# ---- dt_batch_scheduler ----
### Port wiring, dt_batch_scheduler

Scale: 3 px per um.
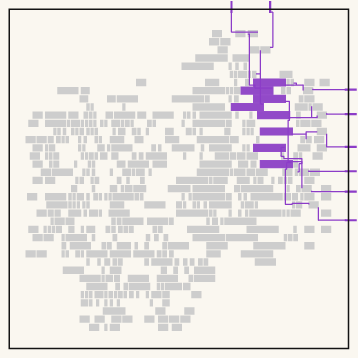
`config.mk`:
```
export PLATFORM = sky130hd
export DESIGN_NAME = dt_batch_scheduler
export DESIGN_NICKNAME = d
export VERILOG_FILES = /design/src/rtl/dt_batch_scheduler.sv
export SDC_FILE = /design/constraint.sdc
export NUM_CORES = 1
export LEC_CHECK = 0
export ABC_AREA = 1
export CAP_MARGIN = 20
export CORE_MARGIN = 5
export CORE_UTILIZATION = 32
export CTS_CLUSTER_SIZE = 24
export DETAILED_ROUTE_END_ITERATION = 10
export HOLD_SLACK_MARGIN = 0.08
export SLEW_MARGIN = 20
export SYNTH_ARGS = -nofsm -noshare
export SYNTH_HDL_FRONTEND = slang
export SYNTH_SLANG_ARGS = --single-unit
```
`constraint.sdc`:
```
create_clock -name clk -period 3.28 [get_ports clk]
set_clock_uncertainty 0.2 [all_clocks]
set_input_delay 0.492 -clock clk [delete_from_list [all_inputs] [get_ports clk]]
set_output_delay 0.492 -clock clk [all_outputs]
set_load 0.02 [all_outputs]
```
`src/rtl/dt_batch_scheduler.sv`:
```
// Batch sequencer for the decision-tree core: one start per sample, fresh-edge done capture, result stream and per-class tallies.
// Optional DT_WATCHDOG_EN adds a per-sample timeout that reports class 3 and raises a sticky timeout_err.
module dt_batch_scheduler #(
  parameter int IDX_W       = 8,
  parameter int CNT_W       = 8,
  parameter int WDOG_CYCLES = 1024
) (
  input  logic             clk,
  input  logic             rst,
  input  logic             batch_start,
  input  logic [IDX_W-1:0] num_samples,
  input  logic             abort,
  output logic             dt_start,
  output logic [IDX_W-1:0] dt_sample_idx,
  input  logic [1:0]       dt_class,
  input  logic             dt_done,
  output logic             res_valid,
  output logic [IDX_W-1:0] res_idx,
  output logic [1:0]       res_class,
  output logic [CNT_W-1:0] cnt_c0,
  output logic [CNT_W-1:0] cnt_c1,
  output logic [CNT_W-1:0] cnt_c2,
  output logic [CNT_W-1:0] cnt_c3,
  output logic             busy,
  output logic             batch_done
`ifdef DT_WATCHDOG_EN
  ,
  output logic             timeout_err
`endif
);

  typedef enum logic [2:0] {
    IDLE   = 3'd0,
    LAUNCH = 3'd1,
    WAIT   = 3'd2,
    STORE  = 3'd3,
    DONE   = 3'd4
  } state_t;

  state_t           state, state_nxt;
  logic [IDX_W-1:0] idx, num_q;
  logic             done_q;
  logic             zero_done_q;
  logic             tmo_q;
  logic [CNT_W-1:0] cnt [4];
  logic             fresh_done;
  logic             last;
  logic             accept;
  logic             wdog_exp;

  assign fresh_done = dt_done & ~done_q;
  assign last       = (idx == num_q - 1'b1);
  assign accept     = (state == IDLE) && batch_start;

`ifdef DT_WATCHDOG_EN
  localparam int WD_W = (WDOG_CYCLES > 1) ? $clog2(WDOG_CYCLES) : 1;
  logic [WD_W-1:0] wdog;

  assign wdog_exp = (wdog == WD_W'(WDOG_CYCLES - 1));

  always_ff @(posedge clk) begin
    if (rst) begin
      wdog        <= '0;
      timeout_err <= 1'b0;
    end else begin
      if (state == LAUNCH) begin
        wdog <= '0;
      end else if (state == WAIT) begin
        wdog <= wdog + 1'b1;
      end
      if (accept) begin
        timeout_err <= 1'b0;
      end else if (state == WAIT && !fresh_done && wdog_exp && !abort) begin
        timeout_err <= 1'b1;
      end
    end
  end
`else
  assign wdog_exp = 1'b0;
`endif

  always_comb begin
    state_nxt = state;
    case (state)
      IDLE:    if (batch_start && num_samples != '0) state_nxt = LAUNCH;
      LAUNCH:  state_nxt = WAIT;
      WAIT:    if (fresh_done || wdog_exp) state_nxt = STORE;
      STORE:   state_nxt = last ? DONE : LAUNCH;
      DONE:    state_nxt = IDLE;
      default: state_nxt = IDLE;
    endcase
    // Abort overrides every transition, including the STORE report.
    if (abort && state != IDLE) state_nxt = IDLE;
  end

  assign dt_start      = (state == LAUNCH) && !abort;
  assign res_valid     = (state == STORE) && !abort;
  assign batch_done    = ((state == DONE) && !abort) || zero_done_q;
  assign busy          = (state != IDLE);
  assign dt_sample_idx = idx;
  assign cnt_c0        = cnt[0];
  assign cnt_c1        = cnt[1];
  assign cnt_c2        = cnt[2];
  assign cnt_c3        = cnt[3];

  always_ff @(posedge clk) begin
    if (rst) begin
      state       <= IDLE;
      idx         <= '0;
      num_q       <= '0;
      done_q      <= 1'b0;
      zero_done_q <= 1'b0;
      tmo_q       <= 1'b0;
      res_idx     <= '0;
      res_class   <= '0;
      for (int i = 0; i < 4; i++) cnt[i] <= '0;
    end else begin
      state       <= state_nxt;
      done_q      <= dt_done;
      zero_done_q <= accept && (num_samples == '0);
      if (accept) begin
        num_q     <= num_samples;
        idx       <= '0;
        res_idx   <= '0;
        res_class <= '0;
        for (int i = 0; i < 4; i++) cnt[i] <= '0;
      end
      if (state == WAIT && state_nxt == STORE) begin
        res_idx   <= idx;
        res_class <= fresh_done ? dt_class : 2'b11;
        tmo_q     <= !fresh_done;
      end
      // Timed-out samples are reported but never tallied.
      if (state == STORE && !abort) begin
        if (!tmo_q && cnt[res_class] != '1) cnt[res_class] <= cnt[res_class] + 1'b1;
        if (!last) idx <= idx + 1'b1;
      end
    end
  end

endmodule
```
==> GITHUB_STEP_SUMMARY <==
### Yosys + OpenROAD results

| Metric | Value |
|---|---|
| Outcome | completed |
| Rows | 37 |
| # Max-Cap Violations | 0 |
| Post-synthesis async set-or-reset flop share | 0% |
| Vias in the first global route | 2834 |
| Worst-path clk slew | 0.08 ns |
| Peak supply drop | 0.000189 V |
| Slew HR | 66.1% |
| Dominant kind of cell by area | sequential cells |
| Worst min path class | flip-flop to flip-flop |
| NetSw | 0.580 mW |
| Tool warning count | 26 |
| Largest power group | sequential cells |
| Cells on worst reg2reg path | 12 |
| Clkbuf count | 10 |
| Worst path top cell family by delay | simple AND/OR/NAND/NOR gates |
| Count of library flops with an enable pin | 32 |
| Hold worst-path end | tmo_q$_SDFFE_PP0N_ |
| Number of diodes | 0 |
| Cell Area, Placed | 0.00417 mm2 |
| Fmax | 0.343 GHz |
| Via-to-Cell Ratio | 4.81 |
| Bufs and invs on worst path | 2 |
| Yosys cell types | 37 |
| Total power | 1.91 mW |
| Final nets | 475 |
| Reg power frac | 49.9% |
| Final min period | 2.92 ns |
| CP endpoint kind | flip-flop |
| Largest register by flop count | cnt |
| Post-synthesis register bit count | 66 |
| Classification of the worst setup path | flip-flop to flip-flop |
| Chip height | 113 um |
| Skew-Pair Late Insertion Delay | 0.34 ns |
About 'Port wiring' of dt_batch_scheduler:
legend:
  purple:
    port: cnt_c3
    bits: 8
    direction: output
    edge: 6 right, 2 top
    end_cells: 8
    buffers: 8
    wire: 253 um
count of input and output buffers: 68
# IOs: 69

-- metal layers --
metal | wire (um) | vias to the layer above | GRT usage [%]
met5 | 0 | - | 0
met4 | 263 | 0 | 5.93
met3 | 655 | 18 | 4.15
met2 | 4300 | 110 | 24.0
met1 | 3650 | 1317 | 17.1
li1 | - | 1429 | -
-- cell families after synthesis --
logic type                 count (synthesis)  synth area share, %
AOI/OAI and AO/OA                         49                 9.25
xor gates and xnor gates                  17                 4.42
adders and majority gates                  3                 1.11
buffers and inverters                     54                 7.32
DFF                                       66                 48.8
and+or+nand+nor                          196                 29.1

# ---- fpu_issue_ctrl ----
### Cell area per tile, fpu_issue_ctrl

Scale: 2 px per um. The die is cut into 12 by 12 equal tiles; dark purple is low, yellow is high, 0 to 100% covered.
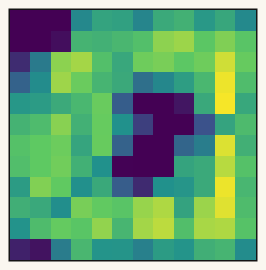
### Clock wiring as the flow saved it, fpu_issue_ctrl

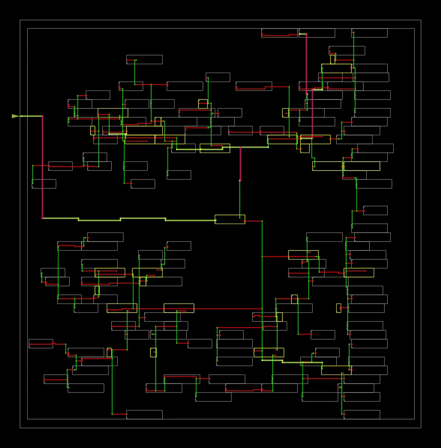
### src/rtl/fpu_ctrl_pkg.sv
// Shared opcode, state and constant definitions for the FP issue sequencer.
package fpu_ctrl_pkg;

  typedef enum logic [3:0] {
    FNEG  = 4'd0,
    FABS  = 4'd1,
    FADD  = 4'd2,
    FSUB  = 4'd3,
    FMUL  = 4'd4,
    FDIV  = 4'd5,
    FSQRT = 4'd6
  } fop_e;

  typedef enum logic [1:0] {
    IDLE      = 2'd0,
    PIPE_WAIT = 2'd1,
    ITER_WAIT = 2'd2,
    RESP      = 2'd3
  } state_e;

  localparam logic [31:0] FP_QNAN  = 32'h7fc00000;

  localparam logic [1:0]  PSEL_ADD = 2'd0;
  localparam logic [1:0]  PSEL_SUB = 2'd1;
  localparam logic [1:0]  PSEL_MUL = 2'd2;

endpackage

### src/rtl/fpu_sign_unit.sv
// Combinational sign manipulation: fneg flips bit 31, fabs clears it; all other bits pass.
module fpu_sign_unit (
  input  logic        abs_sel,
  input  logic [31:0] x,
  output logic [31:0] y
);

  always_comb begin
    y = abs_sel ? {1'b0, x[30:0]} : {~x[31], x[30:0]};
  end

endmodule

### src/rtl/fpu_issue_ctrl.sv
// Single-issue FP sequencer: sign ops inline, add/sub/mul to the pipelined unit,
// div/sqrt to the iterative unit, one tagged response per accepted op.
module fpu_issue_ctrl
  import fpu_ctrl_pkg::*;
#(
  parameter int PIPE_LAT = 2,
  parameter int ITER_MAX = 64,
  parameter int TAG_W    = 5
) (
  input  logic             clk,
  input  logic             rst,
  input  logic             in_valid,
  output logic             in_ready,
  input  logic [3:0]       in_op,
  input  logic [31:0]      in_x,
  input  logic [31:0]      in_y,
  input  logic [TAG_W-1:0] in_tag,
  output logic             out_valid,
  input  logic             out_ready,
  output logic [31:0]      out_result,
  output logic [TAG_W-1:0] out_tag,
  output logic             out_err,
  output logic             pipe_start,
  output logic [1:0]       pipe_sel,
  output logic [31:0]      pipe_x,
  output logic [31:0]      pipe_y,
  input  logic [31:0]      pipe_result,
  output logic             iter_start,
  output logic             iter_sel,
  output logic [31:0]      iter_x,
  output logic [31:0]      iter_y,
  input  logic             iter_done,
  input  logic [31:0]      iter_result,
  output logic             busy
);

  localparam int CNT_MAX = (PIPE_LAT > ITER_MAX) ? PIPE_LAT : ITER_MAX;
  localparam int CNT_W   = $clog2(CNT_MAX + 1);

  localparam logic [CNT_W-1:0] PIPE_LAT_C = CNT_W'(PIPE_LAT);
  localparam logic [CNT_W-1:0] ITER_MAX_C = CNT_W'(ITER_MAX);
  localparam logic [CNT_W-1:0] CNT_ONE    = CNT_W'(1);

  state_e           state_q, state_d;
  logic [CNT_W-1:0] cnt_q, cnt_d;
  logic [3:0]       op_q, op_d;
  logic [31:0]      x_q, x_d;
  logic [31:0]      y_q, y_d;
  logic [TAG_W-1:0] tag_q, tag_d;
  logic [31:0]      result_q, result_d;
  logic             err_q, err_d;
  logic             pipe_start_q, pipe_start_d;
  logic             iter_start_q, iter_start_d;
  logic [31:0]      sign_res;

  fpu_sign_unit u_sign (
    .abs_sel (in_op == FABS),
    .x       (in_x),
    .y       (sign_res)
  );

  always_comb begin
    state_d      = state_q;
    cnt_d        = cnt_q;
    op_d         = op_q;
    x_d          = x_q;
    y_d          = y_q;
    tag_d        = tag_q;
    result_d     = result_q;
    err_d        = err_q;
    pipe_start_d = 1'b0;
    iter_start_d = 1'b0;

    case (state_q)
      IDLE: begin
        if (in_valid) begin
          op_d  = in_op;
          x_d   = in_x;
          y_d   = in_y;
          tag_d = in_tag;
          err_d = 1'b0;
          case (in_op)
            FNEG, FABS: begin
              result_d = sign_res;
              state_d  = RESP;
            end
            FADD, FSUB, FMUL: begin
              pipe_start_d = 1'b1;
              cnt_d        = PIPE_LAT_C;
              state_d      = PIPE_WAIT;
            end
            FDIV, FSQRT: begin
              iter_start_d = 1'b1;
              cnt_d        = '0;
              state_d      = ITER_WAIT;
            end
            default: begin
              result_d = FP_QNAN;
              err_d    = 1'b1;
              state_d  = RESP;
            end
          endcase
        end
      end

      // Down-counter hits zero exactly in the cycle the pipelined result is valid.
      PIPE_WAIT: begin
        if (cnt_q == '0) begin
          result_d = pipe_result;
          state_d  = RESP;
        end else begin
          cnt_d = cnt_q - CNT_ONE;
        end
      end

      // Done takes priority over timeout, including in the start cycle.
      ITER_WAIT: begin
        if (iter_done) begin
          result_d = iter_result;
          state_d  = RESP;
        end else if (cnt_q == ITER_MAX_C) begin
          result_d = FP_QNAN;
          err_d    = 1'b1;
          state_d  = RESP;
        end else begin
          cnt_d = cnt_q + CNT_ONE;
        end
      end

      RESP: begin
        if (out_ready) begin
          state_d = IDLE;
        end
      end

      default: state_d = IDLE;
    endcase
  end

  always_ff @(posedge clk) begin
    if (rst) begin
      state_q      <= IDLE;
      cnt_q        <= '0;
      tag_q        <= '0;
      result_q     <= '0;
      err_q        <= 1'b0;
      pipe_start_q <= 1'b0;
      iter_start_q <= 1'b0;
    end else begin
      state_q      <= state_d;
      cnt_q        <= cnt_d;
      tag_q        <= tag_d;
      result_q     <= result_d;
      err_q        <= err_d;
      pipe_start_q <= pipe_start_d;
      iter_start_q <= iter_start_d;
    end
  end

  // Operand/opcode holding registers only matter while an op is in flight.
  always_ff @(posedge clk) begin
    op_q <= op_d;
    x_q  <= x_d;
    y_q  <= y_d;
  end

  always_comb begin
    pipe_sel = PSEL_ADD;
    case (op_q)
      FSUB:    pipe_sel = PSEL_SUB;
      FMUL:    pipe_sel = PSEL_MUL;
      default: pipe_sel = PSEL_ADD;
    endcase
  end

  assign in_ready   = (state_q == IDLE) && !rst;
  assign out_valid  = (state_q == RESP);
  assign out_result = result_q;
  assign out_tag    = tag_q;
  assign out_err    = err_q;
  assign busy       = (state_q != IDLE);
  assign pipe_start = pipe_start_q;
  assign pipe_x     = x_q;
  assign pipe_y     = y_q;
  assign iter_start = iter_start_q;
  assign iter_sel   = (op_q == FSQRT);
  assign iter_x     = x_q;
  assign iter_y     = y_q;

endmodule

### config.mk
export PLATFORM = sky130hd
export DESIGN_NAME = fpu_issue_ctrl
export DESIGN_NICKNAME = d
export VERILOG_FILES = /design/src/rtl/fpu_ctrl_pkg.sv /design/src/rtl/fpu_sign_unit.sv /design/src/rtl/fpu_issue_ctrl.sv
export SDC_FILE = /design/constraint.sdc
export NUM_CORES = 1
export LEC_CHECK = 0
export CORE_AREA = 2 2 121 123
export DETAILED_ROUTE_END_ITERATION = 12
export DIE_AREA = 0 0 123 125
export HOLD_SLACK_MARGIN = 0.08
export PLACE_DENSITY = 0.83
export SLEW_MARGIN = 20
export SYNTH_ARGS = -nofsm -noshare
export SYNTH_HDL_FRONTEND = slang
export SYNTH_SLANG_ARGS = --single-unit
### constraint.sdc
create_clock -name clk -period 5.35 [get_ports clk]
set_input_delay 1.07 -clock clk [delete_from_list [all_inputs] [get_ports clk]]
set_output_delay 1.07 -clock clk [all_outputs]
set_load 0.03 [all_outputs]
==> GITHUB_STEP_SUMMARY <==
### Yosys + OpenROAD results

| Metric | Value |
|---|---|
| Synth Warn # | 0 |
| Comb area leader | AND-OR/OR-AND gates |
| Met3 Usage GRT | 5.93% |
| Htree depth | 4 |
| Via-to-Cell Ratio | 5.09 |
| Outcome | completed |
| CTS root buffer | clkbuf_16 |
| Post-Synth Adder-Cell Area | 2.62% |
| Cycle use final | 59.0% |
| NetSw | 2.13 mW |
| Initial antenna violation count | 0 |
| Post-synth seq share | 54.5% |
| Hold path start | out_tag[4]$_SDFFE_PP0P_ |
| CP peak stage delay | 0.67 ns |
| P_comb | 2.68 mW |
| Classification of the worst setup path | flip-flop to output port |
| Worst hold path cell count | 2 |
| CTS tree | built |
| Top Layout Cells | 314 x clkdlybuf4s50_1, 68 x edfxtp_1, 49 x dfxtp_1 |
| Slew Limit Fails | 0 |
| DR vias | 4710 |
| Fmax | 0.317 GHz |
| Bufs and invs on worst path | 3 |
| Final min period | 3.16 ns |
| Hold worst-path end | out_tag[4]$_SDFFE_PP0P_ |
| Initial DRC Count | 242 |
| Cells along the critical path | inv_1 -> ha_1 -> inv_1 -> nor2_1 -> clkdlybuf4s50_1 |
## Picture notes: 'Cell area per tile' of fpu_issue_ctrl
mean over tiles: 56%
nearly empty tiles: 9.7%
emptiest ninth of the die: middle
fullest tile: 99%
tiles over 75% full: 26%
Post-Route Utilization: 62.7%
Initial Util: 39.0%
Core Area: 0.0142 mm2

## Picture notes: 'Clock wiring as the flow saved it' of fpu_issue_ctrl
Clock Skew: 0.00811 ns
CTS buffer count: 17
clkbuf count: 20
# clock sinks: 117
Skew-Pair Late Insertion Delay: 0.40 ns

[area by class of cell]
type                            instances  area [um2]
Fill cell                            1111        5290
Inverter                                9        33.8
Clock buffer                           20         437
Clock inverter                         12         113
Tap cell                              184         230
Timing Repair Buffer                  323        3210
Multi-Input combinational cell        261        1870
Sequential cell                       117        3020
[routing by layer]
| layer | wire, um | vias up |
|---|---|---|
| met4 | 336 | 0 |
| met2 | 9120 | 225 |
| met1 | 6680 | 2251 |
| met3 | 1140 | 27 |
| met5 | 0 | - |
| li1 | - | 2207 |

# ---- digit_serial_adder_ctrl ----
### Logic cells by family, digit_serial_adder_ctrl

Scale: 4 px per um.
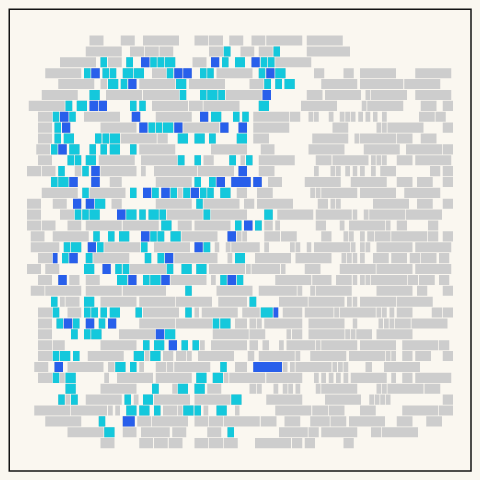
### Cell area per tile, digit_serial_adder_ctrl

Scale: 2 px per um. The die is cut into 12 by 12 equal tiles; dark purple is low, yellow is high, 0 to 100% covered.
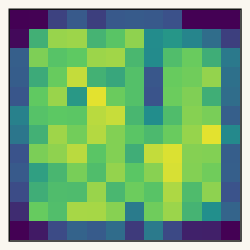
[src/rtl/digit_serial_adder_ctrl_pkg.sv]
// Shared definitions for the digit-serial adder sequencer.
package digit_serial_adder_ctrl_pkg;

  typedef enum logic [1:0] {
    ST_IDLE = 2'b00,
    ST_RUN  = 2'b01,
    ST_DONE = 2'b10
  } state_e;

endpackage

[src/rtl/digit_serial_adder_ctrl_twobit_adder.sv]
// Two-bit ripple slice: the only carry chain in the serial adder datapath.
module twobit_adder (
  input  logic [1:0] in_1,
  input  logic [1:0] in_2,
  input  logic       c_in,
  output logic [1:0] sum,
  output logic       c_out
);

  assign {c_out, sum} = {1'b0, in_1} + {1'b0, in_2} + {2'b00, c_in};

endmodule

[src/rtl/digit_serial_adder_ctrl.sv]
// Digit-serial adder: WIDTH-bit add performed 2 bits per clock through one twobit_adder.
//   state   | meaning
//   IDLE    | ready for start; operands captured on accepted start
//   RUN     | one 2-bit digit added per cycle, NDIG cycles
//   DONE    | one-cycle done pulse; sum/c_out/overflow valid
module digit_serial_adder_ctrl
  import digit_serial_adder_ctrl_pkg::*;
#(
  parameter int WIDTH = 32
) (
  input  logic             clk,
  input  logic             rst_n,
  input  logic             start,
  input  logic [WIDTH-1:0] a,
  input  logic [WIDTH-1:0] b,
  input  logic             c_in,
  output logic             ready,
  output logic             busy,
  output logic             done,
  output logic [WIDTH-1:0] sum,
  output logic             c_out,
  output logic             overflow
);

  localparam int NDIG = WIDTH / 2;
  localparam int CW   = (NDIG > 1) ? $clog2(NDIG) : 1;
  localparam logic [CW-1:0] LAST_DIG = CW'(NDIG - 1);

  state_e           state_q, state_d;
  logic [WIDTH-1:0] a_sh_q, a_sh_d;
  logic [WIDTH-1:0] b_sh_q, b_sh_d;
  logic [WIDTH-1:0] res_sh_q, res_sh_d;
  logic             carry_q, carry_d;
  logic             a_msb_q, a_msb_d;
  logic             b_msb_q, b_msb_d;
  logic [CW-1:0]    cnt_q, cnt_d;
  logic [WIDTH-1:0] sum_q, sum_d;
  logic             c_out_q, c_out_d;
  logic             ovf_q, ovf_d;

  logic [1:0]       slice_sum;
  logic             slice_co;
  logic [WIDTH+1:0] res_ext;
  logic [WIDTH-1:0] res_next;

  twobit_adder u_slice (
    .in_1  (a_sh_q[1:0]),
    .in_2  (b_sh_q[1:0]),
    .c_in  (carry_q),
    .sum   (slice_sum),
    .c_out (slice_co)
  );

  // New digit enters at the top; concatenation keeps WIDTH=2 legal.
  assign res_ext  = {slice_sum, res_sh_q};
  assign res_next = res_ext[WIDTH+1:2];

  always_comb begin
    state_d  = state_q;
    a_sh_d   = a_sh_q;
    b_sh_d   = b_sh_q;
    res_sh_d = res_sh_q;
    carry_d  = carry_q;
    a_msb_d  = a_msb_q;
    b_msb_d  = b_msb_q;
    cnt_d    = cnt_q;
    sum_d    = sum_q;
    c_out_d  = c_out_q;
    ovf_d    = ovf_q;
    case (state_q)
      ST_IDLE: begin
        if (start) begin
          a_sh_d  = a;
          b_sh_d  = b;
          carry_d = c_in;
          a_msb_d = a[WIDTH-1];
          b_msb_d = b[WIDTH-1];
          cnt_d   = '0;
          state_d = ST_RUN;
        end
      end
      ST_RUN: begin
        carry_d  = slice_co;
        a_sh_d   = a_sh_q >> 2;
        b_sh_d   = b_sh_q >> 2;
        res_sh_d = res_next;
        cnt_d    = cnt_q + CW'(1);
        // Outputs load only here so partial results never appear.
        if (cnt_q == LAST_DIG) begin
          state_d = ST_DONE;
          sum_d   = res_next;
          c_out_d = slice_co;
          ovf_d   = (a_msb_q == b_msb_q) && (res_next[WIDTH-1] != a_msb_q);
        end
      end
      ST_DONE: state_d = ST_IDLE;
      default: state_d = ST_IDLE;
    endcase
  end

  always_ff @(posedge clk or negedge rst_n) begin
    if (!rst_n) begin
      state_q  <= ST_IDLE;
      a_sh_q   <= '0;
      b_sh_q   <= '0;
      res_sh_q <= '0;
      carry_q  <= 1'b0;
      a_msb_q  <= 1'b0;
      b_msb_q  <= 1'b0;
      cnt_q    <= '0;
      sum_q    <= '0;
      c_out_q  <= 1'b0;
      ovf_q    <= 1'b0;
    end else begin
      state_q  <= state_d;
      a_sh_q   <= a_sh_d;
      b_sh_q   <= b_sh_d;
      res_sh_q <= res_sh_d;
      carry_q  <= carry_d;
      a_msb_q  <= a_msb_d;
      b_msb_q  <= b_msb_d;
      cnt_q    <= cnt_d;
      sum_q    <= sum_d;
      c_out_q  <= c_out_d;
      ovf_q    <= ovf_d;
    end
  end

  assign ready    = (state_q == ST_IDLE);
  assign busy     = (state_q == ST_RUN);
  assign done     = (state_q == ST_DONE);
  assign sum      = sum_q;
  assign c_out    = c_out_q;
  assign overflow = ovf_q;

endmodule
[config.mk]
export PLATFORM = sky130hd
export DESIGN_NAME = digit_serial_adder_ctrl
export DESIGN_NICKNAME = d
export VERILOG_FILES = /design/src/rtl/digit_serial_adder_ctrl_pkg.sv /design/src/rtl/digit_serial_adder_ctrl_twobit_adder.sv /design/src/rtl/digit_serial_adder_ctrl.sv
export SDC_FILE = /design/constraint.sdc
export NUM_CORES = 1
export LEC_CHECK = 0
export CAP_MARGIN = 20
export CORE_MARGIN = 4
export CORE_UTILIZATION = 53
export CTS_CLUSTER_SIZE = 40
export DETAILED_ROUTE_END_ITERATION = 16
export HOLD_SLACK_MARGIN = 0.15
export PLACE_DENSITY = 0.77
export SYNTH_ARGS = -nofsm -noshare
export SYNTH_HDL_FRONTEND = slang
export SYNTH_HIERARCHICAL = 1
export SYNTH_SLANG_ARGS = --single-unit
export TNS_END_PERCENT = 20
[constraint.sdc]
create_clock -name clk -period 2.4 [get_ports clk]
set_input_delay 0.48 -clock clk [delete_from_list [all_inputs] [get_ports clk]]
set_output_delay 0.48 -clock clk [all_outputs]
set_load 0.1 [all_outputs]
==> GITHUB_STEP_SUMMARY <==
### Yosys + OpenROAD results

| Metric | Value |
|---|---|
| Die X | 115 um |
| Layout cells sized above 1 | 14.4% |
| Sequential Power | 3.85 mW |
| Crit. Startpoint | state_q[1]$_DFFE_PN0P_ |
| Hold_ws | 0.480 ns |
| Count of library flops with an enable pin | 0 |
| Clock Skew | 0.00864 ns |
| Met3 WL | 706 um |
| Htree depth | 4 |
| Met2 usage | 34.3% |
| Pin count of the biggest net entering global routing | 75 |
| Setup repair after global routing missed its margin | no |
| Total power divided by cell area | 1510 mW/mm2 |
| # IOs | 105 |
| Top Layout Cells | 135 x dfrtp_1, 114 x nand2_1, 65 x o21ai_0, 65 x clkdlybuf4s50_1, 60 x a22oi_1 |
| Final min period | 2.02 ns |
| Vias in the first global route | 4691 |
| NetSw | 5.16 mW |
| Top area cell types | dfrtp_1 56%, a22oi_1 7.4%, nand2_1 7.0% |
| Overall Global Routing Usage | 21.8% |
| Outcome | completed |
| DR vias | 4707 |
| P_comb | 5.10 mW |
| Met1 GRT Util | 29.8% |
| Crit path DAT | 1.54 ns |
| Rows | 38 |
| Critical Path End | done |
| M1 wire length | 5970 um |
| Post-Synth Adder-Cell Area | 0.865% |
| Yosys cell types | 29 |
| FF-to-FF setup slack | 0.42 ns |
| # setup viols final | 0 |
| Final nets | 752 |
| Post-CTS setup buffer count | 0 |
| Post-synth net total | 659 |
| Cell total after placement | 801 |
| Commonest Layout Cell | dfrtp_1 |
| Yosys aoi share | 17.5% |
| CTS buffer count | 17 |
| Tool warning count | 27 |
Notes on 'Logic cells by family' of digit_serial_adder_ctrl above:
legend:
  cyan:
    family: inverting AOI/OAI gates
    cells: 178
    most_used: o21ai_0
  blue:
    family: NOR gates
    cells: 55
    most_used: nor2b_1
fraction of area in multi-input gates: 30.4%
Cell Count, Final, Fillers Out: 834

Notes on 'Cell area per tile' of digit_serial_adder_ctrl above:
tiles over 75% full: 37%
fullest tile: 96%
mean over tiles: 58%
Core Area: 0.0110 mm2
Post-Route Utilization: 70.9%
Initial Util: 55.1%

layout make-up:
cell class	instances	area (um2)	area share, %
Clock buffer	19	453	5.79
Clock inverter	13	199	2.54
Inverter	9	33.8	0.432
Multi-Input combinational cell	397	2380	30.4
Sequential cell	137	3430	43.9
Tap cell	140	175	2.24
Timing Repair Buffer	119	1150	14.7
worst max-delay path, stage by stage (launching register included):
cell and delay (ns):
dfrtp_2 0.38, buf_12 0.27, nor2b_2 0.25, buf_12 0.19
timing repair:
action,CTS,global route
endpoints found under the setup margin,0,0
gates resized,0,0
endpoints found under the hold margin,55,0
hold buffers,1,0

# ---- alu_control_seq ----
### Port wiring, alu_control_seq

Scale: 8 px per um.
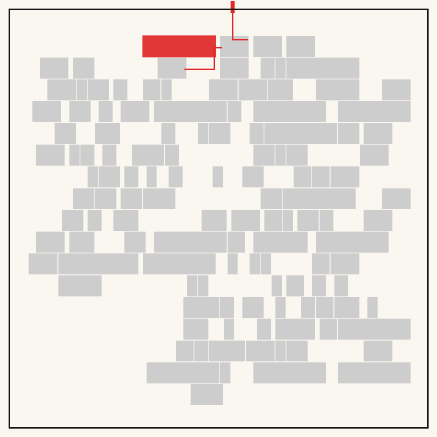
### Sequential cells coloured by netlist name, alu_control_seq

Scale: 8 px per um. Other sequential cells in the stronger grey, the rest of the logic in the fainter grey.
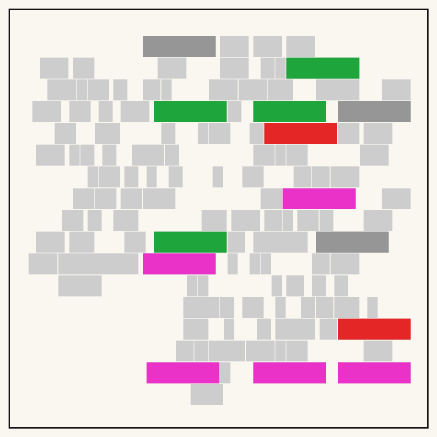
### config.mk
export PLATFORM = sky130hd
export DESIGN_NAME = alu_control_seq
export DESIGN_NICKNAME = d
export VERILOG_FILES = /design/src/rtl/alu_ctrl_pkg.sv /design/src/rtl/mdu_cycle_counter.sv /design/src/rtl/alu_control_seq.sv
export SDC_FILE = /design/constraint.sdc
export NUM_CORES = 1
export LEC_CHECK = 0
export CELL_PAD_IN_SITES_DETAIL_PLACEMENT = 0
export CELL_PAD_IN_SITES_GLOBAL_PLACEMENT = 1
export CORE_MARGIN = 2
export CORE_UTILIZATION = 40
export DETAILED_ROUTE_END_ITERATION = 8
export HOLD_SLACK_MARGIN = 0.06
export PLACE_DENSITY = 0.84
export SLEW_MARGIN = 5
export SYNTH_ARGS = -nofsm -noshare
export SYNTH_HDL_FRONTEND = slang
export SYNTH_HIERARCHICAL = 1
export SYNTH_SLANG_ARGS = --single-unit
export TNS_END_PERCENT = 100
### constraint.sdc
create_clock -name clock -period 2.4 [get_ports clock]
set_input_delay 0.6 -clock clock [delete_from_list [all_inputs] [get_ports clock]]
set_output_delay 0.6 -clock clock [all_outputs]
set_load 0.005 [all_outputs]
### src/rtl/alu_ctrl_pkg.sv
// Shared encodings for the ALU control sequencer: select codes, funct values,
// aluOp meanings, FSM states and the combinational op decoder.
package alu_ctrl_pkg;

    localparam logic [3:0] SEL_ADD   = 4'd0;
    localparam logic [3:0] SEL_SUB   = 4'd1;
    localparam logic [3:0] SEL_AND   = 4'd2;
    localparam logic [3:0] SEL_OR    = 4'd3;
    localparam logic [3:0] SEL_SLL   = 4'd4;
    localparam logic [3:0] SEL_SRL   = 4'd5;
    localparam logic [3:0] SEL_SLT   = 4'd6;
    localparam logic [3:0] SEL_NOR   = 4'd7;
    localparam logic [3:0] SEL_XOR   = 4'd8;
    localparam logic [3:0] SEL_SLTU  = 4'd9;
    localparam logic [3:0] SEL_MULT  = 4'd10;
    localparam logic [3:0] SEL_MULTU = 4'd11;
    localparam logic [3:0] SEL_DIV   = 4'd12;
    localparam logic [3:0] SEL_DIVU  = 4'd13;

    localparam logic [5:0] FN_ADD   = 6'b100000;
    localparam logic [5:0] FN_SUB   = 6'b100010;
    localparam logic [5:0] FN_AND   = 6'b100100;
    localparam logic [5:0] FN_OR    = 6'b100101;
    localparam logic [5:0] FN_SLL   = 6'b000000;
    localparam logic [5:0] FN_SRL   = 6'b000010;
    localparam logic [5:0] FN_SLT   = 6'b101010;
    localparam logic [5:0] FN_NOR   = 6'b100111;
    localparam logic [5:0] FN_XOR   = 6'b100110;
    localparam logic [5:0] FN_SLTU  = 6'b101011;
    localparam logic [5:0] FN_MULT  = 6'b011000;
    localparam logic [5:0] FN_MULTU = 6'b011001;
    localparam logic [5:0] FN_DIV   = 6'b011010;
    localparam logic [5:0] FN_DIVU  = 6'b011011;

    localparam logic [1:0] ALUOP_ADD = 2'd0;
    localparam logic [1:0] ALUOP_SUB = 2'd1;
    localparam logic [1:0] ALUOP_R   = 2'd2;
    localparam logic [1:0] ALUOP_OR  = 2'd3;

    typedef enum logic [1:0] {
        ST_IDLE = 2'd0,
        ST_BUSY = 2'd1,
        ST_DONE = 2'd2
    } state_e;

    typedef struct packed {
        logic [3:0] code;
        logic       illegal;
        logic       is_mdu;
        logic       is_div;
    } dec_t;

    function automatic dec_t decode_op(input logic [1:0] alu_op, input logic [5:0] funct);
        dec_t d;
        d = '{code: SEL_ADD, illegal: 1'b0, is_mdu: 1'b0, is_div: 1'b0};
        case (alu_op)
            ALUOP_ADD: d.code = SEL_ADD;
            ALUOP_SUB: d.code = SEL_SUB;
            ALUOP_OR:  d.code = SEL_OR;
            ALUOP_R: begin
                case (funct)
                    FN_ADD:   d.code = SEL_ADD;
                    FN_SUB:   d.code = SEL_SUB;
                    FN_AND:   d.code = SEL_AND;
                    FN_OR:    d.code = SEL_OR;
                    FN_SLL:   d.code = SEL_SLL;
                    FN_SRL:   d.code = SEL_SRL;
                    FN_SLT:   d.code = SEL_SLT;
                    FN_NOR:   d.code = SEL_NOR;
                    FN_XOR:   d.code = SEL_XOR;
                    FN_SLTU:  d.code = SEL_SLTU;
                    FN_MULT:  begin d.code = SEL_MULT;  d.is_mdu = 1'b1; end
                    FN_MULTU: begin d.code = SEL_MULTU; d.is_mdu = 1'b1; end
                    FN_DIV:   begin d.code = SEL_DIV;   d.is_mdu = 1'b1; d.is_div = 1'b1; end
                    FN_DIVU:  begin d.code = SEL_DIVU;  d.is_mdu = 1'b1; d.is_div = 1'b1; end
                    default:  begin d.code = SEL_ADD;   d.illegal = 1'b1; end
                endcase
            end
            default: begin d.code = SEL_ADD; d.illegal = 1'b1; end
        endcase
        return d;
    endfunction

endpackage

### src/rtl/mdu_cycle_counter.sv
// Down-counter timing an MDU op: loads on accept, decrements while busy,
// saturates at zero and flags it.
module mdu_cycle_counter #(
    parameter int CNT_W = 5
) (
    input  logic             clk_i,
    input  logic             rst_ni,
    input  logic             load_i,
    input  logic [CNT_W-1:0] load_val_i,
    input  logic             dec_i,
    output logic             zero_o
);

    logic [CNT_W-1:0] count_q;
    logic [CNT_W-1:0] count_d;

    // Next count: load has priority; decrement never wraps below zero.
    always_comb begin
        count_d = count_q;
        if (load_i) begin
            count_d = load_val_i;
        end else if (dec_i && (count_q != {CNT_W{1'b0}})) begin
            count_d = count_q - CNT_W'(1);
        end else begin
            count_d = count_q;
        end
    end

    // Count register.
    always_ff @(posedge clk_i or negedge rst_ni) begin
        if (!rst_ni) begin
            count_q <= {CNT_W{1'b0}};
        end else begin
            count_q <= count_d;
        end
    end

    assign zero_o = (count_q == {CNT_W{1'b0}});

endmodule

### src/rtl/alu_control_seq.sv
// ALU control decoder with registered select and a sequencer for the
// multi-cycle multiply/divide unit (valid/ready handshake toward the issuer).
module alu_control_seq
    import alu_ctrl_pkg::*;
#(
    parameter int SEL_W      = 4,
    parameter int FUNCT_W    = 6,
    parameter int MUL_CYCLES = 32,
    parameter int DIV_CYCLES = 32
) (
    input  logic               clock,
    input  logic               reset_n,
    input  logic               in_valid,
    output logic               in_ready,
    input  logic [1:0]         aluOp,
    input  logic [FUNCT_W-1:0] funct,
    output logic [SEL_W-1:0]   alu_sel,
    output logic               out_valid,
    output logic               illegal,
    output logic               mdu_active,
    output logic               mdu_div,
    output logic               hilo_we
);

    localparam int MAX_CYC = (MUL_CYCLES > DIV_CYCLES) ? MUL_CYCLES : DIV_CYCLES;
    localparam int CNT_W   = $clog2(MAX_CYC);
    localparam logic [CNT_W-1:0] MUL_LOAD = CNT_W'(MUL_CYCLES - 1);
    localparam logic [CNT_W-1:0] DIV_LOAD = CNT_W'(DIV_CYCLES - 1);

    state_e           state_q, state_d;
    logic [SEL_W-1:0] alu_sel_q, alu_sel_d;
    logic             out_valid_q, out_valid_d;
    logic             illegal_q, illegal_d;
    logic             mdu_active_q, mdu_active_d;
    logic             mdu_div_q, mdu_div_d;
    logic             hilo_we_q, hilo_we_d;

    logic             accept_s;
    logic             funct_hi_zero_s;
    logic             cnt_zero_s;
    dec_t             dec_raw_s;
    dec_t             dec_s;

    // A funct wider than 6 bits only decodes when its extra bits are zero.
    generate
        if (FUNCT_W > 6) begin : g_funct_hi
            assign funct_hi_zero_s = (funct[FUNCT_W-1:6] == {(FUNCT_W-6){1'b0}});
        end else begin : g_funct_exact
            assign funct_hi_zero_s = 1'b1;
        end
    endgenerate

    assign dec_raw_s = decode_op(aluOp, funct[5:0]);

    // Fold oversize-funct rejection into the decoded record.
    always_comb begin
        dec_s = dec_raw_s;
        if ((aluOp == ALUOP_R) && !funct_hi_zero_s) begin
            dec_s = '{code: SEL_ADD, illegal: 1'b1, is_mdu: 1'b0, is_div: 1'b0};
        end else begin
            dec_s = dec_raw_s;
        end
    end

    assign in_ready = (state_q != ST_BUSY);
    assign accept_s = in_valid & in_ready;

    mdu_cycle_counter #(.CNT_W(CNT_W)) u_cnt (
        .clk_i      (clock),
        .rst_ni     (reset_n),
        .load_i     (accept_s & dec_s.is_mdu),
        .load_val_i (dec_s.is_div ? DIV_LOAD : MUL_LOAD),
        .dec_i      (state_q == ST_BUSY),
        .zero_o     (cnt_zero_s)
    );

    // FSM state register.
    always_ff @(posedge clock or negedge reset_n) begin
        if (!reset_n) begin
            state_q <= ST_IDLE;
        end else begin
            state_q <= state_d;
        end
    end

    // FSM next-state logic.
    always_comb begin
        state_d = state_q;
        case (state_q)
            ST_IDLE, ST_DONE: begin
                if (accept_s && dec_s.is_mdu) begin
                    state_d = ST_BUSY;
                end else begin
                    state_d = ST_IDLE;
                end
            end
            ST_BUSY: begin
                if (cnt_zero_s) begin
                    state_d = ST_DONE;
                end else begin
                    state_d = ST_BUSY;
                end
            end
            default: state_d = ST_IDLE;
        endcase
    end

    // FSM output logic: next values of the registered outputs.
    always_comb begin
        alu_sel_d    = alu_sel_q;
        illegal_d    = illegal_q;
        mdu_div_d    = mdu_div_q;
        mdu_active_d = mdu_active_q;
        out_valid_d  = 1'b0;
        hilo_we_d    = 1'b0;
        case (state_q)
            ST_BUSY: begin
                if (cnt_zero_s) begin
                    out_valid_d  = 1'b1;
                    hilo_we_d    = 1'b1;
                    mdu_active_d = 1'b0;
                end else begin
                    mdu_active_d = 1'b1;
                end
            end
            ST_IDLE, ST_DONE: begin
                if (accept_s) begin
                    alu_sel_d = SEL_W'(dec_s.code);
                    illegal_d = dec_s.illegal;
                    if (dec_s.is_mdu) begin
                        mdu_active_d = 1'b1;
                        mdu_div_d    = dec_s.is_div;
                        out_valid_d  = 1'b0;
                    end else begin
                        mdu_active_d = 1'b0;
                        out_valid_d  = 1'b1;
                    end
                end else begin
                    mdu_active_d = 1'b0;
                end
            end
            default: begin
                alu_sel_d    = {SEL_W{1'b0}};
                illegal_d    = 1'b0;
                mdu_div_d    = 1'b0;
                mdu_active_d = 1'b0;
            end
        endcase
    end

    // Output registers.
    always_ff @(posedge clock or negedge reset_n) begin
        if (!reset_n) begin
            alu_sel_q    <= {SEL_W{1'b0}};
            out_valid_q  <= 1'b0;
            illegal_q    <= 1'b0;
            mdu_active_q <= 1'b0;
            mdu_div_q    <= 1'b0;
            hilo_we_q    <= 1'b0;
        end else begin
            alu_sel_q    <= alu_sel_d;
            out_valid_q  <= out_valid_d;
            illegal_q    <= illegal_d;
            mdu_active_q <= mdu_active_d;
            mdu_div_q    <= mdu_div_d;
            hilo_we_q    <= hilo_we_d;
        end
    end

    assign alu_sel    = alu_sel_q;
    assign out_valid  = out_valid_q;
    assign illegal    = illegal_q;
    assign mdu_active = mdu_active_q;
    assign mdu_div    = mdu_div_q;
    assign hilo_we    = hilo_we_q;

endmodule
==> GITHUB_STEP_SUMMARY <==
### Yosys + OpenROAD results

| Metric | Value |
|---|---|
| Chip area | 0.00272 mm2 |
| Max reg flops | 5 |
| Outcome | completed |
| Slew HR | 57.9% |
| GR peak layer | met2 |
| Post-synth seq share | 37.8% |
| Comb area leader | simple AND/OR/NAND/NOR gates |
| Cell total after placement | 149 |
| Worst Setup Start Kind | input port |
| Met3 Usage GRT | 1.72% |
| NetSw | 0.155 mW |
| Worst min path class | flip-flop to flip-flop |
| Classification of the worst setup path | input port to flip-flop |
| Power share of the clock group | 23.1% |
| Overall Global Routing Usage | 17.6% |
| Comb pwr share | 27.8% |
| CTS resizes | 0 |
| Chip Area, Yosys | 927 um2 |
| Total Wirelength | 2060 um |
| Worst hold path cell count | 2 |
| Mux share | 3.78% |
| CP Max Fanout | 10 |
| Initial DRC Count | 16 |
| Syn-to-layout area delta | 31.0% |
| Clock Power | 0.127 mW |
## Picture notes: 'Port wiring' of alu_control_seq
legend:
  red:
    port: illegal
    bits: 1
    direction: output
    edge: top
    end_cells: 1
    buffers: 1
    wire: 12.6 um
# IOs: 21
count of input and output buffers: 20

## Picture notes: 'Sequential cells coloured by netlist name' of alu_control_seq
legend:
  green:
    signal: alu_sel
    placed_flops: 4
    where: top middle
  magenta:
    signal: u_cnt/count_q
    placed_flops: 5
  red:
    signal: state_q
    placed_flops: 2
not coloured: 3
Post-Route Utilization: 54.9%
Seq/total area: 28.8%
Sequential Power: 0.270 mW
FF/Latch Area: 350 um2

cell type report:
| cell class | instances | area share, % |
|---|---|---|
| Inverter | 7 | 2.16 |
| Clock buffer | 3 | 1.85 |
| Sequential cell | 14 | 28.8 |
| Multi-Input combinational cell | 75 | 44.7 |
| Tap cell | 28 | 2.88 |
| Timing Repair Buffer | 25 | 19.6 |
worst max-delay path: stages:
cell             delay [ns]
clkdlybuf4s50_1        0.59
nand4bb_4              0.17
nor3b_4                0.28
and3_2                 0.33
a21oi_1                0.06
a21oi_1                0.15

# ---- s2mm_burst_splitter ----
### Cell area per tile, s2mm_burst_splitter

Scale: 1.5 px per um. The die is cut into 14 by 17 equal tiles; dark purple is low, yellow is high, 0 to 100% covered.
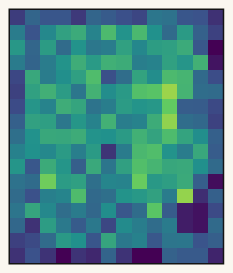
### Clock wiring as the flow saved it, s2mm_burst_splitter

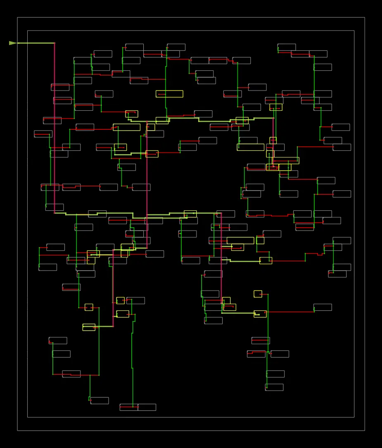
## config.mk

```make
export PLATFORM = sky130hd
export DESIGN_NAME = s2mm_burst_splitter
export DESIGN_NICKNAME = d
export VERILOG_FILES = /design/src/rtl/s2mm_burst_splitter.sv
export SDC_FILE = /design/constraint.sdc
export NUM_CORES = 1
export LEC_CHECK = 0
export CAP_MARGIN = 0
export CORE_ASPECT_RATIO = 1.2
export CORE_MARGIN = 4
export CORE_UTILIZATION = 37
export CTS_BUF_LIST = sky130_fd_sc_hd__clkbuf_2 sky130_fd_sc_hd__clkbuf_4 sky130_fd_sc_hd__clkbuf_8
export DETAILED_ROUTE_END_ITERATION = 8
export GPL_TIMING_DRIVEN = 0
export PLACE_DENSITY_LB_ADDON = 0.05
export SLEW_MARGIN = 10
export SYNTH_ARGS = -nofsm -noshare
export SYNTH_HDL_FRONTEND = slang
export SYNTH_SLANG_ARGS = --single-unit
```

## constraint.sdc

```tcl
create_clock -name m_axi_aclk -period 4.76 [get_ports m_axi_aclk]
set_input_delay 1.19 -clock m_axi_aclk [delete_from_list [all_inputs] [get_ports m_axi_aclk]]
set_output_delay 1.19 -clock m_axi_aclk [all_outputs]
set_load 0.005 [all_outputs]
```

## src/rtl/s2mm_burst_splitter.sv

```systemverilog
`default_nettype none
// ============================================================================
// Module   : s2mm_burst_splitter
// Brief    : Splits one S2MM transfer command into 4 KB-safe AXI4 INCR bursts
//            and gates the beat stream so each burst carries its own tlast.
// Revision : 1.0 - initial release
// ============================================================================
module s2mm_burst_splitter #(
    parameter int DMA_DATA_WIDTH_SRC = 64,
    parameter int DMA_AXI_ADDR_WIDTH = 32,
    parameter int CMD_BEATS_WIDTH    = 24
) (
    input  logic                          m_axi_aclk,
    input  logic                          m_axi_areset,
    input  logic                          cmd_start_i,
    input  logic [DMA_AXI_ADDR_WIDTH-1:0] cmd_addr_i,
    input  logic [CMD_BEATS_WIDTH-1:0]    cmd_beats_i,
    output logic                          cmd_busy_o,
    output logic                          cmd_done_o,
    output logic                          write_start_o,
    output logic [DMA_AXI_ADDR_WIDTH-1:0] write_addr_o,
    output logic [7:0]                    write_len_o,
    output logic [2:0]                    write_size_o,
    input  logic                          write_busy_i,
    input  logic [DMA_DATA_WIDTH_SRC-1:0] s_axis_tdata,
    input  logic                          s_axis_tvalid,
    output logic                          s_axis_tready,
    output logic [DMA_DATA_WIDTH_SRC-1:0] m_axis_tdata,
    output logic                          m_axis_tvalid,
    output logic                          m_axis_tlast,
    input  logic                          m_axis_tready
);

    localparam int c_SIZE_LOG = $clog2(DMA_DATA_WIDTH_SRC / 8);
    localparam logic [DMA_AXI_ADDR_WIDTH-1:0] c_ADDR_MASK =
        {DMA_AXI_ADDR_WIDTH{1'b1}} << c_SIZE_LOG;

    localparam logic [2:0] c_ST_IDLE        = 3'd0;
    localparam logic [2:0] c_ST_CALC        = 3'd1;
    localparam logic [2:0] c_ST_ISSUE       = 3'd2;
    localparam logic [2:0] c_ST_WAIT_ACCEPT = 3'd3;
    localparam logic [2:0] c_ST_WAIT_DONE   = 3'd4;

    logic [2:0]                    r_state;
    logic [2:0]                    w_state_next;
    logic [CMD_BEATS_WIDTH-1:0]    r_rem_beats;
    logic [DMA_AXI_ADDR_WIDTH-1:0] r_cur_addr;
    logic [8:0]                    r_burst_beats;
    logic [8:0]                    r_beat_cnt;
    logic                          r_data_en;
    logic                          r_cmd_done;
    logic [DMA_AXI_ADDR_WIDTH-1:0] r_write_addr;
    logic [7:0]                    r_write_len;

    logic [12:0]                   w_to_4k;
    logic [8:0]                    w_cap;
    logic [8:0]                    w_burst;
    logic [CMD_BEATS_WIDTH-1:0]    w_rem_next;
    logic [DMA_AXI_ADDR_WIDTH-1:0] w_addr_next;
    logic                          w_burst_end;
    logic                          w_last;
    logic                          w_fire;

    // Burst size: the smallest of what is left, the AXI4 limit and the room to the next 4 KB page.
    always_comb begin
        w_to_4k     = (13'd4096 - {1'b0, r_cur_addr[11:0]}) >> c_SIZE_LOG;
        w_cap       = (r_rem_beats > CMD_BEATS_WIDTH'(256)) ? 9'd256 : r_rem_beats[8:0];
        w_burst     = (w_to_4k < {4'b0000, w_cap}) ? w_to_4k[8:0] : w_cap;
        w_rem_next  = r_rem_beats - CMD_BEATS_WIDTH'(r_burst_beats);
        w_addr_next = r_cur_addr + (DMA_AXI_ADDR_WIDTH'(r_burst_beats) << c_SIZE_LOG);
        w_burst_end = !write_busy_i && !r_data_en;
        w_last      = r_data_en && (r_beat_cnt == r_burst_beats - 9'd1);
        w_fire      = s_axis_tvalid && m_axis_tready && r_data_en;
    end

    always_ff @(posedge m_axi_aclk) begin
        if (m_axi_areset) begin
            r_state <= c_ST_IDLE;
        end else begin
            r_state <= w_state_next;
        end
    end

    always_comb begin
        w_state_next = r_state;
        case (r_state)
            c_ST_IDLE: begin
                if (cmd_start_i && (cmd_beats_i != '0)) begin
                    w_state_next = c_ST_CALC;
                end
            end
            c_ST_CALC:  w_state_next = c_ST_ISSUE;
            c_ST_ISSUE: w_state_next = c_ST_WAIT_ACCEPT;
            c_ST_WAIT_ACCEPT: begin
                if (write_busy_i) begin
                    w_state_next = c_ST_WAIT_DONE;
                end
            end
            c_ST_WAIT_DONE: begin
                if (w_burst_end) begin
                    w_state_next = (w_rem_next == '0) ? c_ST_IDLE : c_ST_CALC;
                end
            end
            default: w_state_next = c_ST_IDLE;
        endcase
    end

    always_ff @(posedge m_axi_aclk) begin
        if (m_axi_areset) begin
            r_rem_beats   <= '0;
            r_cur_addr    <= '0;
            r_burst_beats <= '0;
            r_beat_cnt    <= '0;
            r_data_en     <= 1'b0;
            r_cmd_done    <= 1'b0;
            r_write_addr  <= '0;
            r_write_len   <= '0;
        end else begin
            r_cmd_done <= 1'b0;
            case (r_state)
                c_ST_IDLE: begin
                    if (cmd_start_i) begin
                        r_cur_addr  <= cmd_addr_i & c_ADDR_MASK;
                        r_rem_beats <= cmd_beats_i;
                        r_cmd_done  <= (cmd_beats_i == '0);
                    end
                end
                c_ST_CALC: begin
                    r_burst_beats <= w_burst;
                    r_write_addr  <= r_cur_addr;
                    r_write_len   <= 8'(w_burst - 9'd1);
                end
                c_ST_WAIT_DONE: begin
                    if (w_burst_end) begin
                        r_cur_addr  <= w_addr_next;
                        r_rem_beats <= w_rem_next;
                        r_cmd_done  <= (w_rem_next == '0);
                    end
                end
                default: ;
            endcase

            // The beat gate opens at ISSUE and closes right after the tlast handshake.
            if (r_state == c_ST_ISSUE) begin
                r_data_en  <= 1'b1;
                r_beat_cnt <= '0;
            end else if (w_fire) begin
                r_beat_cnt <= r_beat_cnt + 9'd1;
                if (w_last) begin
                    r_data_en <= 1'b0;
                end
            end
        end
    end

    assign cmd_busy_o    = (r_state != c_ST_IDLE);
    assign cmd_done_o    = r_cmd_done;
    assign write_start_o = (r_state == c_ST_ISSUE);
    assign write_addr_o  = r_write_addr;
    assign write_len_o   = r_write_len;
    assign write_size_o  = 3'(c_SIZE_LOG);
    assign m_axis_tdata  = s_axis_tdata;
    assign m_axis_tvalid = s_axis_tvalid && r_data_en;
    assign s_axis_tready = m_axis_tready && r_data_en;
    assign m_axis_tlast  = w_last;

endmodule
`default_nettype wire

```

==> GITHUB_STEP_SUMMARY <==
### Yosys + OpenROAD results

| Metric | Value |
|---|---|
| Pre-Repair DR Iteration Count | 5 |
| Post-CTS setup buffer count | 2 |
| Skew-Pair Late Insertion Delay | 0.46 ns |
| Bufs and invs on worst path | 2 |
| # Max-Cap Violations | 0 |
| Post-synth seq share | 28.5% |
| Mean routed wirelength per cell | 19.9 um |
| Slew @ Worst Pin | 0.887 ns |
| Layout cells sized above 1 | 10.8% |
| # clock sinks | 113 |
| Total power divided by cell area | 442 mW/mm2 |
| Crit path DAT | 4.85 ns |
| Worst Setup Start Kind | flip-flop |
| Total Wirelength | 30900 um |
| CTS max path bufs | 2 |
| Fmax | 0.223 GHz |
| Outcome | completed |
Notes on 'Cell area per tile' of s2mm_burst_splitter above:
mean over tiles: 43%
fullest tile: 85%
tiles over 75% full: 2.5%
emptiest ninth of the die: bottom right
nearly empty tiles: 1.7%
Post-Route Utilization: 49.9%
Initial Util: 37.8%
Core Area: 0.0210 mm2

Notes on 'Clock wiring as the flow saved it' of s2mm_burst_splitter above:
registers: 113
Clock Skew: 0.0166 ns
Clock Power: 1.11 mW

## power by group
part	internal (mW)	leakage [nW]	total, mW	switching [mW]
logic	0.980	2.83	2.31	1.33
clock network	0.638	0.232	1.11	0.475
registers	1.07	0.924	1.22	0.151
total	2.69	3.98	4.64	1.96
## cell type report
class / count / area (um2)
buffer: 132 / 781
clock inverter: 14 / 228
clock buffer: 18 / 241
fill: 2182 / 10500
timing repair buffer: 171 / 1700
sequential: 113 / 2260
tap: 270 / 338
multi-input combinational: 801 / 4830
inverter: 34 / 128

# ---- logic_op_scheduler_flat ----
<file path="config.mk">
export PLATFORM = sky130hd
export DESIGN_NAME = logic_op_scheduler_flat
export DESIGN_NICKNAME = d
export VERILOG_FILES = /design/src/rtl/logic_op_scheduler_if.sv /design/src/rtl/logic_op_scheduler.sv /design/src/flat_wrapper.sv
export SDC_FILE = /design/constraint.sdc
export NUM_CORES = 1
export LEC_CHECK = 0
export ABC_AREA = 1
export CAP_MARGIN = 5
export CORE_MARGIN = 4
export CORE_UTILIZATION = 43
export CTS_CLUSTER_SIZE = 16
export DETAILED_ROUTE_END_ITERATION = 8
export HOLD_SLACK_MARGIN = 0.12
export MAX_ROUTING_LAYER = met4
export PLACE_DENSITY = 0.84
export SYNTH_ARGS = -nofsm -noshare
export SYNTH_HDL_FRONTEND = slang
export SYNTH_SLANG_ARGS = --single-unit
</file>
<file path="constraint.sdc">
create_clock -name clk -period 1.66 [get_ports clk]
set_input_delay 0.332 -clock clk [delete_from_list [all_inputs] [get_ports clk]]
set_output_delay 0.332 -clock clk [all_outputs]
set_load 0.02 [all_outputs]
</file>
<file path="src/rtl/logic_op_scheduler_if.sv">
// Request/result handshake bundle for logic_op_scheduler.
// master = requesters + result sink, slave = the scheduler.
interface logic_op_scheduler_if #(
    parameter int NUM_REQ = 4,
    parameter int WIDTH   = 2
);
    localparam int IDW = $clog2(NUM_REQ);

    logic [NUM_REQ-1:0]       req_valid;
    logic [NUM_REQ-1:0]       req_ready;
    logic [NUM_REQ*WIDTH-1:0] req_a;
    logic [NUM_REQ*WIDTH-1:0] req_b;
    logic [NUM_REQ*2-1:0]     req_op;
    logic                     res_valid;
    logic                     res_ready;
    logic [WIDTH-1:0]         res_data;
    logic [IDW-1:0]           res_id;

    modport master (
        output req_valid, req_a, req_b, req_op, res_ready,
        input  req_ready, res_valid, res_data, res_id
    );

    modport slave (
        input  req_valid, req_a, req_b, req_op, res_ready,
        output req_ready, res_valid, res_data, res_id
    );
endinterface

</file>
<file path="src/rtl/logic_op_scheduler.sv">
// Round-robin scheduler sharing one AND/OR unit (bitwise and logical) between
// NUM_REQ requesters; one operation in flight, 3-cycle accept-to-accept.
module logic_op_scheduler #(
    parameter int NUM_REQ = 4,
    parameter int WIDTH   = 2
) (
    input  logic                 clk,
    input  logic                 rst_n,
    logic_op_scheduler_if.slave  bus,
    output logic                 busy
);
    localparam int IDW = $clog2(NUM_REQ);

    typedef enum logic [1:0] {
        IDLE,
        EXEC,
        HOLD
    } state_t;

    state_t           state;
    state_t           state_nxt;
    logic [IDW-1:0]   rr_ptr;
    logic [IDW-1:0]   gnt;
    logic [IDW-1:0]   cand;
    logic [IDW-1:0]   gnt_q;
    logic             any_req;
    logic             accept;
    logic             res_fire;
    logic [WIDTH-1:0] a_q;
    logic [WIDTH-1:0] b_q;
    logic [1:0]       op_q;
    logic [WIDTH-1:0] result;

    // First valid requester at or after rr_ptr, wrapping modulo NUM_REQ.
    always_comb begin
        gnt     = '0;
        cand    = '0;
        any_req = 1'b0;
        for (int unsigned k = 0; k < NUM_REQ; k++) begin
            cand = IDW'((int'(rr_ptr) + int'(k)) % NUM_REQ);
            if (!any_req && bus.req_valid[cand]) begin
                any_req = 1'b1;
                gnt     = cand;
            end
        end
    end

    // rst_n gating keeps req_ready low while reset is held with requests pending.
    assign accept   = rst_n && (state == IDLE) && any_req;
    assign res_fire = (state == HOLD) && bus.res_ready;

    always_ff @(posedge clk or negedge rst_n) begin
        if (!rst_n) state <= IDLE;
        else        state <= state_nxt;
    end

    always_comb begin
        state_nxt = state;
        case (state)
            IDLE:    if (accept) state_nxt = EXEC;
            EXEC:    state_nxt = HOLD;
            HOLD:    if (res_fire) state_nxt = IDLE;
            default: state_nxt = IDLE;
        endcase
    end

    always_comb begin
        bus.req_ready = '0;
        if (accept) bus.req_ready[gnt] = 1'b1;
        busy = (state != IDLE);
    end

    always_comb begin
        result = '0;
        case (op_q)
            2'b00: result    = a_q & b_q;
            2'b01: result    = a_q | b_q;
            2'b10: result[0] = (|a_q) && (|b_q);
            2'b11: result[0] = (|a_q) || (|b_q);
            default: result  = '0;
        endcase
    end

    always_ff @(posedge clk or negedge rst_n) begin
        if (!rst_n) begin
            a_q           <= '0;
            b_q           <= '0;
            op_q          <= '0;
            gnt_q         <= '0;
            rr_ptr        <= '0;
            bus.res_valid <= 1'b0;
            bus.res_data  <= '0;
            bus.res_id    <= '0;
        end else begin
            if (accept) begin
                a_q   <= bus.req_a[gnt*WIDTH +: WIDTH];
                b_q   <= bus.req_b[gnt*WIDTH +: WIDTH];
                op_q  <= bus.req_op[gnt*2 +: 2];
                gnt_q <= gnt;
            end
            if (state == EXEC) begin
                bus.res_data  <= result;
                bus.res_id    <= gnt_q;
                bus.res_valid <= 1'b1;
            end
            if (res_fire) begin
                bus.res_valid <= 1'b0;
                rr_ptr        <= (gnt_q == IDW'(NUM_REQ - 1)) ? '0 : gnt_q + 1'b1;
            end
        end
    end
endmodule

</file>
<file path="src/flat_wrapper.sv">
// flat-port wrapper written by rule: the top's interface ports become plain ports
module logic_op_scheduler_flat 
#(
    parameter int NUM_REQ = 4,
    parameter int WIDTH   = 2
)
  (clk, rst_n, busy, bus_req_valid, bus_req_a, bus_req_b, bus_req_op, bus_res_ready, bus_req_ready, bus_res_valid, bus_res_data, bus_res_id);
  logic_op_scheduler_if #(.NUM_REQ(NUM_REQ), .WIDTH(WIDTH)) bus_i ();
  input  logic clk;
  input  logic rst_n;
  output logic busy;
  input wire logic [$bits(bus_i.req_valid)-1:0] bus_req_valid;
  input wire logic [$bits(bus_i.req_a)-1:0] bus_req_a;
  input wire logic [$bits(bus_i.req_b)-1:0] bus_req_b;
  input wire logic [$bits(bus_i.req_op)-1:0] bus_req_op;
  input wire logic [$bits(bus_i.res_ready)-1:0] bus_res_ready;
  output wire logic [$bits(bus_i.req_ready)-1:0] bus_req_ready;
  output wire logic [$bits(bus_i.res_valid)-1:0] bus_res_valid;
  output wire logic [$bits(bus_i.res_data)-1:0] bus_res_data;
  output wire logic [$bits(bus_i.res_id)-1:0] bus_res_id;
  assign bus_i.req_valid = bus_req_valid;
  assign bus_i.req_a = bus_req_a;
  assign bus_i.req_b = bus_req_b;
  assign bus_i.req_op = bus_req_op;
  assign bus_i.res_ready = bus_res_ready;
  assign bus_req_ready = bus_i.req_ready;
  assign bus_res_valid = bus_i.res_valid;
  assign bus_res_data = bus_i.res_data;
  assign bus_res_id = bus_i.res_id;
  logic_op_scheduler #(.NUM_REQ(NUM_REQ), .WIDTH(WIDTH)) u_core (.clk(clk), .rst_n(rst_n), .bus(bus_i), .busy(busy));
endmodule
</file>
==> GITHUB_STEP_SUMMARY <==
### Yosys + OpenROAD results

| Metric | Value |
|---|---|
| Worst-path clk slew | 0.10 ns |
| Total Wirelength | 3920 um |
| DR vias | 1580 |
| Chip area | 0.00429 mm2 |
| Slew @ Worst Pin | 0.297 ns |
| Cycle use final | 139% |
| Met2 usage | 37.2% |
| # DRC | 0 |
| # setup viols final | 12 |
| CTS root buffer | clkbuf_4 |
| Crit. Startpoint | u_core.rr_ptr[0]$_DFFE_PN0P_ |
| FF-to-FF setup slack | -0.42 ns |
| Cell Area, Placed | 0.00205 mm2 |
| CTS tree | built |
| Fraction of area in multi-input gates | 39.0% |
| Final hold vios | 0 |
| # clock sinks | 17 |
| Post-synth seq share | 29.9% |
| Fin worst setup slack | -0.651 ns |
| Synth top cells by count | 64 x nand2_1, 40 x inv_1, 17 x dfrtp_1, 17 x nand3_1 |
| CTS resizes | 44 |
| Fmax | 0.433 GHz |
| P_leak | 1.16 nW |
| Post-CTS setup buffer count | 3 |
| Crit path depth | 12 |
| Hold_ws | 0.464 ns |
| Failing checks | setup timing |
| Total power divided by cell area | 2160 mW/mm2 |
| Cell Area, Synth | 0.00142 mm2 |
| Outcome | finished with violations |
| Final-layout fill cell count | 257 |
| Post-synth top area cell | dfrtp_1 |
[flip-flops by register name (all words and copies together) (netlist names)]
name                  count
u_core.bus.res_data       2
u_core.gnt_q              2
u_core.a_q                2
u_core.bus.res_valid      1
u_core.bus.res_id         2
u_core.rr_ptr             2
u_core.op_q               2
u_core.state              2
u_core.b_q                2
[power groups by stage]
stage               Sequential, mW  Combinational, mW  Clock [mW]
floorplan                    0.819               2.13           0
global placement             0.771               3.07           0
detailed placement           0.777               3.15           0
CTS                          0.782               3.64       0.217
global route                 0.828               4.18       0.236
finish                       0.789               3.80       0.220
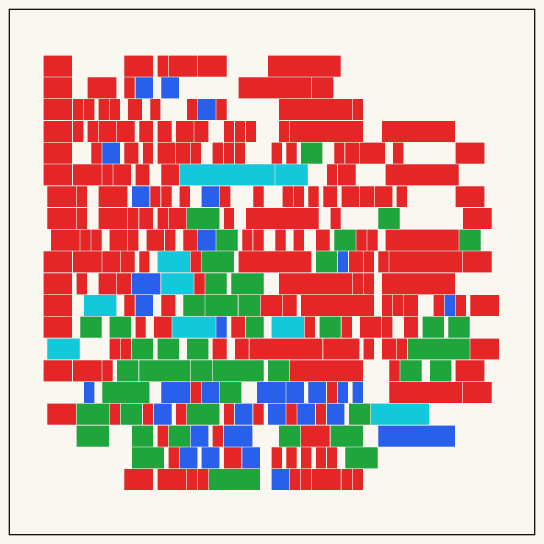
*Cells by drive strength, logic_op_scheduler_flat*
Scale: 8 px per um.
legend:
  red:
    size: drive 1 or less
    cells: 196
  blue:
    size: drive 2
    cells: 32
  cyan:
    size: drive 6 and up
    cells: 9
  green:
    size: drive 3 to 4
    cells: 44
Repair and plain buffers: 69
fin worst setup slack: -0.651 ns
Syn-to-layout area delta: 56.6%

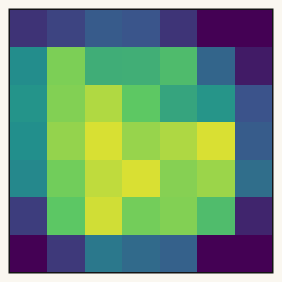
*Cell area per tile, logic_op_scheduler_flat*
Scale: 4 px per um. The die is cut into 7 by 7 equal tiles; dark purple is low, yellow is high, 0 to 100% covered.
fullest tile: 94%
emptiest ninth of the die: top right
nearly empty tiles: 10%
Core Area: 0.00310 mm2
Post-Route Utilization: 71.7%
Initial Util: 45.8%

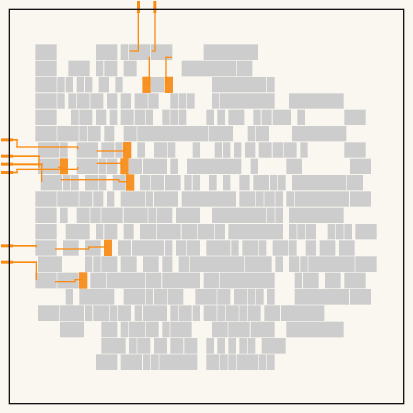
*Port wiring, logic_op_scheduler_flat*
Scale: 6 px per um.
legend:
  orange:
    port: bus_req_b
    bits: 8
    direction: input
    edge: 6 left, 2 top
    end_cells: 8
    buffers: 8
    wire: 110 um
# IOs: 41
count of input and output buffers: 40


# ---- layer_stream_serializer ----
### Sequential cells coloured by netlist name, layer_stream_serializer

Scale: 1 px per um. Other sequential cells in the stronger grey, the rest of the logic in the fainter grey.
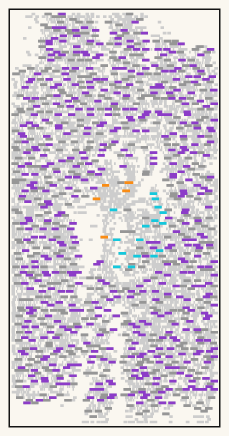
### Logic cells by family, layer_stream_serializer

Scale: 1.5 px per um.
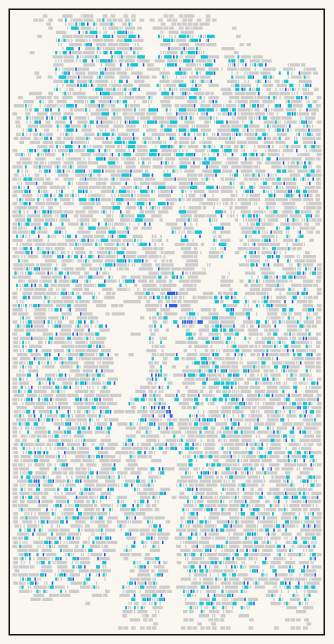
### src/rtl/layer_stream_serializer.sv
// layer_stream_serializer
// Double-buffered parallel-to-serial converter between network layers. Accepts
// one packed frame of NUM_NEURONS words and streams it one word per transfer
// over a valid/ready handshake. A second frame may be captured into a pending
// buffer while the active one is sent; frames follow each other without a gap.
//
// Ports:
//   clk, rst   : clock, synchronous active-high reset
//   in_data    : packed frame, neuron k at [k*DATA_WIDTH +: DATA_WIDTH]
//   in_valid   : frame offered on in_data
//   in_ready   : a frame can be accepted this cycle (pending buffer empty)
//   out_data   : current serial word
//   out_valid  : out_data valid
//   out_ready  : downstream accepts out_data
//   out_last   : current word is the last of its frame
//   out_index  : neuron number of the current word
//   busy       : an active or pending frame is held
//   overflow   : sticky, a frame was offered while in_ready was low
module layer_stream_serializer #(
    parameter int unsigned DATA_WIDTH  = 16,
    parameter int unsigned NUM_NEURONS = 30,
    parameter int unsigned IDX_WIDTH   = 5,
    parameter int unsigned MSB_FIRST   = 0
) (
    input  logic                              clk,
    input  logic                              rst,
    input  logic [NUM_NEURONS*DATA_WIDTH-1:0] in_data,
    input  logic                              in_valid,
    output logic                              in_ready,
    output logic [DATA_WIDTH-1:0]             out_data,
    output logic                              out_valid,
    input  logic                              out_ready,
    output logic                              out_last,
    output logic [IDX_WIDTH-1:0]              out_index,
    output logic                              busy,
    output logic                              overflow
);

    localparam int unsigned FRAME_W = NUM_NEURONS * DATA_WIDTH;
    localparam int unsigned CNT_W   = (NUM_NEURONS > 1) ? $clog2(NUM_NEURONS) : 1;
    localparam logic [CNT_W-1:0] CNT_LAST = CNT_W'(NUM_NEURONS - 1);

    typedef enum logic {
        ST_IDLE,
        ST_SEND
    } state_t;

    state_t                 state_q;
    logic [FRAME_W-1:0]     active_q;
    logic [FRAME_W-1:0]     pending_q;
    logic                   pend_full_q;
    logic [CNT_W-1:0]       cnt_q;
    logic [CNT_W-1:0]       cnt_d;
    logic [DATA_WIDTH-1:0]  out_data_q;
    logic [IDX_WIDTH-1:0]   out_index_q;
    logic                   out_valid_q;
    logic                   out_last_q;
    logic                   in_ready_q;
    logic                   busy_q;
    logic                   overflow_q;

    logic accept;
    logic xfer;

    assign accept = in_valid && in_ready_q;
    assign xfer   = out_valid_q && out_ready;
    assign cnt_d  = cnt_q + CNT_W'(1);

    // Neuron position of the word sent at counter value c.
    function automatic int unsigned pos_of(input logic [CNT_W-1:0] c);
        if (MSB_FIRST != 0) begin
            return NUM_NEURONS - 1 - 32'(c);
        end
        return 32'(c);
    endfunction

    // Word of frame f sent at counter value c.
    function automatic logic [DATA_WIDTH-1:0] word_of(input logic [FRAME_W-1:0] f,
                                                      input logic [CNT_W-1:0]   c);
        return f[pos_of(c)*DATA_WIDTH +: DATA_WIDTH];
    endfunction

    // Control FSM, buffers and registered outputs. Output registers are loaded
    // with the word the new counter value selects, so they change only on a
    // transfer or a frame start and stay stable under backpressure.
    always_ff @(posedge clk) begin
        if (rst) begin
            state_q     <= ST_IDLE;
            active_q    <= '0;
            pending_q   <= '0;
            pend_full_q <= 1'b0;
            cnt_q       <= '0;
            out_data_q  <= '0;
            out_index_q <= '0;
            out_valid_q <= 1'b0;
            out_last_q  <= 1'b0;
            in_ready_q  <= 1'b1;
            busy_q      <= 1'b0;
            overflow_q  <= 1'b0;
        end else begin
            if (in_valid && !in_ready_q) begin
                overflow_q <= 1'b1;
            end

            case (state_q)
                ST_IDLE: begin
                    if (accept) begin
                        active_q    <= in_data;
                        cnt_q       <= '0;
                        state_q     <= ST_SEND;
                        out_valid_q <= 1'b1;
                        out_data_q  <= word_of(in_data, '0);
                        out_index_q <= IDX_WIDTH'(pos_of('0));
                        out_last_q  <= (CNT_LAST == '0);
                        busy_q      <= 1'b1;
                    end
                end

                ST_SEND: begin
                    if (xfer && !out_last_q) begin
                        cnt_q       <= cnt_d;
                        out_data_q  <= word_of(active_q, cnt_d);
                        out_index_q <= IDX_WIDTH'(pos_of(cnt_d));
                        out_last_q  <= (cnt_d == CNT_LAST);
                    end else if (xfer && pend_full_q) begin
                        // Promote the waiting frame with no bubble cycle.
                        active_q    <= pending_q;
                        pend_full_q <= 1'b0;
                        in_ready_q  <= 1'b1;
                        cnt_q       <= '0;
                        out_data_q  <= word_of(pending_q, '0);
                        out_index_q <= IDX_WIDTH'(pos_of('0));
                        out_last_q  <= (CNT_LAST == '0);
                    end else if (xfer && accept) begin
                        // Frame arriving on the last transfer goes straight to active.
                        active_q    <= in_data;
                        cnt_q       <= '0;
                        out_data_q  <= word_of(in_data, '0);
                        out_index_q <= IDX_WIDTH'(pos_of('0));
                        out_last_q  <= (CNT_LAST == '0);
                    end else if (xfer) begin
                        state_q     <= ST_IDLE;
                        out_valid_q <= 1'b0;
                        out_last_q  <= 1'b0;
                        busy_q      <= 1'b0;
                    end

                    // Capture into pending unless the frame was taken as active above.
                    if (accept && !(xfer && out_last_q)) begin
                        pending_q   <= in_data;
                        pend_full_q <= 1'b1;
                        in_ready_q  <= 1'b0;
                    end
                end

                default: begin
                    state_q <= ST_IDLE;
                end
            endcase
        end
    end

    assign in_ready  = in_ready_q;
    assign out_data  = out_data_q;
    assign out_valid = out_valid_q;
    assign out_last  = out_last_q;
    assign out_index = out_index_q;
    assign busy      = busy_q;
    assign overflow  = overflow_q;

endmodule

### config.mk
export PLATFORM = sky130hd
export DESIGN_NAME = layer_stream_serializer
export DESIGN_NICKNAME = d
export VERILOG_FILES = /design/src/rtl/layer_stream_serializer.sv
export SDC_FILE = /design/constraint.sdc
export NUM_CORES = 2
export LEC_CHECK = 0
export CAP_MARGIN = 20
export CORE_ASPECT_RATIO = 2
export CORE_UTILIZATION = 50
export CTS_CLUSTER_SIZE = 14
export DETAILED_ROUTE_END_ITERATION = 10
export PLACE_DENSITY = 0.75
export SETUP_SLACK_MARGIN = 0.3
export SYNTH_ARGS = -nofsm -noshare
export SYNTH_HDL_FRONTEND = slang
export SYNTH_SLANG_ARGS = --single-unit
### constraint.sdc
create_clock -name clk -period 2.53 [get_ports clk]
set_input_delay 0.3795 -clock clk [delete_from_list [all_inputs] [get_ports clk]]
set_output_delay 0.3795 -clock clk [all_outputs]
set_load 0.05 [all_outputs]
==> GITHUB_STEP_SUMMARY <==
### Yosys + OpenROAD results

| Metric | Value |
|---|---|
| Total Wirelength | 158000 um |
| Post-synth top area cell | dfxtp_1 |
| Cell Area, Placed | 0.0499 mm2 |
| Met3 Usage GRT | 7.67% |
| Mux share | 6.26% |
| Met3 WL | 13800 um |
| # clock sinks | 987 |
| Clock Skew | 0.0269 ns |
| First-pass GRT wire length | 235000 um |
| XOR/XNOR Area Share | 0.225% |
| Outcome | completed |
| Area of the multi-input gates | 0.0211 mm2 |
| Ys cells | 5289 |
| CP required | 3.08 ns |
| Met1 GRT Util | 40.3% |
| Yosys cell types | 42 |
| Die X | 209 um |
| Chip Area, Yosys | 0.0429 mm2 |
| Overall Global Routing Usage | 35.6% |
| Power share of the clock group | 36.9% |
| Post-CTS Hold Buffers | 0 |
| Htree depth | 3 |
| Synth top cells by count | 2026 x nand2_1, 987 x dfxtp_1, 524 x nor2_1 |
| Post-synthesis register bit count | 987 |
| Top routing layer used | met5 |
| Synth Warn # | 0 |
| Comb pwr share | 15.1% |
| Skew-Pair Late Insertion Delay | 0.70 ns |
| Count of library flops with an enable pin | 0 |
| Slew Limit Fails | 0 |
| # IOs | 510 |
| Worst-path clk slew | 0.07 ns |
| Post-place setup slack | 0.00734 ns |
| Cycle use final | 94.2% |
| Most common cell on crit path | buf_12 |
| Synth top cell by count | nand2_1 |
| Hold_ws | 0.162 ns |
| Fin worst setup slack | 0.148 ns |
| Initial antenna violation count | 40 |
| Reg power frac | 48.1% |
| # DRC | 0 |
| Inverters | 3 |
| M1 wire length | 55900 um |
| Signal buf overhead | 15.9% |
| Hpwl dp | 109000 um |
| Chip height | 416 um |
| Syn-to-layout area delta | 25.1% |
| Post-synthesis async set-or-reset flop share | 0% |
| Top area cell types | dfxtp_1 46%, nand2_1 18%, a311oi_1 8.1% |
| Initial Util | 50.5% |
| Final hold vios | 0 |
| Cells along the critical path | inv_4 -> ha_4 -> buf_12 -> buf_12 -> buf_16 -> mux4_2 -> nand3_1 -> a41o_1 -> a311oi_1 |
| Setup repair after global routing missed its margin | yes |
| Slew @ Worst Pin | 0.714 ns |
| CP endpoint kind | flip-flop |
| Mean routed wirelength per cell | 23.2 um |
| Worst min path class | input port to flip-flop |
| Via-to-Cell Ratio | 5.98 |
Notes on 'Sequential cells coloured by netlist name' of layer_stream_serializer above:
legend:
  cyan:
    signal: out_data
    placed_flops: 16
  purple:
    signal: active_q
    placed_flops: 480
    where: all over the die
  orange:
    signal: out_index
    placed_flops: 5
    where: middle
FF/Latch Area: 0.0198 mm2
Post-Route Utilization: 63.2%
Sequential Power: 17.5 mW
Seq/total area: 36.9%

Notes on 'Logic cells by family' of layer_stream_serializer above:
legend:
  cyan:
    family: inverting AOI/OAI gates
    cells: 1038
    most_used: a21oi_1
    where: all over the die
  blue:
    family: NOR gates
    cells: 527
    most_used: nor2_1
    where: all over the die
Cell Count, Final, Fillers Out: 6791
fraction of area in multi-input gates: 39.4%
Commonest Layout Cell: nand2_1

[final timing paths]
| path | start | to | depth (start not counted) |
|---|---|---|---|
| hold reg to reg | pending_q[474]$_SDFFE_PP0P_ | pending_q[474]$_SDFFE_PP0P_ | 2 |
| hold / removal | rst | pending_q[174]$_SDFFE_PP0P_ | 2 |
| setup reg to reg | out_index[0]$_SDFFE_PP0P_ | out_data[15]$_SDFFE_PP0P_ | 9 |
| setup / recovery | out_index[0]$_SDFFE_PP0P_ | out_data[15]$_SDFFE_PP0P_ | 9 |

# ---- legv8_iterative_multiplier ----
### Cell area per tile, legv8_iterative_multiplier

Scale: 1 px per um. The die is cut into 27 by 19 equal tiles; dark purple is low, yellow is high, 0 to 100% covered.
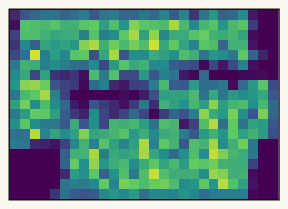
## config.mk

```make
export PLATFORM = sky130hd
export DESIGN_NAME = legv8_iterative_multiplier
export DESIGN_NICKNAME = d
export VERILOG_FILES = /design/src/rtl/legv8_iterative_multiplier.sv
export SDC_FILE = /design/constraint.sdc
export NUM_CORES = 1
export LEC_CHECK = 0
export ABC_CLOCK_PERIOD_IN_PS = 3200
export CAP_MARGIN = 10
export CORE_ASPECT_RATIO = 0.7
export CORE_MARGIN = 2
export CORE_UTILIZATION = 35
export DETAILED_ROUTE_END_ITERATION = 6
export PLACE_DENSITY = 0.63
export SLEW_MARGIN = 20
export SYNTH_ARGS = -nofsm -noshare
export SYNTH_HDL_FRONTEND = slang
export SYNTH_SLANG_ARGS = --single-unit
export TNS_END_PERCENT = 5
```

## constraint.sdc

```tcl
create_clock -name clk -period 3.2 [get_ports clk]
set_input_delay 0.64 -clock clk [delete_from_list [all_inputs] [get_ports clk]]
set_output_delay 0.64 -clock clk [all_outputs]
set_load 0.02 [all_outputs]
```

## src/rtl/legv8_iterative_multiplier.sv

```systemverilog
// Multi-cycle shift-add unsigned multiplier for LEGv8 MUL/UMULH, writing back via the register file port.
// Define LEGV8_MUL_HIGH_EN to honour op_high (UMULH); otherwise the low half is always returned.
module legv8_iterative_multiplier #(
  parameter int unsigned WIDTH    = 64,
  parameter int unsigned ADDR_W   = 5,
  parameter int unsigned ZERO_REG = 31
) (
  input  logic              clk,
  input  logic              rst_n,
  input  logic              start,
  input  logic [WIDTH-1:0]  operand_a,
  input  logic [WIDTH-1:0]  operand_b,
  input  logic [ADDR_W-1:0] dest_addr,
  input  logic              op_high,
  output logic              busy,
  output logic              done,
  output logic [WIDTH-1:0]  data,
  output logic [ADDR_W-1:0] write_reg_address,
  output logic              reg_write
);

  localparam int unsigned CNT_W = (WIDTH > 1) ? $clog2(WIDTH) : 1;
  localparam logic [CNT_W-1:0]  LAST_CNT = CNT_W'(WIDTH - 1);
  localparam logic [ADDR_W-1:0] ZERO_IDX = ADDR_W'(ZERO_REG);

  typedef enum logic [1:0] {
    S_IDLE = 2'd0,
    S_BUSY = 2'd1,
    S_DONE = 2'd2
  } state_t;

  state_t              r_state;
  state_t              w_next_state;
  logic [WIDTH-1:0]    r_mcand;
  logic [WIDTH-1:0]    r_mplier;
  logic [2*WIDTH-1:0]  r_acc;
  logic [CNT_W-1:0]    r_count;
  logic [ADDR_W-1:0]   r_dest;
  logic [WIDTH-1:0]    r_data;
  logic [ADDR_W-1:0]   r_wr_addr;
  logic [WIDTH:0]      w_sum;
  logic [2*WIDTH-1:0]  w_acc_next;
  logic [WIDTH-1:0]    w_result;
  logic                w_last;

  // Upper half plus optional multiplicand, carry kept so the shift brings it back into the MSB.
  always_comb begin
    w_sum      = {1'b0, r_acc[2*WIDTH-1:WIDTH]} + (r_mplier[0] ? {1'b0, r_mcand} : '0);
    w_acc_next = {w_sum, r_acc[WIDTH-1:1]};
    w_last     = (r_state == S_BUSY) && (r_count == LAST_CNT);
  end

`ifdef LEGV8_MUL_HIGH_EN
  logic r_op_high;

  always_ff @(posedge clk or negedge rst_n) begin
    if (!rst_n)
      r_op_high <= 1'b0;
    else if (r_state == S_IDLE && start)
      r_op_high <= op_high;
  end

  always_comb w_result = r_op_high ? w_acc_next[2*WIDTH-1:WIDTH] : w_acc_next[WIDTH-1:0];
`else
  logic w_unused_op_high;

  assign w_unused_op_high = op_high;
  always_comb w_result = w_acc_next[WIDTH-1:0];
`endif

  always_ff @(posedge clk or negedge rst_n) begin
    if (!rst_n)
      r_state <= S_IDLE;
    else
      r_state <= w_next_state;
  end

  always_comb begin
    w_next_state = r_state;
    case (r_state)
      S_IDLE:  if (start) w_next_state = S_BUSY;
      S_BUSY:  if (r_count == LAST_CNT) w_next_state = S_DONE;
      S_DONE:  w_next_state = S_IDLE;
      default: w_next_state = S_IDLE;
    endcase
  end

  always_ff @(posedge clk or negedge rst_n) begin
    if (!rst_n) begin
      r_mcand   <= '0;
      r_mplier  <= '0;
      r_acc     <= '0;
      r_count   <= '0;
      r_dest    <= '0;
      r_data    <= '0;
      r_wr_addr <= '0;
    end else begin
      if (r_state == S_IDLE && start) begin
        r_mcand  <= operand_a;
        r_mplier <= operand_b;
        r_dest   <= dest_addr;
        r_acc    <= '0;
        r_count  <= '0;
      end else if (r_state == S_BUSY) begin
        r_acc    <= w_acc_next;
        r_mplier <= r_mplier >> 1;
        r_count  <= r_count + CNT_W'(1);
      end
      // Result registers load on the final step so they hold through DONE and after.
      if (w_last) begin
        r_data    <= w_result;
        r_wr_addr <= r_dest;
      end
    end
  end

  assign busy              = (r_state != S_IDLE);
  assign done              = (r_state == S_DONE);
  assign reg_write         = (r_state == S_DONE) && (r_wr_addr != ZERO_IDX);
  assign data              = r_data;
  assign write_reg_address = r_wr_addr;

endmodule

```

==> GITHUB_STEP_SUMMARY <==
### Yosys + OpenROAD results

| Metric | Value |
|---|---|
| Critical-path top delay cell | dfrtp_1 |
| # IOs | 209 |
| Mean routed wirelength per cell | 16.1 um |
| P_leak | 10.5 nW |
| Tapcell count | 655 |
| Met3 WL | 3030 um |
| Failing checks | setup timing |
| Power share of the clock group | 22.1% |
| Total power divided by cell area | 886 mW/mm2 |
| Post-synthesis async set-or-reset flop share | 100% |
| Mux share | 0.0585% |
| Repair and plain buffers | 405 |
| Avg Cell Area, Syn | 8.43 um2 |
| Chip Area, Yosys | 0.0171 mm2 |
| Vias in the first global route | 15100 |
| Comb_multi_in | 1558 |
| Cell total after placement | 2966 |
| FF-to-FF setup slack | -0.21 ns |
| Critical R2R Capture | r_acc[123]$_DFFE_PN0P_ |
| Dominant kind of cell by area | multi-input combinational cells |
| CP Max Fanout | 27 |
| Outcome | finished with violations |
| Post-synth top area cell | dfrtp_1 |
| Met3 Usage GRT | 4.10% |
| NetSw | 7.49 mW |
| Count of library flops with an enable pin | 0 |
| Slew @ Worst Pin | 0.765 ns |
| Hpwl dp | 33700 um |
| Yosys aoi share | 15.6% |
| CP peak stage delay | 0.41 ns |
| Fin worst setup slack | -0.210 ns |
| Top routing layer used | met5 |
| # setup viols final | 16 |
| Bufs and invs on worst path | 2 |
| Commonest Layout Cell | nand2_1 |
| Synth top cells by count | 784 x nand2_1, 337 x dfrtp_1, 147 x o21ai_0 |
| Reg power frac | 33.7% |
| Worst Setup Start Kind | flip-flop |
| Worst-path clk slew | 0.07 ns |
| Final ANT Viol Nets | 0 |
| Clkbuf count | 52 |
| Tool warning count | 32 |
| Pin count of the biggest net entering global routing | 103 |
| Overall Global Routing Usage | 19.3% |
| Worst min path class | input port to async pin |
| Signal buf overhead | 16.2% |
| XOR/XNOR Area Share | 2.76% |
| CTS buffer count | 37 |
| # Max-Cap Violations | 0 |
| Met2 usage | 28.6% |
About 'Cell area per tile' of legv8_iterative_multiplier:
nearly empty tiles: 12%
mean over tiles: 43%
fullest tile: 94%
tiles over 75% full: 9.2%
Post-Route Utilization: 47.6%
Core Area: 0.0480 mm2
Initial Util: 35.6%

power by group through the flow:
stage	registers (mW)	logic (mW)	clock network (mW)
after floorplan	6.54	5.19	0
after global placement	6.77	8.27	0
after detailed placement	6.82	8.48	0
after CTS	6.80	8.73	4.59
after global routing	7.00	9.97	4.79
final	6.81	8.96	4.47
flip-flops by register name, indices dropped and copies added, names as in the netlist:
name,count
r_state,2
r_acc,127
r_mplier,64
write_reg_address,5
data,64
r_dest,5
r_count,6
r_mcand,64

# ---- score_display ----
### Cell area per tile, score_display

Scale: 2 px per um. The die is cut into 13 by 13 equal tiles; dark purple is low, yellow is high, 0 to 100% covered.
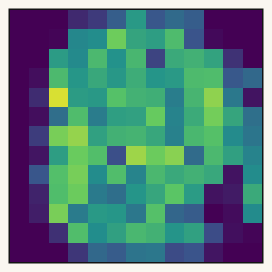
### Logic cells by family, score_display

Scale: 4 px per um.
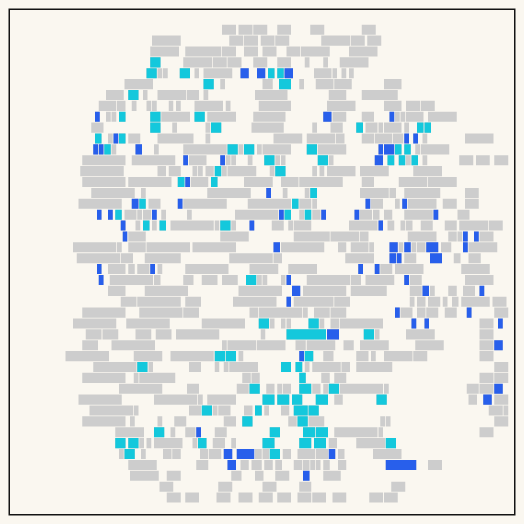
File: config.mk
export PLATFORM = sky130hd
export DESIGN_NAME = score_display
export DESIGN_NICKNAME = d
export VERILOG_FILES = /design/src/rtl/score_display_pkg.sv /design/src/rtl/score_display_bin2bcd_seq.sv /design/src/rtl/score_display.sv
export SDC_FILE = /design/constraint.sdc
export NUM_CORES = 1
export LEC_CHECK = 0
export ABC_CLOCK_PERIOD_IN_PS = 9200
export CAP_MARGIN = 20
export CORE_UTILIZATION = 35
export CTS_CLUSTER_DIAMETER = 150
export DETAILED_ROUTE_END_ITERATION = 8
export GPL_ROUTABILITY_DRIVEN = 0
export PLACE_DENSITY = 0.59
export SETUP_SLACK_MARGIN = 0.1
export SYNTH_ARGS = -nofsm -noshare
export SYNTH_HDL_FRONTEND = slang
export SYNTH_SLANG_ARGS = --single-unit
File: constraint.sdc
create_clock -name clk -period 9.2 [get_ports clk]
set_clock_uncertainty 0.15 [all_clocks]
set_input_delay 1.38 -clock clk [delete_from_list [all_inputs] [get_ports clk]]
set_output_delay 1.38 -clock clk [all_outputs]
set_load 0.05 [all_outputs]
File: src/rtl/score_display_pkg.sv
// Shared types and constants for the score display: converter FSM states,
// score/BCD widths and the active-low seven-segment lookup table.
package score_display_pkg;
  typedef enum logic [1:0] {IDLE, SHIFT, DONE} state_t;

  localparam int MAX_SCORE = 9999;
  localparam int BIN_W     = 14;
  localparam int BCD_W     = 16;

  localparam logic [6:0] SEG_BLANK = 7'h7F;

  // {g,f,e,d,c,b,a}, active-low; codes 10..15 show nothing
  localparam logic [6:0] SEG_LUT [16] = '{
    7'h40, 7'h79, 7'h24, 7'h30, 7'h19, 7'h12, 7'h02, 7'h78,
    7'h00, 7'h10, 7'h7F, 7'h7F, 7'h7F, 7'h7F, 7'h7F, 7'h7F
  };
endpackage

File: src/rtl/score_display_bin2bcd_seq.sv
// Sequential shift-add-3 binary-to-BCD converter: one bit per cycle, result
// published to bcd in the DONE state.
module bin2bcd_seq
  import score_display_pkg::*;
(
  input  logic             clk,
  input  logic             reset,
  input  logic             start,
  input  logic [BIN_W-1:0] bin,
  output logic             busy,
  output logic             done,
  output logic [BCD_W-1:0] bcd
);
  state_t           state, state_nxt;
  logic [BIN_W-1:0] bin_sh;
  logic [BCD_W-1:0] bcd_sh, bcd_adj;
  logic [3:0]       cnt;

  always_comb begin
    bcd_adj = bcd_sh;
    for (int i = 0; i < 4; i++)
      if (bcd_sh[4*i +: 4] >= 4'd5) bcd_adj[4*i +: 4] = bcd_sh[4*i +: 4] + 4'd3;
  end

  always_comb begin
    state_nxt = state;
    busy      = (state != IDLE);
    done      = (state == DONE);
    case (state)
      IDLE:    if (start) state_nxt = SHIFT;
      SHIFT:   if (cnt == 4'(BIN_W - 1)) state_nxt = DONE;
      DONE:    state_nxt = IDLE;
      default: state_nxt = IDLE;
    endcase
  end

  always_ff @(posedge clk) begin
    if (!reset) state <= IDLE;
    else        state <= state_nxt;
  end

  // Shift registers need no reset: they are always reloaded on capture
  always_ff @(posedge clk) begin
    case (state)
      IDLE: if (start) begin
        bin_sh <= bin;
        bcd_sh <= '0;
        cnt    <= '0;
      end
      SHIFT: begin
        bcd_sh <= {bcd_adj[BCD_W-2:0], bin_sh[BIN_W-1]};
        bin_sh <= {bin_sh[BIN_W-2:0], 1'b0};
        cnt    <= cnt + 4'd1;
      end
      default: ;
    endcase
  end

  always_ff @(posedge clk) begin
    if (!reset)             bcd <= '0;
    else if (state == DONE) bcd <= bcd_sh;
  end
endmodule

File: src/rtl/score_display.sv
// Clamps the game score to four digits, re-converts it to BCD on change and
// time-multiplexes the digits onto a shared active-low seven-segment bus.
module score_display
  import score_display_pkg::*;
#(
  parameter int REFRESH_DIV   = 100000,
  parameter bit BLANK_LEADING = 1'b1
) (
  input  logic             clk,
  input  logic             reset,
  input  logic [31:0]      score,
  output logic [6:0]       seg,
  output logic [3:0]       an,
  output logic             dp,
  output logic [BCD_W-1:0] bcd,
  output logic             busy
);
  localparam int CW = $clog2(REFRESH_DIV);

  function automatic logic [BIN_W-1:0] sat_score(input logic [31:0] s);
    return (s > 32'(MAX_SCORE)) ? BIN_W'(MAX_SCORE) : s[BIN_W-1:0];
  endfunction

  logic [BIN_W-1:0] value, cap_value, last_value;
  logic             start, done;
  logic [CW-1:0]    refresh_cnt;
  logic [1:0]       idx;
  logic [3:0]       digit, lz;
  logic             blank;

  assign value = sat_score(score);
  assign start = (value != last_value);
  assign dp    = 1'b1;

  bin2bcd_seq u_conv (
    .clk   (clk),
    .reset (reset),
    .start (start),
    .bin   (value),
    .busy  (busy),
    .done  (done),
    .bcd   (bcd)
  );

  // cap_value mirrors the converter's capture so last_value tracks what was shown
  always_ff @(posedge clk) begin
    if (start && !busy) cap_value <= value;
  end

  always_ff @(posedge clk) begin
    if (!reset)    last_value <= '0;
    else if (done) last_value <= cap_value;
  end

  always_ff @(posedge clk) begin
    if (!reset) begin
      refresh_cnt <= '0;
      idx         <= '0;
    end else if (refresh_cnt == CW'(REFRESH_DIV - 1)) begin
      refresh_cnt <= '0;
      idx         <= idx + 2'd1;
    end else begin
      refresh_cnt <= refresh_cnt + CW'(1);
    end
  end

  // lz[i]: nibbles i..3 are all zero
  always_comb begin
    lz[3] = (bcd[15:12] == 4'd0);
    lz[2] = lz[3] && (bcd[11:8] == 4'd0);
    lz[1] = lz[2] && (bcd[7:4] == 4'd0);
    lz[0] = lz[1] && (bcd[3:0] == 4'd0);
    digit = bcd[{idx, 2'b00} +: 4];
    blank = BLANK_LEADING && (idx != 2'd0) && lz[idx];
  end

  always_ff @(posedge clk) begin
    if (!reset) begin
      an  <= 4'b1111;
      seg <= SEG_BLANK;
    end else begin
      an  <= ~(4'b0001 << idx);
      seg <= blank ? SEG_BLANK : SEG_LUT[digit];
    end
  end
endmodule

==> GITHUB_STEP_SUMMARY <==
### Yosys + OpenROAD results

| Metric | Value |
|---|---|
| CTS buffer count | 9 |
| Met3 WL | 357 um |
| Avg Cell Area, Syn | 9.96 um2 |
| Final min period | 4.48 ns |
| Classification of the worst setup path | input port to flip-flop |
| P_comb | 0.0659 mW |
| # setup viols final | 0 |
| Cycle use final | 48.7% |
| Number of diodes | 0 |
| Initial DRC Count | 229 |
| Chip Area, Yosys | 0.00538 mm2 |
| Post-CTS Hold Buffers | 0 |
| Post-synth top area cell | edfxtp_1 |
| Power share of the clock group | 38.2% |
| Reg power frac | 54.9% |
| Count of library flops with an enable pin | 48 |
| Total power divided by cell area | 147 mW/mm2 |
| Crit path DAT | 4.33 ns |
| Total Wirelength | 11600 um |
| Worst min path class | flip-flop to flip-flop |
| NetSw | 0.218 mW |
| Met3 Usage GRT | 2.59% |
| CP required | 9.05 ns |
| Total power | 0.953 mW |
| DR vias | 4032 |
| Max reg flops | 17 |
| CTS resizes | 0 |
| Via-to-Cell Ratio | 5.14 |
| Post-place setup slack | 4.40 ns |
| Setup TNS | 0 ns |
| Routed length on met2 | 5490 um |
| Post-route cell area | 0.00648 mm2 |
| Crit. Startpoint | score[11] |
| Largest registers | refresh_cnt: 17 flops, u_conv.bcd: 16 flops, u_conv.bcd_sh: 16 flops |
| M1 wire length | 5490 um |
| Final hold vios | 0 |
| Largest register by flop count | refresh_cnt |
| Worst Setup Start Kind | input port |
| Hold worst-path end | refresh_cnt[0]$_SDFF_PP0_ |
| Top routing layer used | met4 |
| Count of input and output buffers | 61 |
| Worst-path clk slew | 0.07 ns |
| Outcome | completed |
| Worst hold path cell count | 1 |
| Switching share of power | 22.9% |
| # clock sinks | 110 |
| Htree depth | 3 |
| Power Internal | 0.735 mW |
| Mean routed wirelength per cell | 14.7 um |
| Critical-path top delay cell | o311ai_0 |
| Post-synth seq share | 49.9% |
| Met1 GRT Util | 19.5% |
| Fmax | 0.223 GHz |
| Chip height | 126 um |
| Clock Power | 0.364 mW |
| CTS max path bufs | 2 |
| Cells on worst reg2reg path | 6 |
| Chip area | 0.0159 mm2 |
| Syn-to-layout area delta | 20.4% |
Notes on 'Cell area per tile' of score_display above:
fullest tile: 94%
nearly empty tiles: 18%
tiles over 75% full: 8.3%
densest ninth of the die: middle
Post-Route Utilization: 43.9%
Initial Util: 36.5%
Core Area: 0.0148 mm2

Notes on 'Logic cells by family' of score_display above:
legend:
  blue:
    family: NOR gates
    cells: 72
    most_used: nor2_1
  cyan:
    family: inverting AOI/OAI gates
    cells: 81
    most_used: a21boi_0
Commonest Layout Cell: nand2_1
Cell Count, Final, Fillers Out: 784
fraction of area in multi-input gates: 39.2%

-- cells by family after synthesis --
family,share of synthesized area (%)
AND-OR/OR-AND,10.4
XOR/XNOR,5.37
flip-flops,49.9
adder cells (fa/ha/maj),4.65
multiplexers,4.95
AND/OR/NAND/NOR,21.3
other,0.0697
buffers and inverters,3.35
-- area by class of cell --
cell class / instances / area, um2
clock buffer: 10 / 229
clock inverter: 6 / 45.0
fill: 1422 / 8280
inverter: 21 / 78.8
multi-input combinational: 386 / 2540
sequential: 110 / 2680
tap: 184 / 230
timing repair buffer: 67 / 676

# ---- fxyz_sweep_ctrl ----
**src/rtl/fxyz_sweep_ctrl.sv**
```systemverilog
// fxyz_sweep_ctrl: on-chip BIST sequencer for the combinational fxyz block.
// Walks {x,y,z} through 000..111, lets each vector settle for SETTLE cycles,
// samples s1/s2 against the expected truth tables and accumulates a per-vector
// fail mask, an error count and a pass flag.
// Optional feature: define FXYZ_SWEEP_SIG_EN to add the sig_o rotate-XOR signature.
//
// state  | meaning
// IDLE   | waiting for start_i; idx held at 0
// DRIVE  | vector idx presented on x/y/z for one cycle
// WAIT   | settle countdown (skipped when SETTLE == 0)
// SAMPLE | compare s1/s2 with expected bits, then advance or finish
// DONE   | one-cycle done pulse, back to IDLE
module fxyz_sweep_ctrl #(
  parameter int unsigned SETTLE = 1,
  parameter logic [7:0]  EXP_S1 = 8'h70,
  parameter logic [7:0]  EXP_S2 = 8'h70
) (
  input  logic       clk_i,
  input  logic       rst_n_i,
  input  logic       start_i,
  input  logic       abort_i,
  input  logic       s1_i,
  input  logic       s2_i,
  output logic       x_o,
  output logic       y_o,
  output logic       z_o,
  output logic       busy_o,
  output logic       done_o,
  output logic       pass_o,
  output logic [3:0] err_count_o,
  output logic [7:0] fail_mask_o
`ifdef FXYZ_SWEEP_SIG_EN
  ,
  output logic [7:0] sig_o
`endif
);

  typedef enum logic [2:0] {
    ST_IDLE,
    ST_DRIVE,
    ST_WAIT,
    ST_SAMPLE,
    ST_DONE
  } state_t;

  localparam logic [3:0] SETTLE_L = 4'(SETTLE);

  state_t     state_q, state_d;
  logic [2:0] idx_q, idx_d;
  logic [3:0] wait_q, wait_d;
  logic [3:0] err_q, err_d;
  logic [7:0] mask_q, mask_d;
  logic       pass_q, pass_d;
  logic       busy;
  logic       mismatch;
`ifdef FXYZ_SWEEP_SIG_EN
  logic [7:0] sig_q, sig_d;
`endif

  assign busy     = (state_q == ST_DRIVE) || (state_q == ST_WAIT) || (state_q == ST_SAMPLE);
  assign mismatch = (s1_i != EXP_S1[idx_q]) || (s2_i != EXP_S2[idx_q]);

  // State and result registers; reset clears everything immediately.
  always_ff @(posedge clk_i or negedge rst_n_i) begin
    if (!rst_n_i) begin
      state_q <= ST_IDLE;
      idx_q   <= 3'd0;
      wait_q  <= 4'd0;
      err_q   <= 4'd0;
      mask_q  <= 8'd0;
      pass_q  <= 1'b0;
`ifdef FXYZ_SWEEP_SIG_EN
      sig_q   <= 8'd0;
`endif
    end else begin
      state_q <= state_d;
      idx_q   <= idx_d;
      wait_q  <= wait_d;
      err_q   <= err_d;
      mask_q  <= mask_d;
      pass_q  <= pass_d;
`ifdef FXYZ_SWEEP_SIG_EN
      sig_q   <= sig_d;
`endif
    end
  end

  // Next-state and result update; abort overrides whatever the busy states computed.
  always_comb begin
    state_d = state_q;
    idx_d   = idx_q;
    wait_d  = wait_q;
    err_d   = err_q;
    mask_d  = mask_q;
    pass_d  = pass_q;
`ifdef FXYZ_SWEEP_SIG_EN
    sig_d   = sig_q;
`endif
    case (state_q)
      ST_IDLE: begin
        if (start_i) begin
          state_d = ST_DRIVE;
          idx_d   = 3'd0;
          err_d   = 4'd0;
          mask_d  = 8'd0;
          pass_d  = 1'b0;
`ifdef FXYZ_SWEEP_SIG_EN
          sig_d   = 8'd0;
`endif
        end
      end
      ST_DRIVE: begin
        if (SETTLE_L != 4'd0) begin
          state_d = ST_WAIT;
          wait_d  = SETTLE_L;
        end else begin
          state_d = ST_SAMPLE;
        end
      end
      ST_WAIT: begin
        if (wait_q <= 4'd1) begin
          state_d = ST_SAMPLE;
        end else begin
          wait_d = wait_q - 4'd1;
        end
      end
      ST_SAMPLE: begin
        if (mismatch) begin
          mask_d[idx_q] = 1'b1;
          err_d         = err_q + 4'd1;
        end
`ifdef FXYZ_SWEEP_SIG_EN
        sig_d = {sig_q[6:0], sig_q[7]} ^ {6'b0, s1_i, s2_i};
`endif
        if (idx_q == 3'd7) begin
          // pass is settled on entry to DONE so it is valid alongside the done pulse
          state_d = ST_DONE;
          idx_d   = 3'd0;
          pass_d  = (err_d == 4'd0);
        end else begin
          state_d = ST_DRIVE;
          idx_d   = idx_q + 3'd1;
        end
      end
      ST_DONE: begin
        state_d = ST_IDLE;
      end
      default: begin
        state_d = ST_IDLE;
        idx_d   = 3'd0;
      end
    endcase

    if (abort_i && busy) begin
      state_d = ST_IDLE;
      idx_d   = 3'd0;
      pass_d  = 1'b0;
      err_d   = err_q;
      mask_d  = mask_q;
`ifdef FXYZ_SWEEP_SIG_EN
      sig_d   = sig_q;
`endif
    end
  end

  assign x_o         = idx_q[2];
  assign y_o         = idx_q[1];
  assign z_o         = idx_q[0];
  assign busy_o      = busy;
  assign done_o      = (state_q == ST_DONE);
  assign pass_o      = pass_q;
  assign err_count_o = err_q;
  assign fail_mask_o = mask_q;
`ifdef FXYZ_SWEEP_SIG_EN
  assign sig_o       = sig_q;
`endif

endmodule
```
**config.mk**
```make
export PLATFORM = sky130hd
export DESIGN_NAME = fxyz_sweep_ctrl
export DESIGN_NICKNAME = d
export VERILOG_FILES = /design/src/rtl/fxyz_sweep_ctrl.sv
export SDC_FILE = /design/constraint.sdc
export NUM_CORES = 1
export LEC_CHECK = 0
export CAP_MARGIN = 5
export CORE_MARGIN = 4
export CORE_UTILIZATION = 53
export DETAILED_ROUTE_END_ITERATION = 8
export DONT_BUFFER_PORTS = 1
export GPL_ROUTABILITY_DRIVEN = 1
export GPL_TIMING_DRIVEN = 0
export PLACE_DENSITY = 0.76
export REMOVE_ABC_BUFFERS = 1
export SLEW_MARGIN = 10
export SYNTH_ARGS = -nofsm -noshare
export SYNTH_HDL_FRONTEND = slang
export SYNTH_SLANG_ARGS = --single-unit
```
**constraint.sdc**
```tcl
create_clock -name clk_i -period 3.2 [get_ports clk_i]
set_input_delay 0.8 -clock clk_i [delete_from_list [all_inputs] [get_ports clk_i]]
set_output_delay 0.8 -clock clk_i [all_outputs]
set_load 0.1 [all_outputs]
```
==> GITHUB_STEP_SUMMARY <==
### Yosys + OpenROAD results

| Metric | Value |
|---|---|
| Bufs and invs on worst path | 0 |
| Reg power frac | 55.0% |
| Total power divided by cell area | 709 mW/mm2 |
| Outcome | completed |
| Fraction of area in multi-input gates | 50.2% |
| CTS buffer count | 3 |
| Met1 GRT Util | 20.2% |
| Critical-path top delay cell | and2_1 |
| Cycle use final | 85.5% |
| FF/Latch Area | 576 um2 |
| Power Internal | 0.463 mW |
| Mux share | 1.51% |
| Worst min path class | input port to async pin |
| P_comb | 0.289 mW |
| Final-layout fill cell count | 195 |
| Top Layout Cells | 23 x dfrtp_1, 21 x nor2_1 |
| Cell total after placement | 155 |
| Top area contributor share | 43.4% |
| Dominant kind of cell by area | multi-input combinational cells |
| Overall Global Routing Usage | 15.9% |
| Slew HR | 22.2% |
| Slew Limit Fails | 0 |
| Final hold vios | 0 |
how the worst max path moves through the flow:
stage	from	endpoint	depth (start not counted)
after floorplan	state_q[1]$_DFFE_PN0P_	busy_o	2
after global placement	state_q[1]$_DFFE_PN0P_	busy_o	2
after detailed placement	idx_q[0]$_DFFE_PN0P_	pass_o$_DFFE_PN0P_	5
after CTS	state_q[1]$_DFFE_PN0P_	done_o	2
after global routing	idx_q[0]$_DFFE_PN0P_	pass_o$_DFFE_PN0P_	5
final	state_q[1]$_DFFE_PN0P_	done_o	2
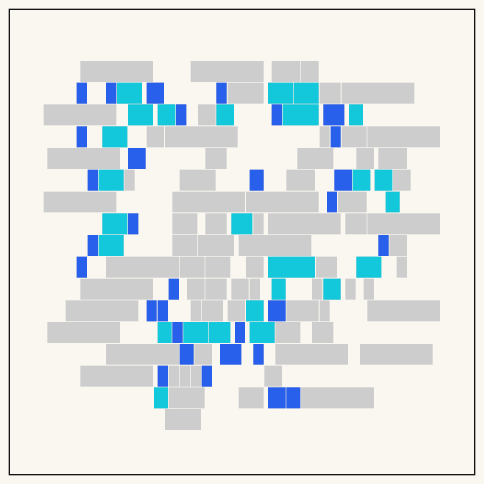
*Logic cells by family, fxyz_sweep_ctrl*
Scale: 8 px per um.
legend:
  blue:
    family: NOR gates
    cells: 31
    most_used: nor2_1
  cyan:
    family: inverting AOI/OAI gates
    cells: 26
    most_used: a41oi_1
Cell Count, Final, Fillers Out: 159
Commonest Layout Cell: dfrtp_1

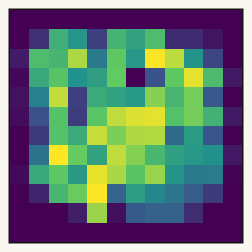
*Cell area per tile, fxyz_sweep_ctrl*
Scale: 4 px per um. The die is cut into 12 by 12 equal tiles; dark purple is low, yellow is high, 0 to 100% covered.
tiles over 75% full: 18%
nearly empty tiles: 28%
fullest tile: 100%
Initial Util: 57.7%
Core Area: 0.00230 mm2

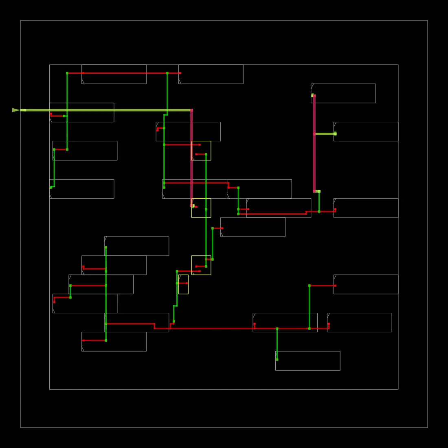
*Clock wiring as the flow saved it, fxyz_sweep_ctrl*
Clock Skew: 0.00526 ns
# clock sinks: 23
registers: 23
Skew-Pair Late Insertion Delay: 0.30 ns
Clock Power: 0.134 mW


# ---- mem_packet_writer_flat ----
### Cell area per tile, mem_packet_writer_flat

Scale: 2 px per um. The die is cut into 12 by 12 equal tiles; dark purple is low, yellow is high, 0 to 100% covered.
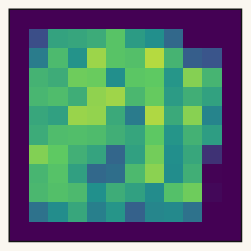
### Sequential cells coloured by netlist name, mem_packet_writer_flat

Scale: 3 px per um. Other sequential cells in the stronger grey, the rest of the logic in the fainter grey.
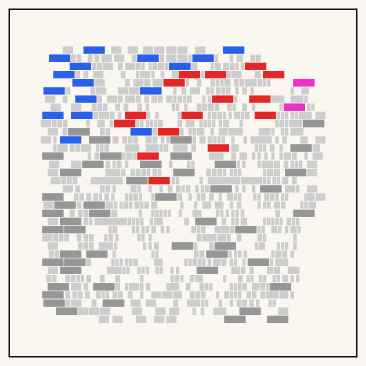
## src/rtl/mem_packet_writer_if.sv

```systemverilog
// Handshake and memory-port bundle between an upstream word source and mem_packet_writer.
interface mem_packet_writer_if #(
  parameter int WORD_WIDTH = 16
);
  logic                  start;
  logic [WORD_WIDTH-1:0] base_addr;
  logic                  in_valid;
  logic [WORD_WIDTH-1:0] in_data;
  logic                  in_last;
  logic                  in_ready;
  logic [WORD_WIDTH-1:0] address;
  logic                  wr_en;
  logic [WORD_WIDTH-1:0] data_out;
  logic                  busy;
  logic                  done;
  logic                  overflow;

  modport master (
    output start, base_addr, in_valid, in_data, in_last,
    input  in_ready, address, wr_en, data_out, busy, done, overflow
  );

  modport slave (
    input  start, base_addr, in_valid, in_data, in_last,
    output in_ready, address, wr_en, data_out, busy, done, overflow
  );
endinterface

```

## src/rtl/mem_packet_writer.sv

```systemverilog
// Streams 16-bit words big-endian into byte-addressed memory from base+2, then writes
// a {overflow, count} header word at base.
module mem_packet_writer #(
  parameter int MEM_DEPTH  = 1024,
  parameter int WORD_WIDTH = 16
) (
  input  logic               clock,
  input  logic               reset,
  mem_packet_writer_if.slave bus
);
  localparam logic [WORD_WIDTH-1:0] LAST_SLOT  = WORD_WIDTH'(MEM_DEPTH - 2);
  localparam logic [WORD_WIDTH-1:0] WORD_BYTES = WORD_WIDTH'(2);

  typedef enum logic [1:0] {IDLE, STREAM, HEADER, DONE} state_t;

  state_t                state, state_nxt;
  logic [WORD_WIDTH-1:0] wr_ptr, wr_ptr_nxt;
  logic [WORD_WIDTH-1:0] base, base_nxt;
  logic [WORD_WIDTH-1:0] count, count_nxt;
  logic [WORD_WIDTH-1:0] address, address_nxt;
  logic [WORD_WIDTH-1:0] data_out, data_out_nxt;
  logic                  wr_en, wr_en_nxt;
  logic                  done, done_nxt;
  logic                  overflow, overflow_nxt;

  logic [WORD_WIDTH-1:0] base_aligned;
  logic [WORD_WIDTH-1:0] start_ptr;
  logic [WORD_WIDTH-1:0] ptr_inc;
  logic                  space;
  logic                  in_ready;
  logic                  accept;

  function automatic logic [WORD_WIDTH-1:0] header_word(input logic                  ovf,
                                                        input logic [WORD_WIDTH-2:0] cnt);
    return {ovf, cnt};
  endfunction

  assign base_aligned = bus.base_addr & ~WORD_WIDTH'(1);
  assign start_ptr    = base_aligned + WORD_BYTES;
  assign ptr_inc      = wr_ptr + WORD_BYTES;
  assign space        = (wr_ptr <= LAST_SLOT);
  assign in_ready     = (state == STREAM) && space;
  assign accept       = bus.in_valid && in_ready;

  always_comb begin
    state_nxt    = state;
    wr_ptr_nxt   = wr_ptr;
    base_nxt     = base;
    count_nxt    = count;
    address_nxt  = address;
    data_out_nxt = data_out;
    overflow_nxt = overflow;
    wr_en_nxt    = 1'b0;
    done_nxt     = 1'b0;
    unique case (state)
      IDLE: begin
        if (bus.start) begin
          base_nxt     = base_aligned;
          wr_ptr_nxt   = start_ptr;
          count_nxt    = '0;
          overflow_nxt = 1'b0;
          // A base too close to the top leaves no payload slot at all.
          if (start_ptr > LAST_SLOT) begin
            overflow_nxt = 1'b1;
            state_nxt    = HEADER;
          end else begin
            state_nxt    = STREAM;
          end
        end
      end
      STREAM: begin
        if (accept) begin
          address_nxt  = wr_ptr;
          data_out_nxt = bus.in_data;
          wr_en_nxt    = 1'b1;
          wr_ptr_nxt   = ptr_inc;
          count_nxt    = count + 1'b1;
          if (bus.in_last) begin
            state_nxt    = HEADER;
          end else if (ptr_inc > LAST_SLOT) begin
            overflow_nxt = 1'b1;
            state_nxt    = HEADER;
          end
        end
      end
      HEADER: begin
        address_nxt  = base;
        data_out_nxt = header_word(overflow, count[WORD_WIDTH-2:0]);
        wr_en_nxt    = 1'b1;
        state_nxt    = DONE;
      end
      DONE: begin
        done_nxt  = 1'b1;
        state_nxt = IDLE;
      end
      default: state_nxt = IDLE;
    endcase
  end

  always_ff @(posedge clock) begin
    if (reset) begin
      state    <= IDLE;
      wr_ptr   <= '0;
      base     <= '0;
      count    <= '0;
      address  <= '0;
      data_out <= '0;
      wr_en    <= 1'b0;
      done     <= 1'b0;
      overflow <= 1'b0;
    end else begin
      state    <= state_nxt;
      wr_ptr   <= wr_ptr_nxt;
      base     <= base_nxt;
      count    <= count_nxt;
      address  <= address_nxt;
      data_out <= data_out_nxt;
      wr_en    <= wr_en_nxt;
      done     <= done_nxt;
      overflow <= overflow_nxt;
    end
  end

  assign bus.in_ready = in_ready;
  assign bus.address  = address;
  assign bus.wr_en    = wr_en;
  assign bus.data_out = data_out;
  assign bus.busy     = (state != IDLE);
  assign bus.done     = done;
  assign bus.overflow = overflow;
endmodule

```

## src/flat_wrapper.sv

```systemverilog
// flat-port wrapper written by rule: the top's interface ports become plain ports
module mem_packet_writer_flat 
#(
  parameter int MEM_DEPTH  = 1024,
  parameter int WORD_WIDTH = 16
)
  (clock, reset, bus_start, bus_base_addr, bus_in_valid, bus_in_data, bus_in_last, bus_in_ready, bus_address, bus_wr_en, bus_data_out, bus_busy, bus_done, bus_overflow);
  mem_packet_writer_if #(.WORD_WIDTH(WORD_WIDTH)) bus_i ();
  input  logic clock;
  input  logic reset;
  input wire logic [$bits(bus_i.start)-1:0] bus_start;
  input wire logic [$bits(bus_i.base_addr)-1:0] bus_base_addr;
  input wire logic [$bits(bus_i.in_valid)-1:0] bus_in_valid;
  input wire logic [$bits(bus_i.in_data)-1:0] bus_in_data;
  input wire logic [$bits(bus_i.in_last)-1:0] bus_in_last;
  output wire logic [$bits(bus_i.in_ready)-1:0] bus_in_ready;
  output wire logic [$bits(bus_i.address)-1:0] bus_address;
  output wire logic [$bits(bus_i.wr_en)-1:0] bus_wr_en;
  output wire logic [$bits(bus_i.data_out)-1:0] bus_data_out;
  output wire logic [$bits(bus_i.busy)-1:0] bus_busy;
  output wire logic [$bits(bus_i.done)-1:0] bus_done;
  output wire logic [$bits(bus_i.overflow)-1:0] bus_overflow;
  assign bus_i.start = bus_start;
  assign bus_i.base_addr = bus_base_addr;
  assign bus_i.in_valid = bus_in_valid;
  assign bus_i.in_data = bus_in_data;
  assign bus_i.in_last = bus_in_last;
  assign bus_in_ready = bus_i.in_ready;
  assign bus_address = bus_i.address;
  assign bus_wr_en = bus_i.wr_en;
  assign bus_data_out = bus_i.data_out;
  assign bus_busy = bus_i.busy;
  assign bus_done = bus_i.done;
  assign bus_overflow = bus_i.overflow;
  mem_packet_writer #(.MEM_DEPTH(MEM_DEPTH), .WORD_WIDTH(WORD_WIDTH)) u_core (.clock(clock), .reset(reset), .bus(bus_i));
endmodule
```

## config.mk

```make
export PLATFORM = sky130hd
export DESIGN_NAME = mem_packet_writer_flat
export DESIGN_NICKNAME = d
export VERILOG_FILES = /design/src/rtl/mem_packet_writer_if.sv /design/src/rtl/mem_packet_writer.sv /design/src/flat_wrapper.sv
export SDC_FILE = /design/constraint.sdc
export NUM_CORES = 1
export LEC_CHECK = 0
export ABC_AREA = 1
export CORE_MARGIN = 10
export CORE_UTILIZATION = 49
export DETAILED_ROUTE_END_ITERATION = 6
export PLACE_DENSITY = 0.8
export SLEW_MARGIN = 20
export SYNTH_ARGS = -nofsm -noshare
export SYNTH_HDL_FRONTEND = slang
export SYNTH_SLANG_ARGS = --single-unit
```

## constraint.sdc

```tcl
create_clock -name clock -period 3.9 [get_ports clock]
set_clock_uncertainty 0.2 [all_clocks]
set_input_delay 0.78 -clock clock [delete_from_list [all_inputs] [get_ports clock]]
set_output_delay 0.78 -clock clock [all_outputs]
set_load 0.1 [all_outputs]
```

==> GITHUB_STEP_SUMMARY <==
### Yosys + OpenROAD results

| Metric | Value |
|---|---|
| Fmax | 0.350 GHz |
| Post-Synth Adder-Cell Area | 2.53% |
| Top area contributor share | 36.8% |
| Cell Area, Synth | 0.00446 mm2 |
| Fraction of area in multi-input gates | 44.1% |
| Worst-path clk slew | 0.09 ns |
| # clock sinks | 82 |
| Outcome | completed |
| Met1 GRT Util | 28.5% |
| Met3 Usage GRT | 4.17% |
| M1 wire length | 6240 um |
| Post-synth seq share | 36.8% |
| Crit path DAT | 1.88 ns |
| Synthesized instance count | 668 |
| Final hold vios | 0 |
| Mux share | 0% |
| CTS buffer count | 9 |
| Post-synthesis register bit count | 82 |
| Top_reg_cell synth | dfxtp_1 |
| Post-synth top area cell | dfxtp_1 |
| Total power divided by cell area | 969 mW/mm2 |
| Dominant kind of cell by area | multi-input combinational cells |
| Worst Setup Start Kind | flip-flop |
| Top Layout Cells | 157 x nand2_1, 82 x dfxtp_1, 80 x o21ai_0 |
| Hold worst-path end | u_core.bus.address[0]$_SDFFE_PP0P_ |
About 'Cell area per tile' of mem_packet_writer_flat:
tiles over 75% full: 11%
mean over tiles: 40%
nearly empty tiles: 33%
densest ninth of the die: middle
Core Area: 0.00881 mm2
Post-Route Utilization: 61.8%
Initial Util: 50.6%

About 'Sequential cells coloured by netlist name' of mem_packet_writer_flat:
legend:
  red:
    signal: u_core.count
    placed_flops: 15
  blue:
    signal: u_core.bus.data_out
    placed_flops: 16
  magenta:
    signal: u_core.state
    placed_flops: 2
Sequential Power: 1.32 mW
FF/Latch Area: 0.00164 mm2
Seq/total area: 30.2%

-- per-stage QoR --
step | hold WS (ns) | instances | worst slack (ns) | instance area, um2 | utilization (%)
finish | 0.251 | 841 | 1.04 | 5440 | 61.8
global route | 0.284 | 841 | 0.779 | 5440 | 61.8
CTS | 0.258 | 841 | 1.04 | 5440 | 61.8
detailed placement | 0.244 | 825 | 0.720 | 5200 | 59.0
global placement | 0.232 | 825 | 0.736 | 5200 | 59.0
floorplan | 0.248 | 668 | 1.34 | 4460 | -

# ---- fp32_normalizer ----
### Port wiring, fp32_normalizer

Scale: 3 px per um.
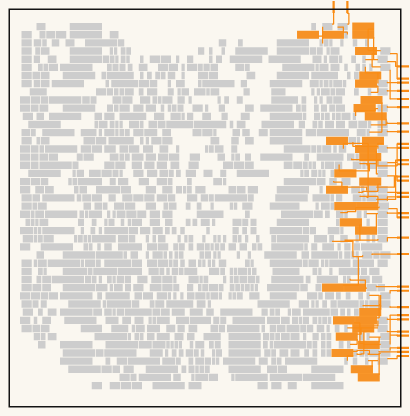
### Cell area per tile, fp32_normalizer

Scale: 2 px per um. The die is cut into 13 by 13 equal tiles; dark purple is low, yellow is high, 0 to 100% covered.
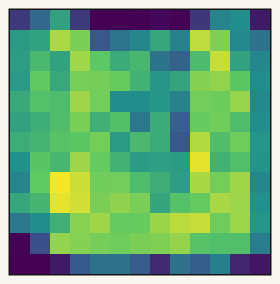
$ cat config.mk
export PLATFORM = sky130hd
export DESIGN_NAME = fp32_normalizer
export DESIGN_NICKNAME = d
export VERILOG_FILES = /design/src/rtl/fp32_normalizer.sv
export SDC_FILE = /design/constraint.sdc
export NUM_CORES = 1
export LEC_CHECK = 0
export CAP_MARGIN = 5
export CORE_AREA = 3 3 127 129
export DETAILED_ROUTE_END_ITERATION = 8
export DIE_AREA = 0 0 130 132
export PLACE_DENSITY = 0.82
export SETUP_SLACK_MARGIN = 0.5
export SKIP_CTS_REPAIR_TIMING = 1
export SLEW_MARGIN = 20
export SYNTH_ARGS = -nofsm -noshare
export SYNTH_HDL_FRONTEND = slang
export SYNTH_SLANG_ARGS = --single-unit
$ cat constraint.sdc
create_clock -name clk -period 7.3 [get_ports clk]
set_input_delay 1.46 -clock clk [delete_from_list [all_inputs] [get_ports clk]]
set_output_delay 1.46 -clock clk [all_outputs]
set_load 0.02 [all_outputs]
$ cat src/rtl/fp32_normalizer.sv
// rtl/fp32_normalizer.sv - FP32 adder-tree back end: normalize, round to nearest-even, pack
//
// Ports:
//   clk, rst          clock, synchronous active-high reset
//   in_valid/in_ready input handshake
//   sum_in            two's-complement sum of aligned mantissas (implied 1 at ALIGN_POINT)
//   max_exp_in        shared maximum biased exponent of the operands
//   any_nan_in        some operand was NaN
//   inf_pos_in        some operand was +inf
//   inf_neg_in        some operand was -inf
//   out_valid/out_ready output handshake
//   result            packed IEEE-754 single-precision result
//   overflow          finite sum rounded to infinity
//   underflow         result is denormal or zero and inexact
//   inexact           nonzero bits discarded by rounding
module fp32_normalizer #(
  parameter int SUM_WIDTH   = 31,
  parameter int ALIGN_POINT = 26
) (
  input  logic                 clk,
  input  logic                 rst,
  input  logic                 in_valid,
  output logic                 in_ready,
  input  logic [SUM_WIDTH-1:0] sum_in,
  input  logic [7:0]           max_exp_in,
  input  logic                 any_nan_in,
  input  logic                 inf_pos_in,
  input  logic                 inf_neg_in,
  output logic                 out_valid,
  input  logic                 out_ready,
  output logic [31:0]          result,
  output logic                 overflow,
  output logic                 underflow,
  output logic                 inexact
);

  localparam int MAG_W = SUM_WIDTH - 1;
  localparam int P_W   = $clog2(MAG_W);

  // Pipeline control: a stage loads when empty or when its content moves on.
  logic v1, v2, v3;
  logic load1, load2, load3;

  assign load3     = !v3 || out_ready;
  assign load2     = !v2 || load3;
  assign load1     = !v1 || load2;
  assign in_ready  = load1;
  assign out_valid = v3;

  // ---------------------------------------------------------------- S1
  logic             s1_sign;
  logic [MAG_W-1:0] s1_mag;
  logic [9:0]       s1_exp;
  logic             s1_nan, s1_infp, s1_infn;
  logic [MAG_W-1:0] abs_mag;

  // The sum never reaches -2^MAG_W, so negating the low bits alone is exact.
  assign abs_mag = sum_in[SUM_WIDTH-1] ? (~sum_in[MAG_W-1:0] + MAG_W'(1))
                                       : sum_in[MAG_W-1:0];

  always_ff @(posedge clk) begin
    if (rst) begin
      v1 <= 1'b0;
    end else if (load1) begin
      v1      <= in_valid;
      s1_sign <= sum_in[SUM_WIDTH-1];
      s1_mag  <= abs_mag;
      // Denormal operands share the scale of exponent 1.
      s1_exp  <= (max_exp_in == 8'd0) ? 10'd1 : {2'b00, max_exp_in};
      s1_nan  <= any_nan_in;
      s1_infp <= inf_pos_in;
      s1_infn <= inf_neg_in;
    end
  end

  // ---------------------------------------------------------------- S2
  logic [P_W-1:0]   lead;
  logic [9:0]       x_unb;
  logic             is_norm;
  logic [MAG_W-1:0] norm;
  logic [25:0]      dn;

  always_comb begin
    lead = '0;
    for (int i = 0; i < MAG_W; i++) begin
      if (s1_mag[i]) lead = P_W'(i);
    end
  end

  assign x_unb   = s1_exp + 10'(lead) - 10'(ALIGN_POINT);
  assign is_norm = $signed(x_unb) > 10'sd0;

  // Normal path: leading one moved to the MSB; top 24 bits are the
  // significand, the rest become guard/round/sticky.
  assign norm = s1_mag << (P_W'(MAG_W - 1) - lead);

  // Denormal path: fraction*8 = mag << (E-1), giving the 23-bit fraction
  // followed by guard, round and sticky. On this path E <= ALIGN_POINT, so
  // the leading one lands at or below bit 25 and a 5-bit shift suffices.
  assign dn = 26'(s1_mag) << (s1_exp[4:0] - 5'd1);

  logic        s2_sign;
  logic [23:0] s2_sig;
  logic        s2_g, s2_r, s2_s;
  logic [9:0]  s2_exp;
  logic        s2_denorm, s2_zero;
  logic        s2_nan, s2_infp, s2_infn;

  always_ff @(posedge clk) begin
    if (rst) begin
      v2 <= 1'b0;
    end else if (load2) begin
      v2        <= v1;
      s2_sign   <= s1_sign;
      s2_sig    <= is_norm ? norm[MAG_W-1 -: 24] : {1'b0, dn[25:3]};
      s2_g      <= is_norm ? norm[MAG_W-25] : dn[2];
      s2_r      <= is_norm ? norm[MAG_W-26] : dn[1];
      s2_s      <= is_norm ? (|norm[MAG_W-27:0]) : dn[0];
      s2_exp    <= is_norm ? x_unb : 10'd0;
      s2_denorm <= !is_norm;
      s2_zero   <= (s1_mag == '0);
      s2_nan    <= s1_nan;
      s2_infp   <= s1_infp;
      s2_infn   <= s1_infn;
    end
  end

  // ---------------------------------------------------------------- S3
  logic        inc;
  logic [24:0] rsum;
  logic [9:0]  exp_f;
  logic [22:0] frac;
  logic        ovf;
  logic        inx;

  assign inc  = s2_g & (s2_r | s2_s | s2_sig[0]);
  assign rsum = {1'b0, s2_sig} + 25'(inc);
  // A denormal that carries into bit 23 becomes the smallest normal.
  assign exp_f = s2_denorm ? 10'(rsum[23]) : (s2_exp + 10'(rsum[24]));
  assign frac  = rsum[24] ? rsum[23:1] : rsum[22:0];
  assign ovf   = !s2_denorm && ($signed(exp_f) >= 10'sd255);
  assign inx   = s2_g | s2_r | s2_s;

  always_ff @(posedge clk) begin
    if (rst) begin
      v3        <= 1'b0;
      result    <= '0;
      overflow  <= 1'b0;
      underflow <= 1'b0;
      inexact   <= 1'b0;
    end else if (load3) begin
      v3 <= v2;
      if (v2) begin
        overflow  <= 1'b0;
        underflow <= 1'b0;
        inexact   <= 1'b0;
        if (s2_nan || (s2_infp && s2_infn)) begin
          result <= 32'h7FC0_0000;
        end else if (s2_infp) begin
          result <= 32'h7F80_0000;
        end else if (s2_infn) begin
          result <= 32'hFF80_0000;
        end else if (s2_zero) begin
          result <= 32'h0000_0000;
        end else if (ovf) begin
          result   <= {s2_sign, 8'hFF, 23'h0};
          overflow <= 1'b1;
          inexact  <= 1'b1;
        end else begin
          result    <= {s2_sign, exp_f[7:0], frac};
          inexact   <= inx;
          underflow <= inx && (exp_f[7:0] == 8'd0);
        end
      end
    end
  end

endmodule

==> GITHUB_STEP_SUMMARY <==
### Yosys + OpenROAD results

| Metric | Value |
|---|---|
| Outcome | completed |
| Htree depth | 4 |
| Post-synthesis register bit count | 123 |
| Yosys cell types | 83 |
| Power Internal | 1.67 mW |
| Crit path depth | 19 |
| Power share of the clock group | 31.1% |
| CP endpoint kind | flip-flop |
| Layout cells sized above 1 | 7.54% |
| Reg power frac | 37.3% |
| Met1 GRT Util | 33.1% |
| Fmax | 0.173 GHz |
| Top Layout Cells | 101 x nor2_1, 85 x nand2_1, 85 x edfxtp_1 |
| Number of diodes | 0 |
| Hold worst-path end | s2_infn$_DFFE_PP_ |
| Worst path top cell family by delay | simple AND/OR/NAND/NOR gates |
| Avg Cell Area, Syn | 9.07 um2 |
About 'Port wiring' of fp32_normalizer:
legend:
  orange:
    port: result
    bits: 32
    direction: output
    edge: 30 right, 2 top
    end_cells: 32
    buffers: 32
    wire: 587 um
count of input and output buffers: 82
# IOs: 83

About 'Cell area per tile' of fp32_normalizer:
tiles over 75% full: 34%
nearly empty tiles: 4.1%
emptiest ninth of the die: top middle
fullest tile: 99%
mean over tiles: 59%
Core Area: 0.0151 mm2
Post-Route Utilization: 68.8%

-- per-stage QoR --
stage	hold slack, ns	setup WS, ns	power (mW)	area, um2
CTS	0.429	1.61	2.55	10400
detailed placement	0.415	1.66	1.75	9810
global route	0.435	1.20	2.69	10400
finish	0.422	1.53	2.57	10400
global placement	0.402	1.79	1.75	9810
floorplan	0.400	2.29	1.52	8960
-- power groups by stage --
stage	clock [mW]	sequential, mW	combinational, mW
after global placement	0	0.963	0.786
after detailed placement	0	0.966	0.788
after global routing	0.839	0.967	0.879
final	0.798	0.958	0.814
after floorplan	0	0.928	0.593
after CTS	0.806	0.953	0.794


==> layout pictures side by side <==
Cell area per tile.
(a)
Scale: 1 px per um. The die is cut into 10 by 21 equal tiles; dark purple is low, yellow is high, 0 to 100% covered.
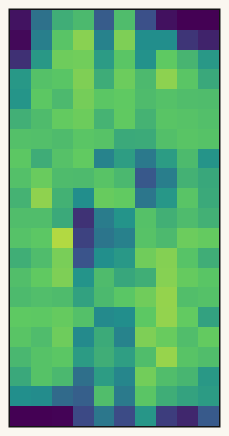
(b)
Scale: 6 px per um. The die is cut into 10 by 10 equal tiles; dark purple is low, yellow is high, 0 to 100% covered.
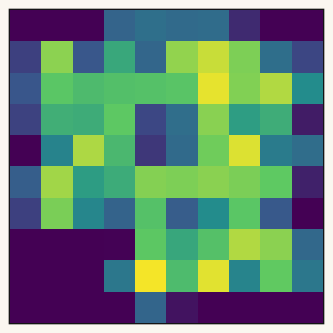
(c)
Scale: 2 px per um. The die is cut into 11 by 11 equal tiles; dark purple is low, yellow is high, 0 to 100% covered.
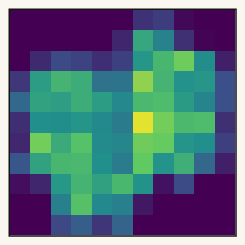
(c): dt_batch_scheduler
(b): alu_control_seq
(a): layer_stream_serializer
The one with the largest die is (a).
The one with the highest utilization is (a).


## Gallery

Port wiring.
panel A
Scale: 3 px per um.
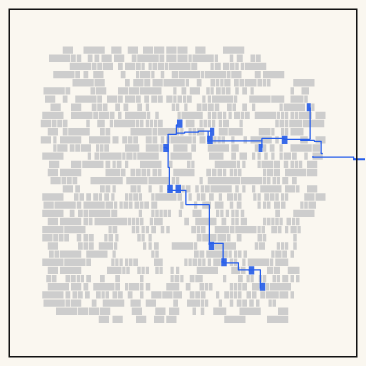
panel B
Scale: 2 px per um.
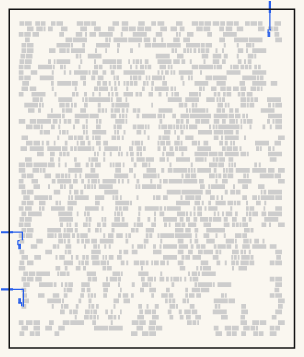
panel C
Scale: 6 px per um.
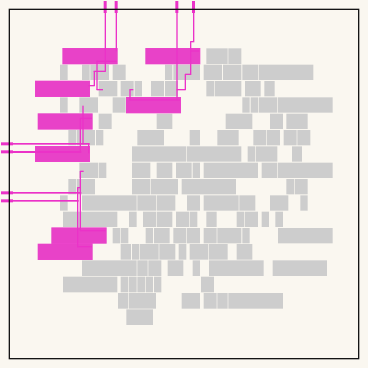
panel D
Scale: 3 px per um.
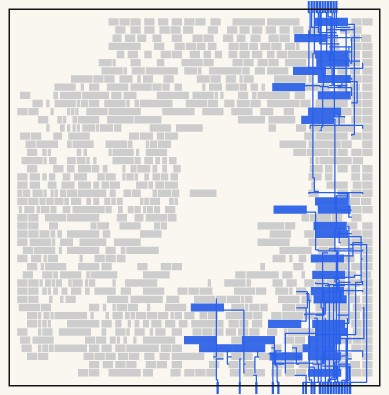
panel E
Scale: 1.5 px per um.
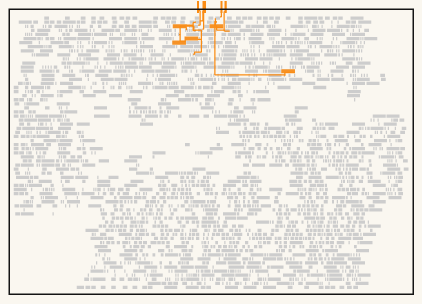
panel F
Scale: 1 px per um.
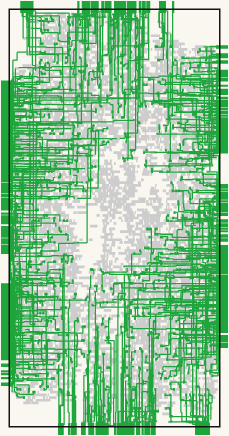
layer_stream_serializer: panel F
fpu_issue_ctrl: panel D
legv8_iterative_multiplier: panel E
s2mm_burst_splitter: panel B
mem_packet_writer_flat: panel A
fxyz_sweep_ctrl: panel C

Key to panel A:
legend:
  blue:
    port: reset
    bits: 1
    direction: input
    edge: right
    end_cells: 13
    buffers: 2
    wire: 183 um

Power is estimated from default activity; no workload was simulated.
